# ---- design 1 ----
**Design 1: supply network**

Bar = 20 um. Pins as bars on the die edge.
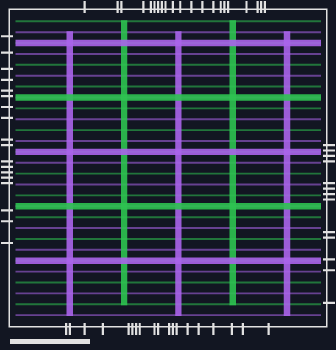
==> config.mk <==
export PLATFORM = sky130hd
export DESIGN_NAME = vdcorput_inverse
export DESIGN_NICKNAME = d
export VERILOG_FILES = /design/src/rtl/vdcorput_inverse.sv
export SDC_FILE = /design/constraint.sdc
export NUM_CORES = 1
export LEC_CHECK = 0
export ABC_AREA = 0
export CAP_MARGIN = 0
export CORE_UTILIZATION = 50
export CTS_CLUSTER_SIZE = 10
export DETAILED_ROUTE_END_ITERATION = 16
export HOLD_SLACK_MARGIN = 0.12
export PLACE_DENSITY_LB_ADDON = 0.3
export SETUP_SLACK_MARGIN = 0.1
export SLEW_MARGIN = 20
export SYNTH_ARGS = -nofsm -noshare
export SYNTH_HDL_FRONTEND = slang
export SYNTH_SLANG_ARGS = --single-unit
==> constraint.sdc <==
create_clock -name clk -period 3.7 [get_ports clk]
set_input_delay 0.555 -clock clk [delete_from_list [all_inputs] [get_ports clk]]
set_output_delay 0.555 -clock clk [all_outputs]
set_load 0.005 [all_outputs]
==> src/rtl/vdcorput_inverse.sv <==
// Van der Corput inverse: recovers the sequence index by base-BASE digit reversal over SCALE digits.
// Optional range flag for inputs >= BASE**SCALE is built when VDC_INV_RANGE_CHECK_EN is defined.
module vdcorput_inverse #(
  parameter int unsigned BASE  = 2,
  parameter int unsigned SCALE = 16
) (
  input  logic        clk,
  input  logic        rst,
  input  logic        in_valid,
  output logic        in_ready,
  input  logic [31:0] vdc_in,
  output logic        out_valid,
  input  logic        out_ready,
  output logic [31:0] k_out,
  output logic        err
);

  // Saturates just past 2**32 so absurd SCALE values cannot wrap into a legal-looking limit.
  function automatic longint unsigned pow_sat(input int unsigned b, input int unsigned e);
    longint unsigned r;
    r = 1;
    for (int unsigned i = 0; i < e; i++) begin
      if (r < 64'h1_0000_0000) r = r * longint'(b);
    end
    return r;
  endfunction

  localparam longint unsigned Limit = pow_sat(BASE, SCALE);
  localparam int unsigned CntW = $clog2(SCALE + 1);
  localparam logic [CntW-1:0] LastCnt = CntW'(SCALE - 1);

  if (!(BASE == 2 || BASE == 3 || BASE == 7) || SCALE < 1 || Limit >= 64'h1_0000_0000)
  begin : g_bad_param
    $error("vdcorput_inverse: illegal BASE/SCALE combination");
  end

  typedef enum logic [1:0] {StIdle, StCalc, StDone} state_e;

  state_e          state_q, state_d;
  logic [31:0]     x_q, x_d;
  logic [31:0]     k_q, k_d;
  logic [CntW-1:0] cnt_q, cnt_d;

  always_comb begin
    state_d   = state_q;
    x_d       = x_q;
    k_d       = k_q;
    cnt_d     = cnt_q;
    in_ready  = 1'b0;
    out_valid = 1'b0;
    unique case (state_q)
      StIdle: begin
        in_ready = 1'b1;
        if (in_valid) begin
          x_d     = vdc_in;
          k_d     = '0;
          cnt_d   = '0;
          state_d = StCalc;
        end
      end
      StCalc: begin
        // Always runs the full SCALE digits so latency is data-independent.
        x_d   = x_q / BASE;
        k_d   = k_q * BASE + x_q % BASE;
        cnt_d = cnt_q + 1'b1;
        if (cnt_q == LastCnt) state_d = StDone;
      end
      StDone: begin
        out_valid = 1'b1;
        if (out_ready) state_d = StIdle;
      end
      default: state_d = StIdle;
    endcase
  end

  always_ff @(posedge clk) begin
    if (rst) begin
      state_q <= StIdle;
      x_q     <= '0;
      k_q     <= '0;
      cnt_q   <= '0;
    end else begin
      state_q <= state_d;
      x_q     <= x_d;
      k_q     <= k_d;
      cnt_q   <= cnt_d;
    end
  end

`ifdef VDC_INV_RANGE_CHECK_EN
  localparam logic [31:0] Limit32 = Limit[31:0];

  logic err_q;

  always_ff @(posedge clk) begin
    if (rst) begin
      err_q <= 1'b0;
    end else if (state_q == StIdle && in_valid) begin
      err_q <= (vdc_in >= Limit32);
    end
  end

  assign err = err_q;
`else
  assign err = 1'b0;
`endif

  assign k_out = err ? '0 : k_q;

endmodule
==> impl_summary.log <==
[metrics] run summary
[metrics] status: finished clean
[metrics] total die area: 6240 um^2
[metrics] mapped cell area: between 2000 and 3000 um^2
[metrics] wire length on met3: roughly 310 um
[metrics] most common logic cells in the final layout: nor2_1 (97), dfxtp_1 (71), clkdlybuf4s50_1 (68), a22oi_1 (34), o2bb2ai_1 (28)
[metrics] number of violations reported at the end of detailed-routing iteration 0: 168
[metrics] worst hold path type: flop to flop
[metrics] count of different cell masters after synthesis: 31
[metrics] met1 usage: 0.280
[metrics] portion of total power attributed to the clock network: 0.339
[metrics] cell type taking the most area: registers
[metrics] number of flip-flops and latches in the synthesized netlist: 71
[metrics] Crit. Startpoint: state_q[1]
[metrics] vias in the first global route: around 2,500
[metrics] Top FF cell, synth: dfxtp_1
[metrics] kind of launch point of the worst setup path: flop
[metrics] Int Pwr: 1140 uW
[metrics] Sequential Power: 824 uW
[metrics] post-detailed-route count of antenna-violating nets: 0
[metrics] final standard cell area without fillers: around 3700 um^2
Notes on 'supply network' of design 1 above:
VSS: marked purple. VDD: marked green.
5 straps on met5. 5 straps on met4. 28 met1 rails follow the rows. 71 signal pins sit on the boundary.
worst IR drop on VDD: 0.000297 V
core region area: 5610 um^2
DIE HEIGHT: 79.0 um
die boundary width: 79.0 um


# ---- design 2 ----
File: config.mk
export PLATFORM = sky130hd
export DESIGN_NAME = i2c_target_regs
export DESIGN_NICKNAME = d
export VERILOG_FILES = /design/src/rtl/i2c_target_regs.sv
export SDC_FILE = /design/constraint.sdc
export NUM_CORES = 1
export LEC_CHECK = 0
export CAP_MARGIN = 20
export CORE_MARGIN = 2
export CORE_UTILIZATION = 40
export CTS_BUF_LIST = sky130_fd_sc_hd__clkbuf_4
export CTS_CLUSTER_DIAMETER = 100
export DETAILED_ROUTE_END_ITERATION = 8
export GPL_ROUTABILITY_DRIVEN = 0
export PLACE_DENSITY = 0.69
export REMOVE_ABC_BUFFERS = 1
export SETUP_SLACK_MARGIN = 0.2
export SYNTH_ARGS = -nofsm -noshare
export SYNTH_HDL_FRONTEND = slang
export SYNTH_SLANG_ARGS = --single-unit
export TNS_END_PERCENT = 10
File: constraint.sdc
create_clock -name i_clk -period 2.43 [get_ports i_clk]
set_clock_uncertainty 0.15 [all_clocks]
set_input_delay 0.243 -clock i_clk [delete_from_list [all_inputs] [get_ports i_clk]]
set_output_delay 0.243 -clock i_clk [all_outputs]
set_load 0.01 [all_outputs]
File: src/rtl/i2c_target_regs.sv
// I2C target: oversampled SCL/SDA, START/STOP detection, 7-bit address match and an
// auto-incrementing register pointer into an external 8-bit register bank.
module i2c_target_regs #(
    parameter logic [6:0] I2C_ADDR    = 7'h50,
    parameter int         NREGS       = 16,
    parameter int         SYNC_STAGES = 2,
    localparam int        PW          = $clog2(NREGS)
) (
    input  logic          i_clk,
    input  logic          i_aresetn,
    input  logic          i_scl,
    input  logic          i_sda,
    output logic          o_sda_t,
    output logic [PW-1:0] o_reg_addr,
    output logic [7:0]    o_reg_wdata,
    output logic          o_reg_wr,
    output logic          o_reg_rd,
    input  logic [7:0]    i_reg_rdata,
    output logic          o_busy
);

    typedef enum logic [3:0] {
        StIdle, StAddr, StAddrAck, StPtr, StPtrAck,
        StWdata, StWdataAck, StRdata, StRdataAck, StIgnore
    } state_e;

    logic [SYNC_STAGES-1:0] r_scl_sync, r_sda_sync;
    logic                   r_scl_prev, r_sda_prev;
    state_e                 r_state;
    logic [2:0]             r_bitcnt;
    logic [7:0]             r_shift;
    logic                   r_rw;
    logic                   r_load;
    logic                   r_sda_t;
    logic [PW-1:0]          r_reg_addr;
    logic [7:0]             r_reg_wdata;
    logic                   r_reg_wr, r_reg_rd, r_busy;

    logic       w_scl_s, w_sda_s;
    logic       w_scl_rise, w_scl_fall, w_start, w_stop;
    logic [7:0] w_byte;

    assign w_scl_s    = r_scl_sync[SYNC_STAGES-1];
    assign w_sda_s    = r_sda_sync[SYNC_STAGES-1];
    assign w_scl_rise = w_scl_s & ~r_scl_prev;
    assign w_scl_fall = ~w_scl_s & r_scl_prev;
    // SCL must be high on both samples so an SCL edge never reads as START/STOP
    assign w_start    = w_scl_s & r_scl_prev & r_sda_prev & ~w_sda_s;
    assign w_stop     = w_scl_s & r_scl_prev & ~r_sda_prev & w_sda_s;
    assign w_byte     = {r_shift[6:0], w_sda_s};

    always_ff @(posedge i_clk or negedge i_aresetn) begin
        if (!i_aresetn) begin
            r_scl_sync <= '1;
            r_sda_sync <= '1;
            r_scl_prev <= 1'b1;
            r_sda_prev <= 1'b1;
        end else begin
            r_scl_sync <= {r_scl_sync[SYNC_STAGES-2:0], i_scl};
            r_sda_sync <= {r_sda_sync[SYNC_STAGES-2:0], i_sda};
            r_scl_prev <= w_scl_s;
            r_sda_prev <= w_sda_s;
        end
    end

    always_ff @(posedge i_clk or negedge i_aresetn) begin
        if (!i_aresetn) begin
            r_state     <= StIdle;
            r_bitcnt    <= 3'd0;
            r_shift     <= 8'h00;
            r_rw        <= 1'b0;
            r_load      <= 1'b0;
            r_sda_t     <= 1'b1;
            r_reg_addr  <= '0;
            r_reg_wdata <= 8'h00;
            r_reg_wr    <= 1'b0;
            r_reg_rd    <= 1'b0;
            r_busy      <= 1'b0;
        end else begin
            r_reg_wr <= 1'b0;
            r_reg_rd <= 1'b0;
            r_load   <= r_reg_rd;
            if (r_load) begin
                r_shift <= i_reg_rdata;
            end

            if (w_start) begin
                r_state  <= StAddr;
                r_bitcnt <= 3'd0;
                r_sda_t  <= 1'b1;
            end else if (w_stop) begin
                r_state <= StIdle;
                r_busy  <= 1'b0;
                r_sda_t <= 1'b1;
            end else begin
                unique case (r_state)
                    StIdle: ;
                    StAddr, StPtr, StWdata: begin
                        if (w_scl_fall) begin
                            r_sda_t <= 1'b1;
                        end
                        if (w_scl_rise) begin
                            r_shift  <= w_byte;
                            r_bitcnt <= r_bitcnt + 3'd1;
                            if (r_bitcnt == 3'd7) begin
                                unique case (r_state)
                                    StAddr: begin
                                        if (r_shift[6:0] == I2C_ADDR) begin
                                            r_state <= StAddrAck;
                                            r_rw    <= w_sda_s;
                                            r_busy  <= 1'b1;
                                        end else begin
                                            r_state <= StIgnore;
                                            r_busy  <= 1'b0;
                                        end
                                    end
                                    StPtr: begin
                                        r_reg_addr <= w_byte[PW-1:0];
                                        r_state    <= StPtrAck;
                                    end
                                    default: begin
                                        r_reg_wdata <= w_byte;
                                        r_reg_wr    <= 1'b1;
                                        r_state     <= StWdataAck;
                                    end
                                endcase
                            end
                        end
                    end
                    StAddrAck, StPtrAck, StWdataAck: begin
                        // Fall ending the 8th bit starts the ACK; the ACK rise moves on
                        if (w_scl_fall) begin
                            r_sda_t <= 1'b0;
                        end
                        if (w_scl_rise) begin
                            r_bitcnt <= 3'd0;
                            if (r_state == StAddrAck) begin
                                if (r_rw) begin
                                    r_state  <= StRdata;
                                    r_reg_rd <= 1'b1;
                                end else begin
                                    r_state <= StPtr;
                                end
                            end else begin
                                if (r_state == StWdataAck) begin
                                    r_reg_addr <= r_reg_addr + PW'(1);
                                end
                                r_state <= StWdata;
                            end
                        end
                    end
                    StRdata: begin
                        if (w_scl_fall) begin
                            r_sda_t <= r_shift[7];
                        end
                        if (w_scl_rise) begin
                            r_shift  <= {r_shift[6:0], 1'b0};
                            r_bitcnt <= r_bitcnt + 3'd1;
                            if (r_bitcnt == 3'd7) begin
                                r_state <= StRdataAck;
                            end
                        end
                    end
                    StRdataAck: begin
                        if (w_scl_fall) begin
                            r_sda_t <= 1'b1;
                        end
                        if (w_scl_rise) begin
                            r_reg_addr <= r_reg_addr + PW'(1);
                            r_bitcnt   <= 3'd0;
                            if (!w_sda_s) begin
                                r_reg_rd <= 1'b1;
                                r_state  <= StRdata;
                            end else begin
                                r_state <= StIgnore;
                            end
                        end
                    end
                    StIgnore: begin
                        if (w_scl_fall) begin
                            r_sda_t <= 1'b1;
                        end
                    end
                    default: begin
                        r_state <= StIdle;
                        r_sda_t <= 1'b1;
                    end
                endcase
            end
        end
    end

    assign o_sda_t     = r_sda_t;
    assign o_reg_addr  = r_reg_addr;
    assign o_reg_wdata = r_reg_wdata;
    assign o_reg_wr    = r_reg_wr;
    assign o_reg_rd    = r_reg_rd;
    assign o_busy      = r_busy;

endmodule

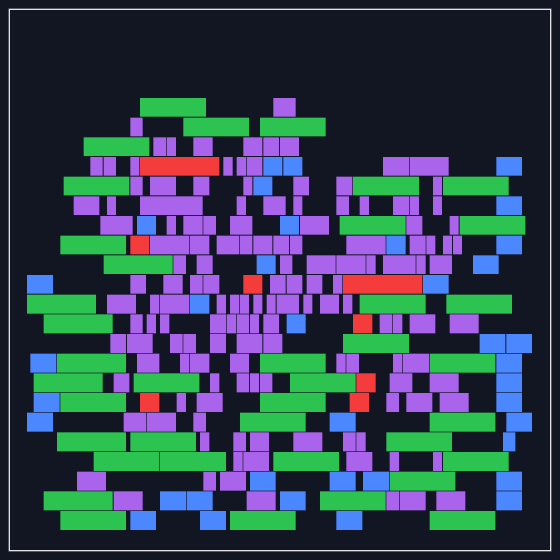
**Above:** design 2 (placement by cell class).
combinational and other logic: marked purple, cells 144, share of their area 40%. other buffers and delay cells: marked blue, cells 37, share of their area 14%. flops: marked green, cells 39, share of their area 41%. clock drivers and dummy loads: marked red, cells 8, share of their area 4.4%.
final standard cell area without fillers: 2490 um^2
site row count: 25
Post-Route Utilization: 0.523
core region area: 4750 um^2
sequential cell area share: 0.396

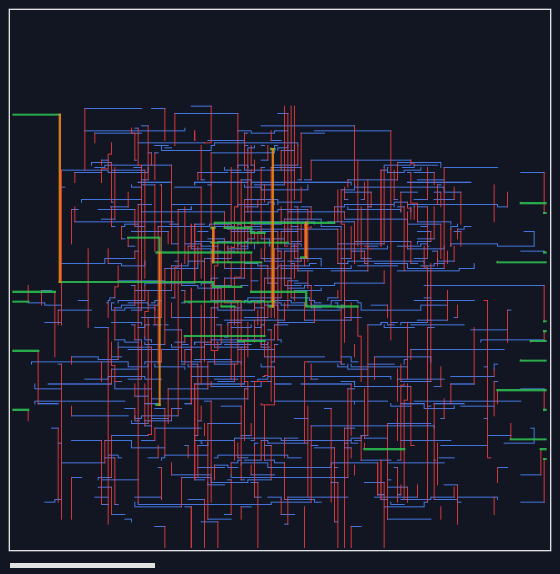
**Above:** design 2 (metal layers overlaid).
Bar = 20 um.
metal 2: marked red, wire length 2,010 um. metal 1: marked blue, wire length 1,990 um. metal 4: marked orange, wire length 75.5 um. metal 3: marked green, wire length 187 um.
drt total wl: 4260 um
wire per inst: 14.5 um
via count: 1,626
overall fraction of global-route tracks in use: 0.173

==> impl_summary.log <==
[metrics] run summary
[metrics] clock slew seen by the registers of the worst setup and hold paths: between 100 and 150 ps
[metrics] capturing point of the worst reg2reg path: o_reg_addr[3]
[metrics] Gate Count Post-Synth: roughly 190
[metrics] met2 routed wirelength: 2010 um
[metrics] Comb group: between 300 and 400 uW
[metrics] number of non-clock inverters in the layout: 6
[metrics] largest area contributor in the netlist: dfrtp_1
[metrics] number of clock buffers in the layout: 6
[metrics] critical path's largest stage delay: between 500 and 600 ps
[metrics] HPWL after DPL: roughly 3000 um
[metrics] worst hold path type: input pin to flop
[metrics] sequential-to-total area share from yosys stat: 0.493
[metrics] area share of and-or/or-and cells after synthesis: 0.172
[metrics] most used cell, CP: nand2_1
[metrics] most common logic cells in the final layout: dfrtp_1 (32), clkdlybuf4s50_1 (26), nand2_1 (23), nor2_1 (15), o21ai_0 (13)
[metrics] Leak: 0.00109 uW
[metrics] number of top-level design ports: 28
[metrics] maximum number of pins on one net before global-route repair: around 40
[metrics] via/cell ratio: approximately 5.5
[metrics] kind of launch point of the worst setup path: flop
[metrics] status: finished clean
[metrics] total power per unit cell area: roughly 700 nW/um^2
[metrics] top logic cell by instance count in the layout: dfrtp_1
[metrics] top achievable clock speed: between 0.4 and 0.5 GHz
[metrics] setup-violating endpoint count in the final report: 0
[metrics] mean area per synthesized cell: between 10 and 15 um^2
[metrics] # placed instances: about 280
[metrics] met3 usage in global routing: 0.0361
[metrics] number of synthesized flops with an enable pin: 0
[metrics] aggregate global routing overflow: 0
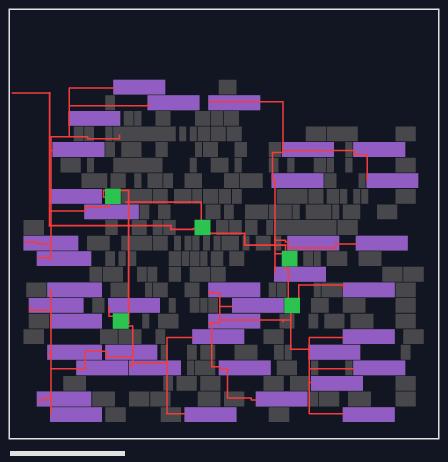
**Above:** design 2 (clock wires, drivers and flops).
Bar = 20 um.
clock wires: marked red, length 492 um. clock drivers: marked green, count 5. flip-flops: marked purple, count 39.
There are 6 routed clock nets.
clock insertion delay at the later pin of the skew report: 350 ps
portion of total power attributed to the clock network: 0.313


# ---- design 3 ----
**Design 3: supply network**

Bar = 10 um. Pins as bars on the die edge.
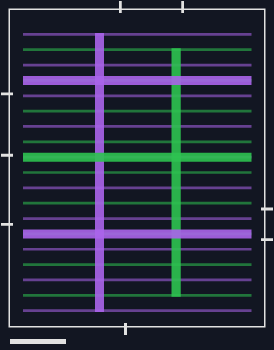
**src/rtl/ain_debouncer.sv**
```systemverilog
// ain_debouncer: 2-flop synchronizer plus whole-vector debounce of a 2-bit raw code.
// Optional AIN_GLITCH_COUNT_EN adds a saturating glitch_cnt output.
module ain_debouncer #(
    parameter  int DEBOUNCE_CYCLES = 4,
    localparam int CNT_W = $clog2(DEBOUNCE_CYCLES + 1)
) (
    input  logic       clock,
    input  logic       reset,
    input  logic [1:0] raw_in,
    output logic [1:0] ain,
    output logic       ain_changed,
`ifdef AIN_GLITCH_COUNT_EN
    output logic [7:0] glitch_cnt,
`endif
    output logic       busy
);
    typedef enum logic {IDLE, CHECK} state_t;
    localparam logic [CNT_W-1:0] CNT_MAX = CNT_W'(DEBOUNCE_CYCLES);
    state_t           state;
    logic [1:0]       sync_q1, sync_q2, cand;
    logic [CNT_W-1:0] cnt;
    assign busy = (state == CHECK);
    always_ff @(posedge clock or negedge reset) begin
        if (!reset) begin
            sync_q1     <= 2'b00;
            sync_q2     <= 2'b00;
            ain         <= 2'b00;
            cand        <= 2'b00;
            cnt         <= '0;
            ain_changed <= 1'b0;
            state       <= IDLE;
        end else begin
            sync_q1     <= raw_in;
            sync_q2     <= sync_q1;
            ain_changed <= 1'b0;
            if (state == IDLE) begin
                if (sync_q2 != ain) begin
                    cand  <= sync_q2;
                    cnt   <= CNT_W'(1);
                    state <= CHECK;
                end
            end else if (sync_q2 == cand && cnt == CNT_MAX) begin
                ain         <= cand;
                ain_changed <= 1'b1;
                cnt         <= '0;
                state       <= IDLE;
            end else if (sync_q2 == cand) begin
                cnt <= cnt + 1'b1;
            end else if (sync_q2 == ain) begin
                cnt   <= '0;
                state <= IDLE;
            end else begin
                cand <= sync_q2;
                cnt  <= CNT_W'(1);
            end
        end
    end
`ifdef AIN_GLITCH_COUNT_EN
    // any CHECK cycle that departs from the candidate is a bounce-back or a restart
    logic glitch_ev;
    assign glitch_ev = (state == CHECK) && (sync_q2 != cand);
    always_ff @(posedge clock or negedge reset) begin
        if (!reset)
            glitch_cnt <= 8'h00;
        else if (glitch_ev && glitch_cnt != 8'hFF)
            glitch_cnt <= glitch_cnt + 8'd1;
    end
`endif
endmodule

```
**config.mk**
```make
export PLATFORM = sky130hd
export DESIGN_NAME = ain_debouncer
export DESIGN_NICKNAME = d
export VERILOG_FILES = /design/src/rtl/ain_debouncer.sv
export SDC_FILE = /design/constraint.sdc
export NUM_CORES = 1
export LEC_CHECK = 0
export CAP_MARGIN = 15
export CORE_AREA = 2 2 43 54
export DETAILED_ROUTE_END_ITERATION = 6
export DIE_AREA = 0 0 45 56
export PLACE_DENSITY = 0.54
export SYNTH_ARGS = -nofsm -noshare
export SYNTH_HDL_FRONTEND = slang
export SYNTH_SLANG_ARGS = --single-unit
export TNS_END_PERCENT = 30
```
**constraint.sdc**
```tcl
create_clock -name clock -period 1.9 [get_ports clock]
set_input_delay 0.19 -clock clock [delete_from_list [all_inputs] [get_ports clock]]
set_output_delay 0.19 -clock clock [all_outputs]
set_load 0.02 [all_outputs]
```
==> impl_summary.log <==
[metrics] run summary
[metrics] status: finished clean
[metrics] total negative setup slack: 0 ps
[metrics] number of antenna violations at the first check in global routing: 0
[metrics] DIE HEIGHT: 56 um
[metrics] required time of the critical path: between 1500 and 2000 ps
[metrics] register name with the most flops: cnt
[metrics] Slowest cell on crit path: clkdlybuf4s50_1
[metrics] quantity of I/O buffers inserted on ports: 7
[metrics] Sequential Power: between 300 and 400 uW
[metrics] critical path's largest stage delay: 650 ps
[metrics] n_taps: 20
[metrics] Basic Gates by Area: 0.168
[metrics] number of non-clock inverters in the layout: 3
[metrics] Comb group: approximately 180 uW
[metrics] Crit. Startpoint: busy
[metrics] met1 usage: 0.101
[metrics] dominant cell by count in the synthesized netlist: dfrtp_1
[metrics] Max Fanout on Critical Path: 8
Notes on 'supply network' of design 3 above:
VSS: marked purple. VDD: marked green.
The core has 18 rows. 2 straps on met4.


# ---- design 4 ----
<file path="src/rtl/counter_pkg.sv">
// rtl/counter_pkg.sv - shared state encoding and direction constants for multi_pass_counter
package counter_pkg;

  typedef enum logic [1:0] {
    IDLE = 2'd0,
    RUN  = 2'd1,
    DONE = 2'd2
  } state_t;

  localparam logic DIR_UP = 1'b0;
  localparam logic DIR_DN = 1'b1;

endpackage

</file>
<file path="src/rtl/step_counter.sv">
// rtl/step_counter.sv - bounded up/down counter with load, enable and at-end flag
module step_counter
  import counter_pkg::*;
#(
  parameter int WIDTH   = 3,
  parameter int MAX_VAL = 7
) (
  input  logic             clk,
  input  logic             rst,
  input  logic             clr,
  input  logic             load,
  input  logic             en,
  input  logic             dir,
  input  logic [WIDTH-1:0] load_val,
  output logic [WIDTH-1:0] count,
  output logic             at_end
);

  localparam logic [WIDTH-1:0] MAX_V = WIDTH'(MAX_VAL);
  localparam logic [WIDTH-1:0] ONE   = WIDTH'(1);

  // Saturating steps: never past MAX_VAL going up, never below 0 going down.
  always_ff @(posedge clk or negedge rst) begin
    if (!rst) begin
      count <= '0;
    end else if (clr) begin
      count <= '0;
    end else if (load) begin
      count <= load_val;
    end else if (en) begin
      if (dir == DIR_UP) begin
        if (count < MAX_V) count <= count + ONE;
      end else begin
        if (count != '0) count <= count - ONE;
      end
    end
  end

  assign at_end = (dir == DIR_UP) ? (count == MAX_V) : (count == '0);

endmodule

</file>
<file path="src/rtl/multi_pass_counter.sv">
// rtl/multi_pass_counter.sv - multi-pass sequence counter: FSM, pass counter, wrap/done flags
module multi_pass_counter
  import counter_pkg::*;
#(
  parameter int WIDTH   = 3,
  parameter int MAX_VAL = 7,
  parameter int PASSES  = 3,
  parameter int PASS_W  = 2
) (
  input  logic              clk,
  input  logic              rst,
  input  logic              start,
  input  logic              clr,
  input  logic              pause,
  input  logic              dir,
  output logic [WIDTH-1:0]  count,
  output logic [PASS_W-1:0] pass_idx,
  output logic              wrap,
  output logic              busy,
  output logic              done
);

  if (MAX_VAL >= (1 << WIDTH) || PASSES < 1 || (1 << PASS_W) < PASSES) begin : g_param_check
    $error("multi_pass_counter: illegal WIDTH/MAX_VAL/PASSES/PASS_W combination");
  end

  localparam logic [WIDTH-1:0]  MAX_V     = WIDTH'(MAX_VAL);
  localparam logic [PASS_W-1:0] LAST_PASS = PASS_W'(PASSES - 1);
  localparam logic [PASS_W-1:0] PASS_ONE  = PASS_W'(1);

  state_t              state, state_d;
  logic                dir_q, dir_d;
  logic [PASS_W-1:0]   pass_d;
  logic                wrap_d, busy_d, done_d;
  logic                cnt_load, cnt_en, at_end;
  logic [WIDTH-1:0]    load_val;

  step_counter #(
    .WIDTH   (WIDTH),
    .MAX_VAL (MAX_VAL)
  ) u_step (
    .clk      (clk),
    .rst      (rst),
    .clr      (clr),
    .load     (cnt_load),
    .en       (cnt_en),
    .dir      (dir_q),
    .load_val (load_val),
    .count    (count),
    .at_end   (at_end)
  );

  always_ff @(posedge clk or negedge rst) begin
    if (!rst) begin
      state    <= IDLE;
      dir_q    <= DIR_UP;
      pass_idx <= '0;
      wrap     <= 1'b0;
      busy     <= 1'b0;
      done     <= 1'b0;
    end else begin
      state    <= state_d;
      dir_q    <= dir_d;
      pass_idx <= pass_d;
      wrap     <= wrap_d;
      busy     <= busy_d;
      done     <= done_d;
    end
  end

  always_comb begin
    state_d  = state;
    dir_d    = dir_q;
    pass_d   = pass_idx;
    wrap_d   = 1'b0;
    busy_d   = busy;
    done_d   = done;
    cnt_load = 1'b0;
    cnt_en   = 1'b0;
    load_val = (dir_q == DIR_DN) ? MAX_V : '0;
    if (clr) begin
      state_d = IDLE;
      pass_d  = '0;
      busy_d  = 1'b0;
      done_d  = 1'b0;
    end else begin
      case (state)
        IDLE, DONE: begin
          if (start) begin
            // The start value comes from the live dir input, not the old latch.
            dir_d    = dir;
            cnt_load = 1'b1;
            load_val = (dir == DIR_DN) ? MAX_V : '0;
            pass_d   = '0;
            busy_d   = 1'b1;
            done_d   = 1'b0;
            state_d  = RUN;
          end
        end
        RUN: begin
          if (!pause) begin
            if (!at_end) begin
              cnt_en = 1'b1;
            end else if (pass_idx < LAST_PASS) begin
              cnt_load = 1'b1;
              pass_d   = pass_idx + PASS_ONE;
              wrap_d   = 1'b1;
            end else begin
              state_d = DONE;
              busy_d  = 1'b0;
              done_d  = 1'b1;
            end
          end
        end
        default: begin
          state_d = IDLE;
          pass_d  = '0;
          busy_d  = 1'b0;
          done_d  = 1'b0;
        end
      endcase
    end
  end

endmodule
</file>
<file path="config.mk">
export PLATFORM = sky130hd
export DESIGN_NAME = multi_pass_counter
export DESIGN_NICKNAME = d
export VERILOG_FILES = /design/src/rtl/counter_pkg.sv /design/src/rtl/step_counter.sv /design/src/rtl/multi_pass_counter.sv
export SDC_FILE = /design/constraint.sdc
export NUM_CORES = 1
export LEC_CHECK = 0
export ABC_AREA = 1
export ABC_CLOCK_PERIOD_IN_PS = 3600
export CORE_MARGIN = 5
export CORE_UTILIZATION = 40
export DETAILED_ROUTE_END_ITERATION = 10
export MAX_ROUTING_LAYER = met4
export PLACE_DENSITY = 0.64
export SETUP_SLACK_MARGIN = 0.4
export SYNTH_ARGS = -nofsm -noshare
export SYNTH_HDL_FRONTEND = slang
export SYNTH_HIERARCHICAL = 1
export SYNTH_SLANG_ARGS = --single-unit
export TNS_END_PERCENT = 5
</file>
<file path="constraint.sdc">
create_clock -name clk -period 3.6 [get_ports clk]
set_clock_uncertainty 0.1 [all_clocks]
set_input_delay 0.54 -clock clk [delete_from_list [all_inputs] [get_ports clk]]
set_output_delay 0.54 -clock clk [all_outputs]
set_load 0.1 [all_outputs]
</file>
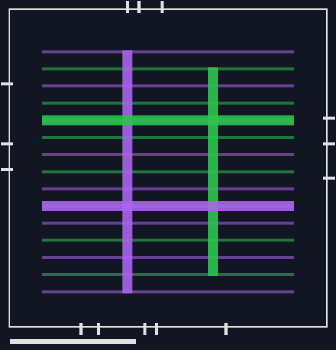
**Above:** design 4 (supply network).
Bar = 20 um. Pins as bars on the die edge.
VSS: marked purple. VDD: marked green.
The core has 14 rows. 2 straps on met4. 2 straps on met5. 14 signal pins sit on the boundary. 15 met1 rails follow the rows.
DIE HEIGHT: 50.1 um
die boundary width: 50.1 um

==> impl_summary.log <==
[metrics] run summary
[metrics] wire per inst: 10.8 um
[metrics] number of top-level design ports: 14
[metrics] clock network power consumption: around 85 uW
[metrics] post-route DRC violation count: 0
[metrics] sequential-to-total area share from yosys stat: 0.350
[metrics] fraction of final layout cells with drive strength greater than 1: 0.189
[metrics] number of buffers between clock root and the deepest sink: 2
[metrics] n_taps: 16
[metrics] Yosys top cell area share: 0.350
[metrics] RSZ-0062 raised after global routing: no
[metrics] Commonest cells post-synth: nand2_1 (28), nand3_1 (12), inv_1 (11)
[metrics] count of different cell masters after synthesis: 15
[metrics] Layout fillers: 150
[metrics] signal arrival time at the worst endpoint: 1910 ps
[metrics] status: finished clean
[metrics] XOR-XNOR Cells, Area Fraction: 0
[metrics] vias in the first global route: 547
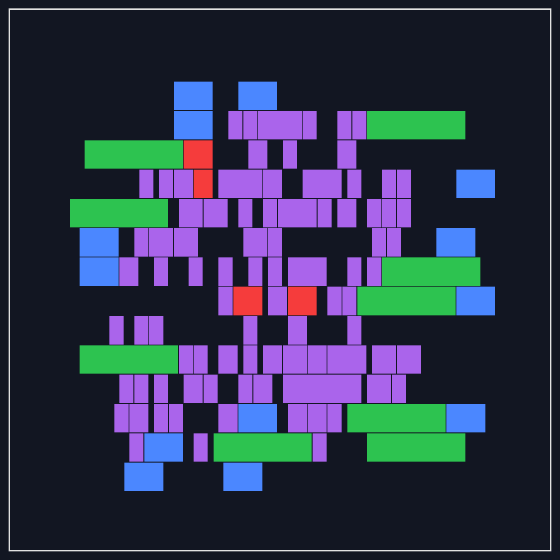
**Above:** design 4 (placement by cell class).
clock drivers and dummy loads: marked red, cells 4, share of their area 3.4%. flops: marked green, cells 9, share of their area 28%. other buffers and delay cells: marked blue, cells 13, share of their area 16%. combinational and other logic: marked purple, cells 85, share of their area 52%.


# ---- design 5 ----
**Design 5: supply network**

Bar = 50 um. Pins as bars on the die edge.
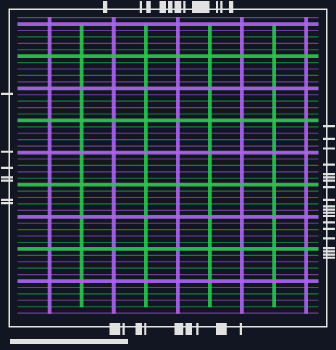
**Design 5: placement by cell class**

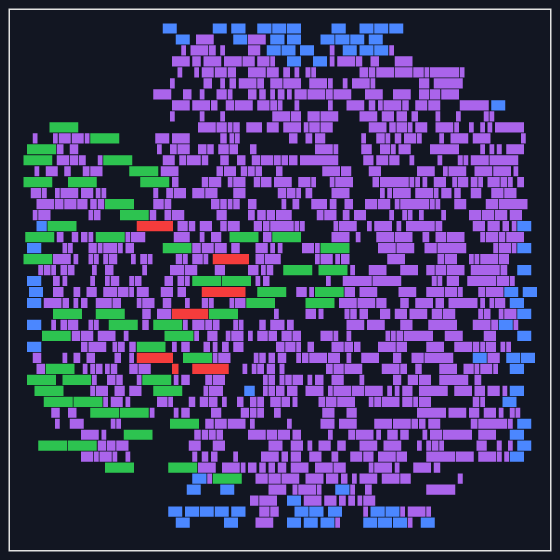
### src/rtl/enemy_chaser_pkg.sv
// Shared types and helpers for the boxhead enemy controller: life-cycle states,
// facing directions, playfield bounds and the clamped single-axis step.
package enemy_pkg;

   typedef enum logic [2:0] {
      DEAD   = 3'd0,
      SPAWN  = 3'd1,
      CHASE  = 3'd2,
      ATTACK = 3'd3,
      DYING  = 3'd4
   } enemy_state_t;

   typedef enum logic [1:0] {
      DOWN  = 2'd0,
      LEFT  = 2'd1,
      UP    = 2'd2,
      RIGHT = 2'd3
   } dir_t;

   localparam int PF_X_MIN = 0;
   localparam int PF_X_MAX = 319;
   localparam int PF_Y_MIN = 52;
   localparam int PF_Y_MAX = 205;

   // One optional step on an axis, then the result is forced into [lo, hi].
   // Worked at 10 bits so neither the add nor the subtract can wrap.
   function automatic logic [8:0] move_clamp(
      input logic [8:0] pos,
      input logic       inc,
      input logic       dec,
      input logic [8:0] step,
      input logic [8:0] lo,
      input logic [8:0] hi
   );
      logic [9:0] p;
      p = {1'b0, pos};
      if (inc)
         p = p + {1'b0, step};
      else if (dec)
         p = (p < ({1'b0, lo} + {1'b0, step})) ? {1'b0, lo} : p - {1'b0, step};
      if (p < {1'b0, lo})
         p = {1'b0, lo};
      else if (p > {1'b0, hi})
         p = {1'b0, hi};
      return p[8:0];
   endfunction

endpackage

### src/rtl/enemy_chaser_if.sv
// Game-facing bundle of one enemy: spawn/hit strobes, draw pixel and player
// position in; sprite position, ROM address and damage strobe out.
interface enemy_chaser_if;
   logic        spawn_req;
   logic        hit;
   logic [8:0]  PixelX;
   logic [8:0]  PixelY;
   logic [8:0]  Player_X;
   logic [8:0]  Player_Y;
   logic        is_obj;
   logic [12:0] Obj_address;
   logic [8:0]  Obj_X_Pos;
   logic [8:0]  Obj_Y_Pos;
   logic [1:0]  Obj_Direction;
   logic        Attack_Strobe;
   logic        is_alive;

   modport master (
      output spawn_req, hit, PixelX, PixelY, Player_X, Player_Y,
      input  is_obj, Obj_address, Obj_X_Pos, Obj_Y_Pos, Obj_Direction,
             Attack_Strobe, is_alive
   );

   modport slave (
      input  spawn_req, hit, PixelX, PixelY, Player_X, Player_Y,
      output is_obj, Obj_address, Obj_X_Pos, Obj_Y_Pos, Obj_Direction,
             Attack_Strobe, is_alive
   );
endinterface

### src/rtl/enemy_tick_gen.sv
// Move-tick generator: synchronises the asynchronous frame_clk level, detects
// its rising edges and emits a one-cycle tick every FRAME_DIV edges.
module enemy_tick_gen #(
   parameter int FRAME_DIV = 4
) (
   input  logic Clk,
   input  logic Reset,
   input  logic frame_clk,
   output logic tick
);
   // sync[0] may go metastable, sync[1] is the clean level, sync[2] its history.
   logic [2:0] sync;
   logic [3:0] div_cnt;
   logic       rise;

   assign rise = sync[1] & ~sync[2];

   // NOTE: non-blocking for every flop so each samples values from before the edge.
   always_ff @(posedge Clk) begin
      if (Reset) begin
         sync    <= '0;
         div_cnt <= '0;
         tick    <= 1'b0;
      end else begin
         sync <= {sync[1:0], frame_clk};
         tick <= 1'b0;
         if (rise) begin
            if (div_cnt == 4'(FRAME_DIV - 1)) begin
               div_cnt <= '0;
               tick    <= 1'b1;
            end else begin
               div_cnt <= div_cnt + 4'd1;
            end
         end
      end
   end
endmodule

### src/rtl/enemy_chaser.sv
// One boxhead enemy: life-cycle FSM, chase stepping, attack cooldown and sprite
// address generation. Define ENEMY_DIAGONAL_EN to step X and Y on the same tick.
module enemy_chaser
   import enemy_pkg::*;
#(
   parameter int ID          = 0,
   parameter int W           = 26,
   parameter int H           = 26,
   parameter int PW          = 18,
   parameter int PH          = 20,
   parameter int STEP        = 1,
   parameter int FRAME_DIV   = 4,
   parameter int MAX_HP      = 3,
   parameter int ATK_PERIOD  = 8,
   parameter int DEATH_TICKS = 6,
   parameter int X_MIN       = PF_X_MIN,
   parameter int X_MAX       = PF_X_MAX,
   parameter int Y_MIN       = PF_Y_MIN,
   parameter int Y_MAX       = PF_Y_MAX
) (
   input  logic         Clk,
   input  logic         Reset,
   input  logic         frame_clk,
   enemy_chaser_if.slave bus
);
   localparam logic [8:0] SPAWN_X = 9'(70 * (ID + 1) - W / 2);
   localparam logic [8:0] SPAWN_Y = 9'(40 * (ID + 1) - H / 2);

   localparam logic [2:0] S_DEAD   = DEAD;
   localparam logic [2:0] S_SPAWN  = SPAWN;
   localparam logic [2:0] S_CHASE  = CHASE;
   localparam logic [2:0] S_ATTACK = ATTACK;
   localparam logic [2:0] S_DYING  = DYING;

   logic       tick;
   logic [2:0] state;
   logic [2:0] hp;
   logic [8:0] x, y;
   dir_t       dir;
   logic [1:0] anim;
   logic [7:0] phase_cnt;
   logic [7:0] cool;
   logic       strobe;

   enemy_tick_gen #(.FRAME_DIV(FRAME_DIV)) u_tick (
      .Clk       (Clk),
      .Reset     (Reset),
      .frame_clk (frame_clk),
      .tick      (tick)
   );

   logic [9:0] x10, y10, plx10, ply10;
   logic       go_r, go_l, go_d, go_u, adjacent;
   logic       mv_x_inc, mv_x_dec, mv_y_inc, mv_y_dec;
   dir_t       step_dir;
   logic [8:0] next_x, next_y;
   logic       kill;

   assign x10   = {1'b0, x};
   assign y10   = {1'b0, y};
   assign plx10 = {1'b0, bus.Player_X};
   assign ply10 = {1'b0, bus.Player_Y};

   // NOTE: every variable gets a default at the top so no path infers a latch.
   always_comb begin
      go_r     = (x10 + 10'(W)) < plx10;
      go_l     = x10 > (plx10 + 10'(PW));
      go_d     = (y10 + 10'(H)) < ply10;
      go_u     = y10 > (ply10 + 10'(PH));
      adjacent = !(go_r || go_l || go_d || go_u);
`ifdef ENEMY_DIAGONAL_EN
      mv_x_inc = go_r;
      mv_x_dec = go_l;
      mv_y_inc = go_d;
      mv_y_dec = go_u;
`else
      mv_x_inc = go_r;
      mv_x_dec = !go_r && go_l;
      mv_y_inc = !go_r && !go_l && go_d;
      mv_y_dec = !go_r && !go_l && !go_d && go_u;
`endif
      if (go_r)      step_dir = RIGHT;
      else if (go_l) step_dir = LEFT;
      else if (go_d) step_dir = DOWN;
      else           step_dir = UP;
      // Both axes are clamped even when only one moves, pulling an
      // off-field spawn point into the playfield on the first step.
      next_x = move_clamp(x, mv_x_inc, mv_x_dec, 9'(STEP), 9'(X_MIN), 9'(X_MAX));
      next_y = move_clamp(y, mv_y_inc, mv_y_dec, 9'(STEP), 9'(Y_MIN), 9'(Y_MAX));
   end

   // A hit at HP 1 ends the chase before any movement or strobe on this cycle.
   assign kill = bus.hit && (hp <= 3'd1);

   always_ff @(posedge Clk) begin
      if (Reset) begin
         state     <= S_DEAD;
         hp        <= '0;
         x         <= SPAWN_X;
         y         <= SPAWN_Y;
         dir       <= DOWN;
         anim      <= '0;
         phase_cnt <= '0;
         cool      <= '0;
         strobe    <= 1'b0;
      end else begin
         strobe <= 1'b0;
         case (state)
            S_DEAD: begin
               if (bus.spawn_req) begin
                  x         <= SPAWN_X;
                  y         <= SPAWN_Y;
                  hp        <= 3'(MAX_HP);
                  phase_cnt <= '0;
                  state     <= S_SPAWN;
               end
            end
            S_SPAWN: begin
               if (tick) begin
                  if (phase_cnt == 8'd1) begin
                     phase_cnt <= '0;
                     state     <= S_CHASE;
                  end else begin
                     phase_cnt <= phase_cnt + 8'd1;
                  end
               end
            end
            S_CHASE, S_ATTACK: begin
               if (kill) begin
                  hp        <= '0;
                  phase_cnt <= '0;
                  state     <= S_DYING;
               end else begin
                  if (bus.hit)
                     hp <= hp - 3'd1;
                  if (tick) begin
                     if (state == S_CHASE) begin
                        if (adjacent) begin
                           cool  <= '0;
                           state <= S_ATTACK;
                        end else begin
                           x    <= next_x;
                           y    <= next_y;
                           dir  <= step_dir;
                           anim <= anim + 2'd1;
                        end
                     end else if (!adjacent) begin
                        state <= S_CHASE;
                     end else if (cool == 8'd0) begin
                        strobe <= 1'b1;
                        cool   <= 8'(ATK_PERIOD - 1);
                     end else begin
                        cool <= cool - 8'd1;
                     end
                  end
               end
            end
            S_DYING: begin
               if (tick) begin
                  if (phase_cnt == 8'(DEATH_TICKS - 1)) begin
                     phase_cnt <= '0;
                     state     <= S_DEAD;
                  end else begin
                     phase_cnt <= phase_cnt + 8'd1;
                  end
               end
            end
            default: state <= S_DEAD;
         endcase
      end
   end

   logic [9:0]  px10, py10;
   logic        visible;
   logic [1:0]  frame;
   logic [3:0]  sprite_idx;
   logic [12:0] dist_x, dist_y, addr;

   assign px10 = {1'b0, bus.PixelX};
   assign py10 = {1'b0, bus.PixelY};

   // Sprite sheet: three frames per facing, each W*H pixels, row-major.
   always_comb begin
      visible = (state != S_DEAD)
             && (px10 >= x10) && (px10 < x10 + 10'(W))
             && (py10 >= y10) && (py10 < y10 + 10'(H));
      frame = 2'd0;
      if (state != S_DYING && anim[0])
         frame = anim[1] ? 2'd2 : 2'd1;
      sprite_idx = {2'b00, dir} * 4'd3 + {2'b00, frame};
      dist_x     = {4'b0000, bus.PixelX} - {4'b0000, x};
      dist_y     = {4'b0000, bus.PixelY} - {4'b0000, y};
      addr       = dist_x + dist_y * 13'(W) + {9'b0, sprite_idx} * 13'(W * H);
      bus.is_obj      = visible;
      bus.Obj_address = visible ? addr : 13'd0;
   end

   assign bus.Obj_X_Pos     = x;
   assign bus.Obj_Y_Pos     = y;
   assign bus.Obj_Direction = dir;
   assign bus.Attack_Strobe = strobe;
   assign bus.is_alive      = (state == S_CHASE) || (state == S_ATTACK);

endmodule
### src/flat_wrapper.sv
// flat-port wrapper written by rule: the top's interface ports become plain ports
module enemy_chaser_flat import enemy_pkg::*;
#(
   parameter int ID          = 0,
   parameter int W           = 26,
   parameter int H           = 26,
   parameter int PW          = 18,
   parameter int PH          = 20,
   parameter int STEP        = 1,
   parameter int FRAME_DIV   = 4,
   parameter int MAX_HP      = 3,
   parameter int ATK_PERIOD  = 8,
   parameter int DEATH_TICKS = 6,
   parameter int X_MIN       = PF_X_MIN,
   parameter int X_MAX       = PF_X_MAX,
   parameter int Y_MIN       = PF_Y_MIN,
   parameter int Y_MAX       = PF_Y_MAX
)
  (Clk, Reset, frame_clk, bus_spawn_req, bus_hit, bus_PixelX, bus_PixelY, bus_Player_X, bus_Player_Y, bus_is_obj, bus_Obj_address, bus_Obj_X_Pos, bus_Obj_Y_Pos, bus_Obj_Direction, bus_Attack_Strobe, bus_is_alive);
  enemy_chaser_if bus_i ();
  input  logic Clk;
  input  logic Reset;
  input  logic frame_clk;
  input wire logic [$bits(bus_i.spawn_req)-1:0] bus_spawn_req;
  input wire logic [$bits(bus_i.hit)-1:0] bus_hit;
  input wire logic [$bits(bus_i.PixelX)-1:0] bus_PixelX;
  input wire logic [$bits(bus_i.PixelY)-1:0] bus_PixelY;
  input wire logic [$bits(bus_i.Player_X)-1:0] bus_Player_X;
  input wire logic [$bits(bus_i.Player_Y)-1:0] bus_Player_Y;
  output wire logic [$bits(bus_i.is_obj)-1:0] bus_is_obj;
  output wire logic [$bits(bus_i.Obj_address)-1:0] bus_Obj_address;
  output wire logic [$bits(bus_i.Obj_X_Pos)-1:0] bus_Obj_X_Pos;
  output wire logic [$bits(bus_i.Obj_Y_Pos)-1:0] bus_Obj_Y_Pos;
  output wire logic [$bits(bus_i.Obj_Direction)-1:0] bus_Obj_Direction;
  output wire logic [$bits(bus_i.Attack_Strobe)-1:0] bus_Attack_Strobe;
  output wire logic [$bits(bus_i.is_alive)-1:0] bus_is_alive;
  assign bus_i.spawn_req = bus_spawn_req;
  assign bus_i.hit = bus_hit;
  assign bus_i.PixelX = bus_PixelX;
  assign bus_i.PixelY = bus_PixelY;
  assign bus_i.Player_X = bus_Player_X;
  assign bus_i.Player_Y = bus_Player_Y;
  assign bus_is_obj = bus_i.is_obj;
  assign bus_Obj_address = bus_i.Obj_address;
  assign bus_Obj_X_Pos = bus_i.Obj_X_Pos;
  assign bus_Obj_Y_Pos = bus_i.Obj_Y_Pos;
  assign bus_Obj_Direction = bus_i.Obj_Direction;
  assign bus_Attack_Strobe = bus_i.Attack_Strobe;
  assign bus_is_alive = bus_i.is_alive;
  enemy_chaser #(.ID(ID), .W(W), .H(H), .PW(PW), .PH(PH), .STEP(STEP), .FRAME_DIV(FRAME_DIV), .MAX_HP(MAX_HP), .ATK_PERIOD(ATK_PERIOD), .DEATH_TICKS(DEATH_TICKS), .X_MIN(X_MIN), .X_MAX(X_MAX), .Y_MIN(Y_MIN), .Y_MAX(Y_MAX)) u_core (.Clk(Clk), .Reset(Reset), .frame_clk(frame_clk), .bus(bus_i));
endmodule
### config.mk
export PLATFORM = sky130hd
export DESIGN_NAME = enemy_chaser_flat
export DESIGN_NICKNAME = d
export VERILOG_FILES = /design/src/rtl/enemy_chaser_pkg.sv /design/src/rtl/enemy_chaser_if.sv /design/src/rtl/enemy_tick_gen.sv /design/src/rtl/enemy_chaser.sv /design/src/flat_wrapper.sv
export SDC_FILE = /design/constraint.sdc
export NUM_CORES = 1
export LEC_CHECK = 0
export CAP_MARGIN = 20
export CORE_MARGIN = 3
export CORE_UTILIZATION = 45
export DETAILED_ROUTE_END_ITERATION = 8
export PLACE_DENSITY = 0.66
export REMOVE_ABC_BUFFERS = 1
export SLEW_MARGIN = 20
export SYNTH_ARGS = -nofsm -noshare
export SYNTH_HDL_FRONTEND = slang
export SYNTH_SLANG_ARGS = --single-unit
### constraint.sdc
create_clock -name Clk -period 17.5 [get_ports Clk]
set_clock_uncertainty 0.05 [all_clocks]
set_input_delay 3.5 -clock Clk [delete_from_list [all_inputs] [get_ports Clk]]
set_output_delay 3.5 -clock Clk [all_outputs]
set_load 0.02 [all_outputs]
==> impl_summary.log <==
[metrics] run summary
[metrics] status: finished clean
[metrics] DIE HEIGHT: ~130 um
[metrics] chip area line of the yosys report: 7350 um^2
[metrics] total die area: 17,900 um^2
[metrics] multi-input gate count: between 700 and 800
[metrics] number of violations reported at the end of detailed-routing iteration 0: about 400
[metrics] min Tclk post-route: 13,030 ps
[metrics] multiplexer share of the synthesized area: 0.00409
[metrics] top logic cell by instance count in the layout: ha_1
[metrics] overall fraction of global-route tracks in use: 0.198
[metrics] reported net switching power: between 200 and 250 uW
[metrics] Final #Nets: approximately 1,200
[metrics] worst hold stages: 1
[metrics] Hold Path Sink: u_core.u_tick.sync[1]
[metrics] RSZ-0062 raised after global routing: no
[metrics] critical path's largest stage delay: roughly 600 ps
[metrics] WP buf/inv: 7
[metrics] number of antenna violations at the first check in global routing: 0
[metrics] register area: about 1100 um^2
[metrics] setup slack on the worst flop-to-flop path: between 10,000 and 15,000 ps
[metrics] switching power as a share of total power: 0.402
[metrics] Crit. path cell count: 28
[metrics] number of buffers between clock root and the deepest sink: 2
[metrics] capturing point of the worst reg2reg path: u_core.bus.Obj_Y_Pos[0]
[metrics] Gate Count Post-Synth: 934
[metrics] final standard cell count with taps included and fillers excluded: approximately 1,200
[metrics] core region area: around 16,000 um^2
## Picture notes: 'supply network' of design 5
VDD: marked green. VSS: marked purple.
9 straps on met4. 47 met1 rails follow the rows.

## Picture notes: 'placement by cell class' of design 5
combinational and other logic: marked purple, cells 857, share of their area 76%. other buffers and delay cells: marked blue, cells 78, share of their area 9.5%. flops: marked green, cells 53, share of their area 13%. clock drivers and dummy loads: marked red, cells 7, share of their area 2.0%.
Post-Route Utilization: 0.530
sequential cell area share: 0.126
site row count: 46


# ---- design 6 ----
**Design 6: supply network**

Bar = 50 um. Pins as bars on the die edge.
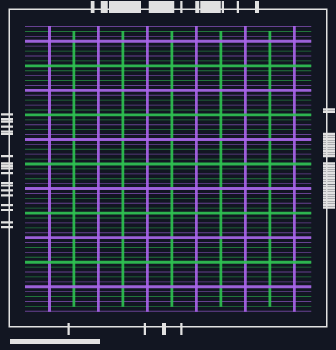
$ cat src/rtl/spell_sram_port_pkg.sv
// rtl/spell_sram_port_pkg.sv - shared spell SRAM port types and constants
package spell_sram_port_pkg;

  typedef enum logic [1:0] {
    IDLE = 2'd0,
    BUS  = 2'd1,
    DONE = 2'd2
  } sram_state_e;

  localparam logic [7:0] SRAM_ERR_BYTE = 8'hFF;

endpackage

$ cat src/rtl/spell_sram_port.sv
// rtl/spell_sram_port.sv - byte request front end to the 32-bit shared-RAM wishbone port
// Adds a one-word write-through read buffer and an ack timeout.
module spell_sram_port
  import spell_sram_port_pkg::*;
#(
  parameter int unsigned           ADDR_W     = 8,
  parameter int unsigned           RAM_ADDR_W = 10,
  parameter logic [RAM_ADDR_W-1:0] BASE_WORD  = '0,
  parameter int unsigned           TIMEOUT    = 255,
  parameter bit                    CACHE_EN   = 1'b1
) (
  input  logic                  clock,
  input  logic                  reset,
  input  logic                  req,
  input  logic                  req_write,
  input  logic                  req_type_data,
  input  logic [ADDR_W-1:0]     req_addr,
  input  logic [7:0]            req_wdata,
  output logic                  ready,
  output logic [7:0]            rdata,
  output logic                  err,
  input  logic                  flush,
  output logic                  rambus_wb_stb_o,
  output logic                  rambus_wb_cyc_o,
  output logic                  rambus_wb_we_o,
  output logic [3:0]            rambus_wb_sel_o,
  output logic [31:0]           rambus_wb_dat_o,
  output logic [RAM_ADDR_W-1:0] rambus_wb_addr_o,
  input  logic                  rambus_wb_ack_i,
  input  logic [31:0]           rambus_wb_dat_i
);

  localparam int          TAG_W    = int'(ADDR_W) - 1;
  localparam int          SUM_W    = (TAG_W > int'(RAM_ADDR_W)) ? TAG_W + 1 : int'(RAM_ADDR_W) + 1;
  localparam bit          TO_EN    = (TIMEOUT != 0);
  localparam logic [31:0] CNT_LAST = TO_EN ? 32'(TIMEOUT - 1) : 32'd0;

  sram_state_e           state_q, state_d;
  logic [31:0]           cnt_q, cnt_d;
  logic                  cyc_q, cyc_d;
  logic                  stb_q, stb_d;
  logic                  we_q, we_d;
  logic [3:0]            sel_q, sel_d;
  logic [31:0]           dat_q, dat_d;
  logic [RAM_ADDR_W-1:0] addr_q, addr_d;
  logic                  ready_q, ready_d;
  logic [7:0]            rdata_q, rdata_d;
  logic                  err_q, err_d;
  logic [1:0]            lane_q, lane_d;
  logic [TAG_W-1:0]      tag_q, tag_d;
  logic                  buf_valid_q, buf_valid_d;
  logic [TAG_W-1:0]      buf_tag_q, buf_tag_d;
  logic [31:0]           buf_word_q, buf_word_d;

  logic [TAG_W-1:0]      req_tag;
  logic [1:0]            req_lane;
  logic [SUM_W-1:0]      word_sum;
  logic [RAM_ADDR_W-1:0] word_addr;
  logic                  hit;
  logic                  timeout_hit;

  // Word address wraps modulo the RAM address space.
  assign req_tag     = {req_type_data, req_addr[ADDR_W-1:2]};
  assign req_lane    = req_addr[1:0];
  assign word_sum    = SUM_W'(BASE_WORD) + SUM_W'(req_tag);
  assign word_addr   = word_sum[RAM_ADDR_W-1:0];
  assign hit         = CACHE_EN && !req_write && !flush && buf_valid_q && (buf_tag_q == req_tag);
  assign timeout_hit = TO_EN && (cnt_q == CNT_LAST);

  always_ff @(posedge clock or posedge reset) begin
    if (reset) begin
      state_q     <= IDLE;
      cnt_q       <= '0;
      cyc_q       <= 1'b0;
      stb_q       <= 1'b0;
      we_q        <= 1'b0;
      sel_q       <= '0;
      dat_q       <= '0;
      addr_q      <= '0;
      ready_q     <= 1'b0;
      rdata_q     <= '0;
      err_q       <= 1'b0;
      lane_q      <= '0;
      tag_q       <= '0;
      buf_valid_q <= 1'b0;
      buf_tag_q   <= '0;
      buf_word_q  <= '0;
    end else begin
      state_q     <= state_d;
      cnt_q       <= cnt_d;
      cyc_q       <= cyc_d;
      stb_q       <= stb_d;
      we_q        <= we_d;
      sel_q       <= sel_d;
      dat_q       <= dat_d;
      addr_q      <= addr_d;
      ready_q     <= ready_d;
      rdata_q     <= rdata_d;
      err_q       <= err_d;
      lane_q      <= lane_d;
      tag_q       <= tag_d;
      buf_valid_q <= buf_valid_d;
      buf_tag_q   <= buf_tag_d;
      buf_word_q  <= buf_word_d;
    end
  end

  always_comb begin
    state_d     = state_q;
    cnt_d       = cnt_q;
    cyc_d       = cyc_q;
    stb_d       = stb_q;
    we_d        = we_q;
    sel_d       = sel_q;
    dat_d       = dat_q;
    addr_d      = addr_q;
    ready_d     = 1'b0;
    rdata_d     = rdata_q;
    err_d       = 1'b0;
    lane_d      = lane_q;
    tag_d       = tag_q;
    buf_valid_d = buf_valid_q;
    buf_tag_d   = buf_tag_q;
    buf_word_d  = buf_word_q;

    if (flush) buf_valid_d = 1'b0;

    case (state_q)
      IDLE: begin
        if (req) begin
          lane_d = req_lane;
          tag_d  = req_tag;
          if (hit) begin
            rdata_d = buf_word_q[8*req_lane +: 8];
            ready_d = 1'b1;
            state_d = DONE;
          end else begin
            cyc_d   = 1'b1;
            stb_d   = 1'b1;
            we_d    = req_write;
            sel_d   = 4'b0001 << req_lane;
            dat_d   = {4{req_wdata}};
            addr_d  = word_addr;
            cnt_d   = '0;
            state_d = BUS;
          end
        end
      end
      BUS: begin
        if (rambus_wb_ack_i) begin
          if (!we_q) begin
            rdata_d     = rambus_wb_dat_i[8*lane_q +: 8];
            buf_word_d  = rambus_wb_dat_i;
            buf_tag_d   = tag_q;
            buf_valid_d = !flush;
          end else if (buf_valid_q && (buf_tag_q == tag_q)) begin
            buf_word_d[8*lane_q +: 8] = dat_q[7:0];
          end
          cyc_d   = 1'b0;
          stb_d   = 1'b0;
          we_d    = 1'b0;
          sel_d   = '0;
          ready_d = 1'b1;
          state_d = DONE;
        end else if (timeout_hit) begin
          cyc_d   = 1'b0;
          stb_d   = 1'b0;
          we_d    = 1'b0;
          sel_d   = '0;
          rdata_d = SRAM_ERR_BYTE;
          err_d   = 1'b1;
          ready_d = 1'b1;
          state_d = DONE;
        end else begin
          cnt_d = cnt_q + 32'd1;
        end
      end
      DONE: begin
        state_d = IDLE;
      end
      default: begin
        state_d = IDLE;
      end
    endcase
  end

  assign ready            = ready_q;
  assign rdata            = rdata_q;
  assign err              = err_q;
  assign rambus_wb_stb_o  = stb_q;
  assign rambus_wb_cyc_o  = cyc_q;
  assign rambus_wb_we_o   = we_q;
  assign rambus_wb_sel_o  = sel_q;
  assign rambus_wb_dat_o  = dat_q;
  assign rambus_wb_addr_o = addr_q;

endmodule
$ cat config.mk
export PLATFORM = sky130hd
export DESIGN_NAME = spell_sram_port
export DESIGN_NICKNAME = d
export VERILOG_FILES = /design/src/rtl/spell_sram_port_pkg.sv /design/src/rtl/spell_sram_port.sv
export SDC_FILE = /design/constraint.sdc
export NUM_CORES = 1
export LEC_CHECK = 0
export ABC_AREA = 0
export CORE_MARGIN = 8
export CORE_UTILIZATION = 25
export CTS_BUF_LIST = sky130_fd_sc_hd__clkbuf_8
export DETAILED_ROUTE_END_ITERATION = 8
export GPL_TIMING_DRIVEN = 0
export MAX_ROUTING_LAYER = met4
export PLACE_DENSITY = 0.46
export SLEW_MARGIN = 20
export SYNTH_ARGS = -nofsm -noshare
export SYNTH_HDL_FRONTEND = slang
export SYNTH_SLANG_ARGS = --single-unit
$ cat constraint.sdc
create_clock -name clock -period 3.3 [get_ports clock]
set_input_delay 0.33 -clock clock [delete_from_list [all_inputs] [get_ports clock]]
set_output_delay 0.33 -clock clock [all_outputs]
set_load 0.01 [all_outputs]
==> impl_summary.log <==
[metrics] run summary
[metrics] Pins Over Slew Limit: 0
[metrics] vias in the first global route: roughly 5,300
[metrics] quantity of I/O buffers inserted on ports: 109
[metrics] overall fraction of global-route tracks in use: 0.137
[metrics] clock insertion delay at the later pin of the skew report: 450 ps
[metrics] Slowest cell on crit path: nor2_1
[metrics] # placed instances: 1,017
[metrics] GR peak layer: met2
[metrics] worst path setup slack after routing: 486 ps
[metrics] total cells reported by yosys after synthesis: about 570
[metrics] CTS buffer count: 17
[metrics] uppermost layer routed: met4
[metrics] Multi-input gate area: 3100 um^2
[metrics] register area: approximately 2900 um^2
[metrics] yosys warns: 0
[metrics] minimum setup slack after placement: about 370 ps
[metrics] Top FF cell, synth: dfrtp_1
[metrics] capturing point of the worst reg2reg path: buf_word_q[21]
[metrics] Commonest cells post-synth: dfrtp_1 (114), nand2_1 (65), a22o_1 (42)
[metrics] status: finished clean
[metrics] total negative setup slack: 0 ps
[metrics] post-detailed-route count of antenna-violating nets: 0
[metrics] Comb group: roughly 2600 uW
[metrics] final weighted congestion in routability-driven placement: about 0.83
[metrics] H-tree level count: 4
[metrics] number of antenna violations at the first check in global routing: 0
About 'supply network' of design 6:
VSS: marked purple. VDD: marked green.
114 signal pins sit on the boundary. The core has 58 rows.
die boundary width: 175 um
core region area: 25,000 um^2


# ---- design 7 ----
**Design 7: supply network**

Bar = 10 um. Pins as bars on the die edge.
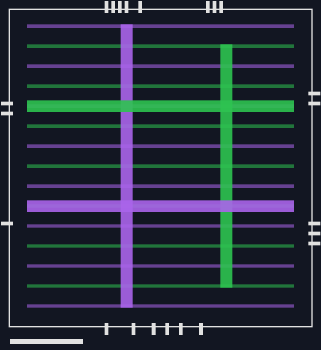
**Design 7: local utilization**

8 x 9 tiles, from dark blue (low) to red (high), 0 to 100% covered.
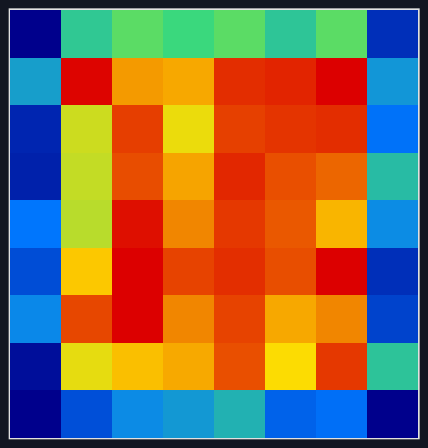
**Design 7: placement by cell class**

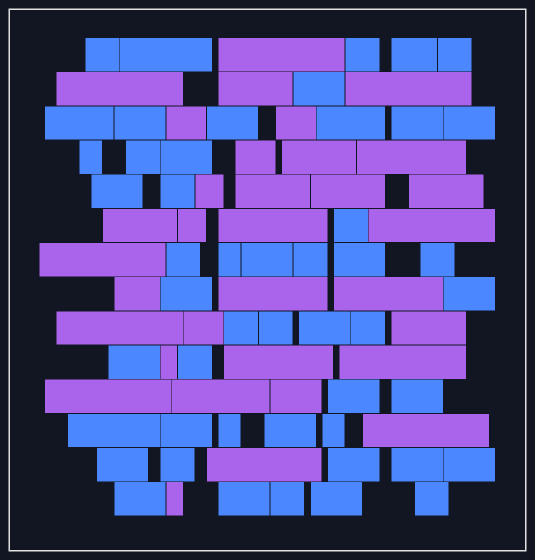
## src/rtl/hamming_sec_dec.sv

```systemverilog
// Combinational single-error-correcting Hamming decoder. Bit i of the code
// word is position i+1; parity sits at positions 1,2,4,8 and data fills the
// remaining positions in ascending order.
`timescale 1ns/1ps
module hamming_sec_dec #(
  parameter int N = 12,
  parameter int K = 8
) (
  input  logic [N-1:0] i_code,
  output logic [K-1:0] o_data,
  output logic         o_corrected,
  output logic         o_bad_syn
);

  logic [3:0] w_syn;

  // Index of the code bit that holds data bit j.
  function automatic int data_slot(input int j);
    int seen;
    int slot;
    seen = 0;
    slot = 0;
    for (int i = 0; i < N; i++) begin
      if (((i + 1) & i) != 0) begin
        if (seen == j) begin
          slot = i;
        end else begin
          slot = slot;
        end
        seen = seen + 1;
      end else begin
        seen = seen;
      end
    end
    return slot;
  endfunction

  // Syndrome is the XOR of the positions of all set bits.
  always_comb begin
    w_syn = 4'd0;
    for (int i = 0; i < N; i++) begin
      w_syn = w_syn ^ (i_code[i] ? 4'(i + 1) : 4'd0);
    end
  end

  // Classify the syndrome and extract data, flipping the addressed position.
  always_comb begin
    o_corrected = (w_syn != 4'd0) && (32'(w_syn) <= 32'(N));
    o_bad_syn   = (32'(w_syn) > 32'(N));
    o_data      = '0;
    for (int j = 0; j < K; j++) begin
      o_data[j] = i_code[data_slot(j)] ^ (w_syn == 4'(data_slot(j) + 1));
    end
  end

endmodule

```

## config.mk

```make
export PLATFORM = sky130hd
export DESIGN_NAME = hamming_sec_dec
export DESIGN_NICKNAME = d
export VERILOG_FILES = /design/src/rtl/hamming_sec_dec.sv
export SDC_FILE = /design/constraint.sdc
export NUM_CORES = 1
export LEC_CHECK = 0
export CAP_MARGIN = 15
export CORE_AREA = 2 2 39 41
export DETAILED_ROUTE_END_ITERATION = 10
export DIE_AREA = 0 0 41 43
export PLACE_DENSITY_LB_ADDON = 0.05
export SLEW_MARGIN = 20
export SYNTH_ARGS = -nofsm -noshare
export SYNTH_HDL_FRONTEND = slang
export SYNTH_SLANG_ARGS = --single-unit
```

## constraint.sdc

```tcl
create_clock -name vclk -period 2.35
set_clock_uncertainty 0.15 [all_clocks]
set_input_delay 0.5875 -clock vclk [all_inputs]
set_output_delay 0.5875 -clock vclk [all_outputs]
set_load 0.03 [all_outputs]
```

==> impl_summary.log <==
[metrics] run summary
[metrics] number of antenna violations at the first check in global routing: 0
[metrics] global-route track usage on met2: 0.306
[metrics] Max Fanout on Critical Path: 7
[metrics] data-path buffer share of cell area in the final layout: 0.440
[metrics] setup-violating endpoint count in the final report: 10
[metrics] count of different cell masters after synthesis: 17
[metrics] wire length on met3: 27 um
[metrics] worst hold stages: 3
[metrics] multi-input gate count: 33
[metrics] worst path setup slack after routing: -528 ps
[metrics] synth top area cells: xnor2_1 (16%), xor2_1 (16%), xnor3_1 (12%)
[metrics] violated checks: setup timing
[metrics] final standard cell area without fillers: about 1100 um^2
[metrics] number of non-clock inverters in the layout: 0
[metrics] 1st-pass router iterations: 4
[metrics] number of clock buffers in the layout: 0
[metrics] # placed instances: between 80 and 90
[metrics] Comb group: roughly 640 uW
[metrics] status: finished, violations left
[metrics] Post-Route Utilization: 0.805
[metrics] via count: ~450
[metrics] Tot Pwr: between 600 and 700 uW
[metrics] RSZ-0062 raised after global routing: yes
[metrics] Final #Nets: 96
[metrics] part of the power in registers: 0
[metrics] overall fraction of global-route tracks in use: 0.166
[metrics] cell family with the largest share of critical-path delay: XOR/XNOR gates
## Picture notes: 'supply network' of design 7
VDD: marked green. VSS: marked purple.
The core has 14 rows. 2 straps on met4.
worst IR drop on VDD: 0.000419 V
core region area: 1380 um^2

## Picture notes: 'local utilization' of design 7
The fullest tile reaches 100%. 50% of the tiles are over 75% full. 4.2% of the tiles are nearly empty. The densest ninth of the die: centre. The mean over all tiles is 62%.

## Picture notes: 'placement by cell class' of design 7
other buffers and delay cells: marked blue, cells 49, share of their area 45%. combinational and other logic: marked purple, cells 33, share of their area 55%.



==> notes/layouts.md <==
Pictures saved along the way, in no particular order.

Placement by cell class.
shot_01.png
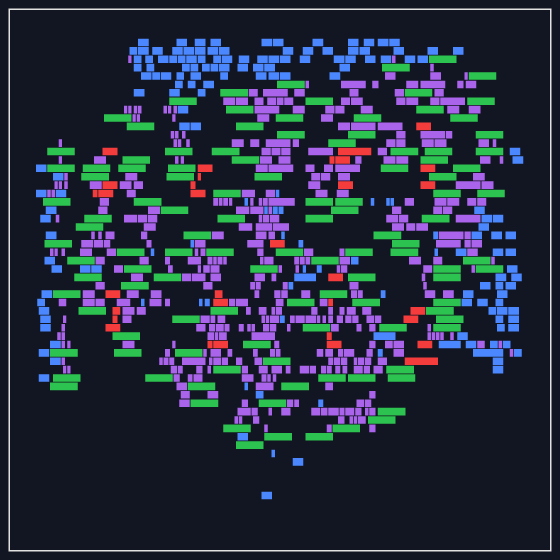
shot_02.png
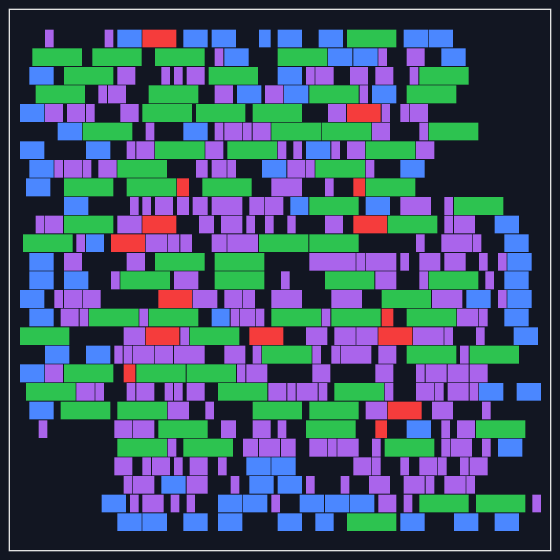
shot_03.png
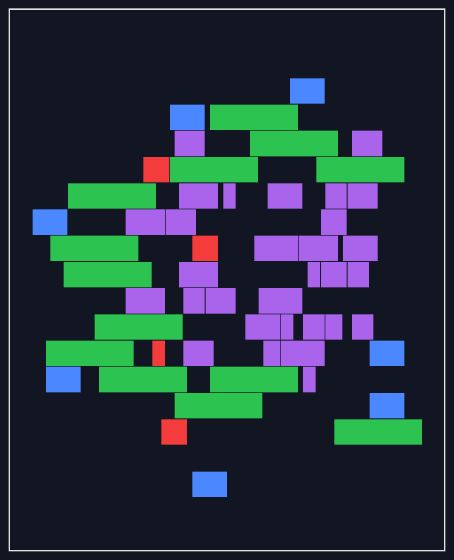
shot_01.png comes from design 6.
shot_03.png comes from design 3.
shot_02.png comes from design 1.
Of these, most sequential cells: shot_01.png
Of these, fewest cells: shot_03.png

Key to shot_01.png:
clock drivers and dummy loads: marked red, cells 32, share of their area 4.9%. other buffers and delay cells: marked blue, cells 169, share of their area 19%. flops: marked green, cells 114, share of their area 36%. combinational and other logic: marked purple, cells 404, share of their area 40%.


==> notes/layouts.md <==
Pictures saved along the way, in no particular order.

Metal layers overlaid.
panel A
Bar = 50 um.
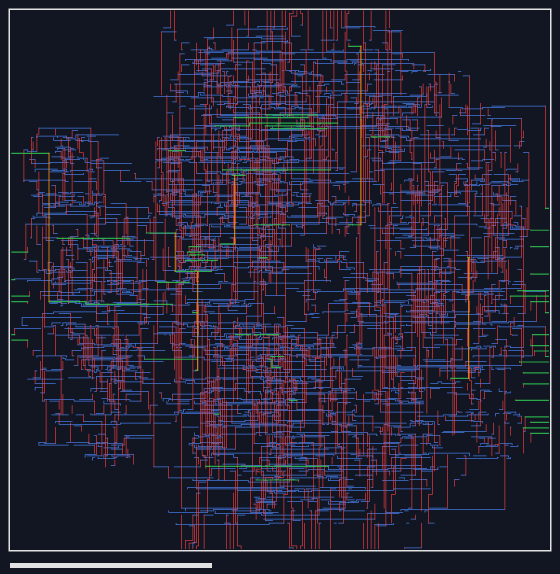
panel B
Bar = 50 um.
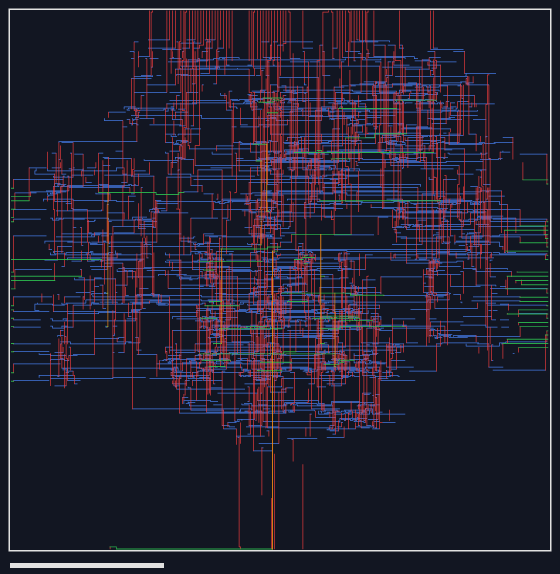
panel C
Bar = 10 um.
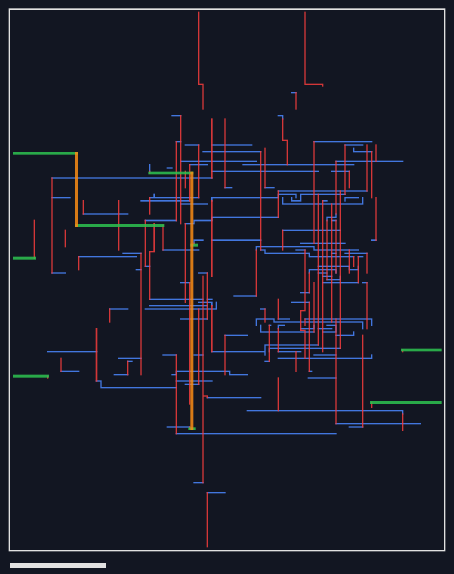
panel D
Bar = 20 um.
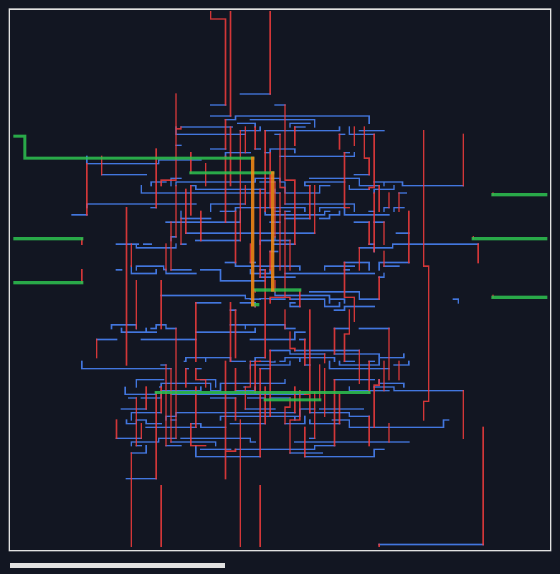
panel E
Bar = 10 um.
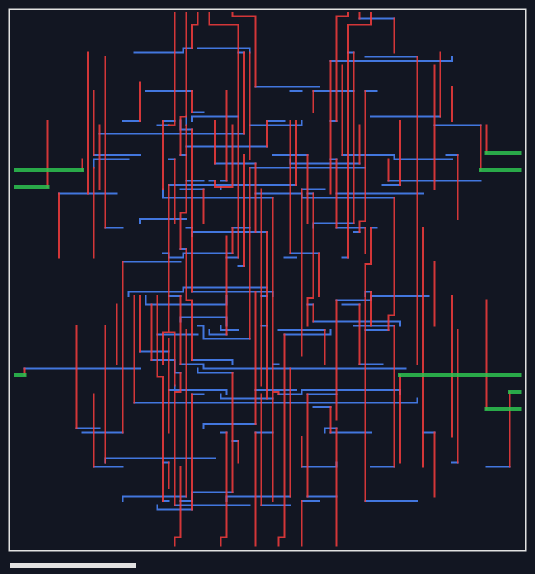
panel F
Bar = 20 um.
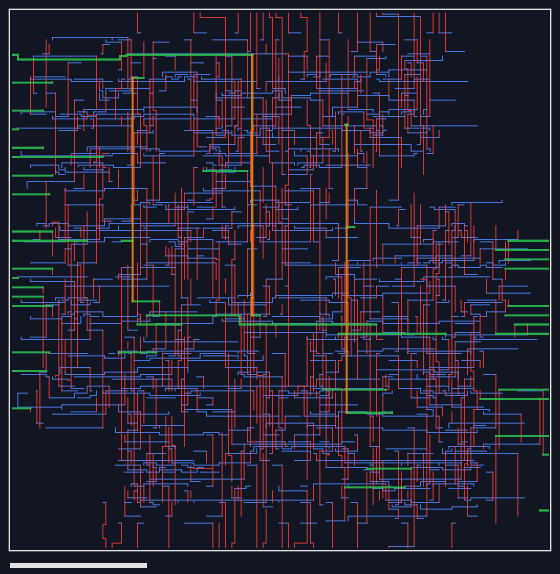
Design 1 is panel F.
Design 3 is panel C.
Design 4 is panel D.
Design 7 is panel E.
Design 5 is panel A.
Design 6 is panel B.

Power is estimated from default activity; no workload was simulated.
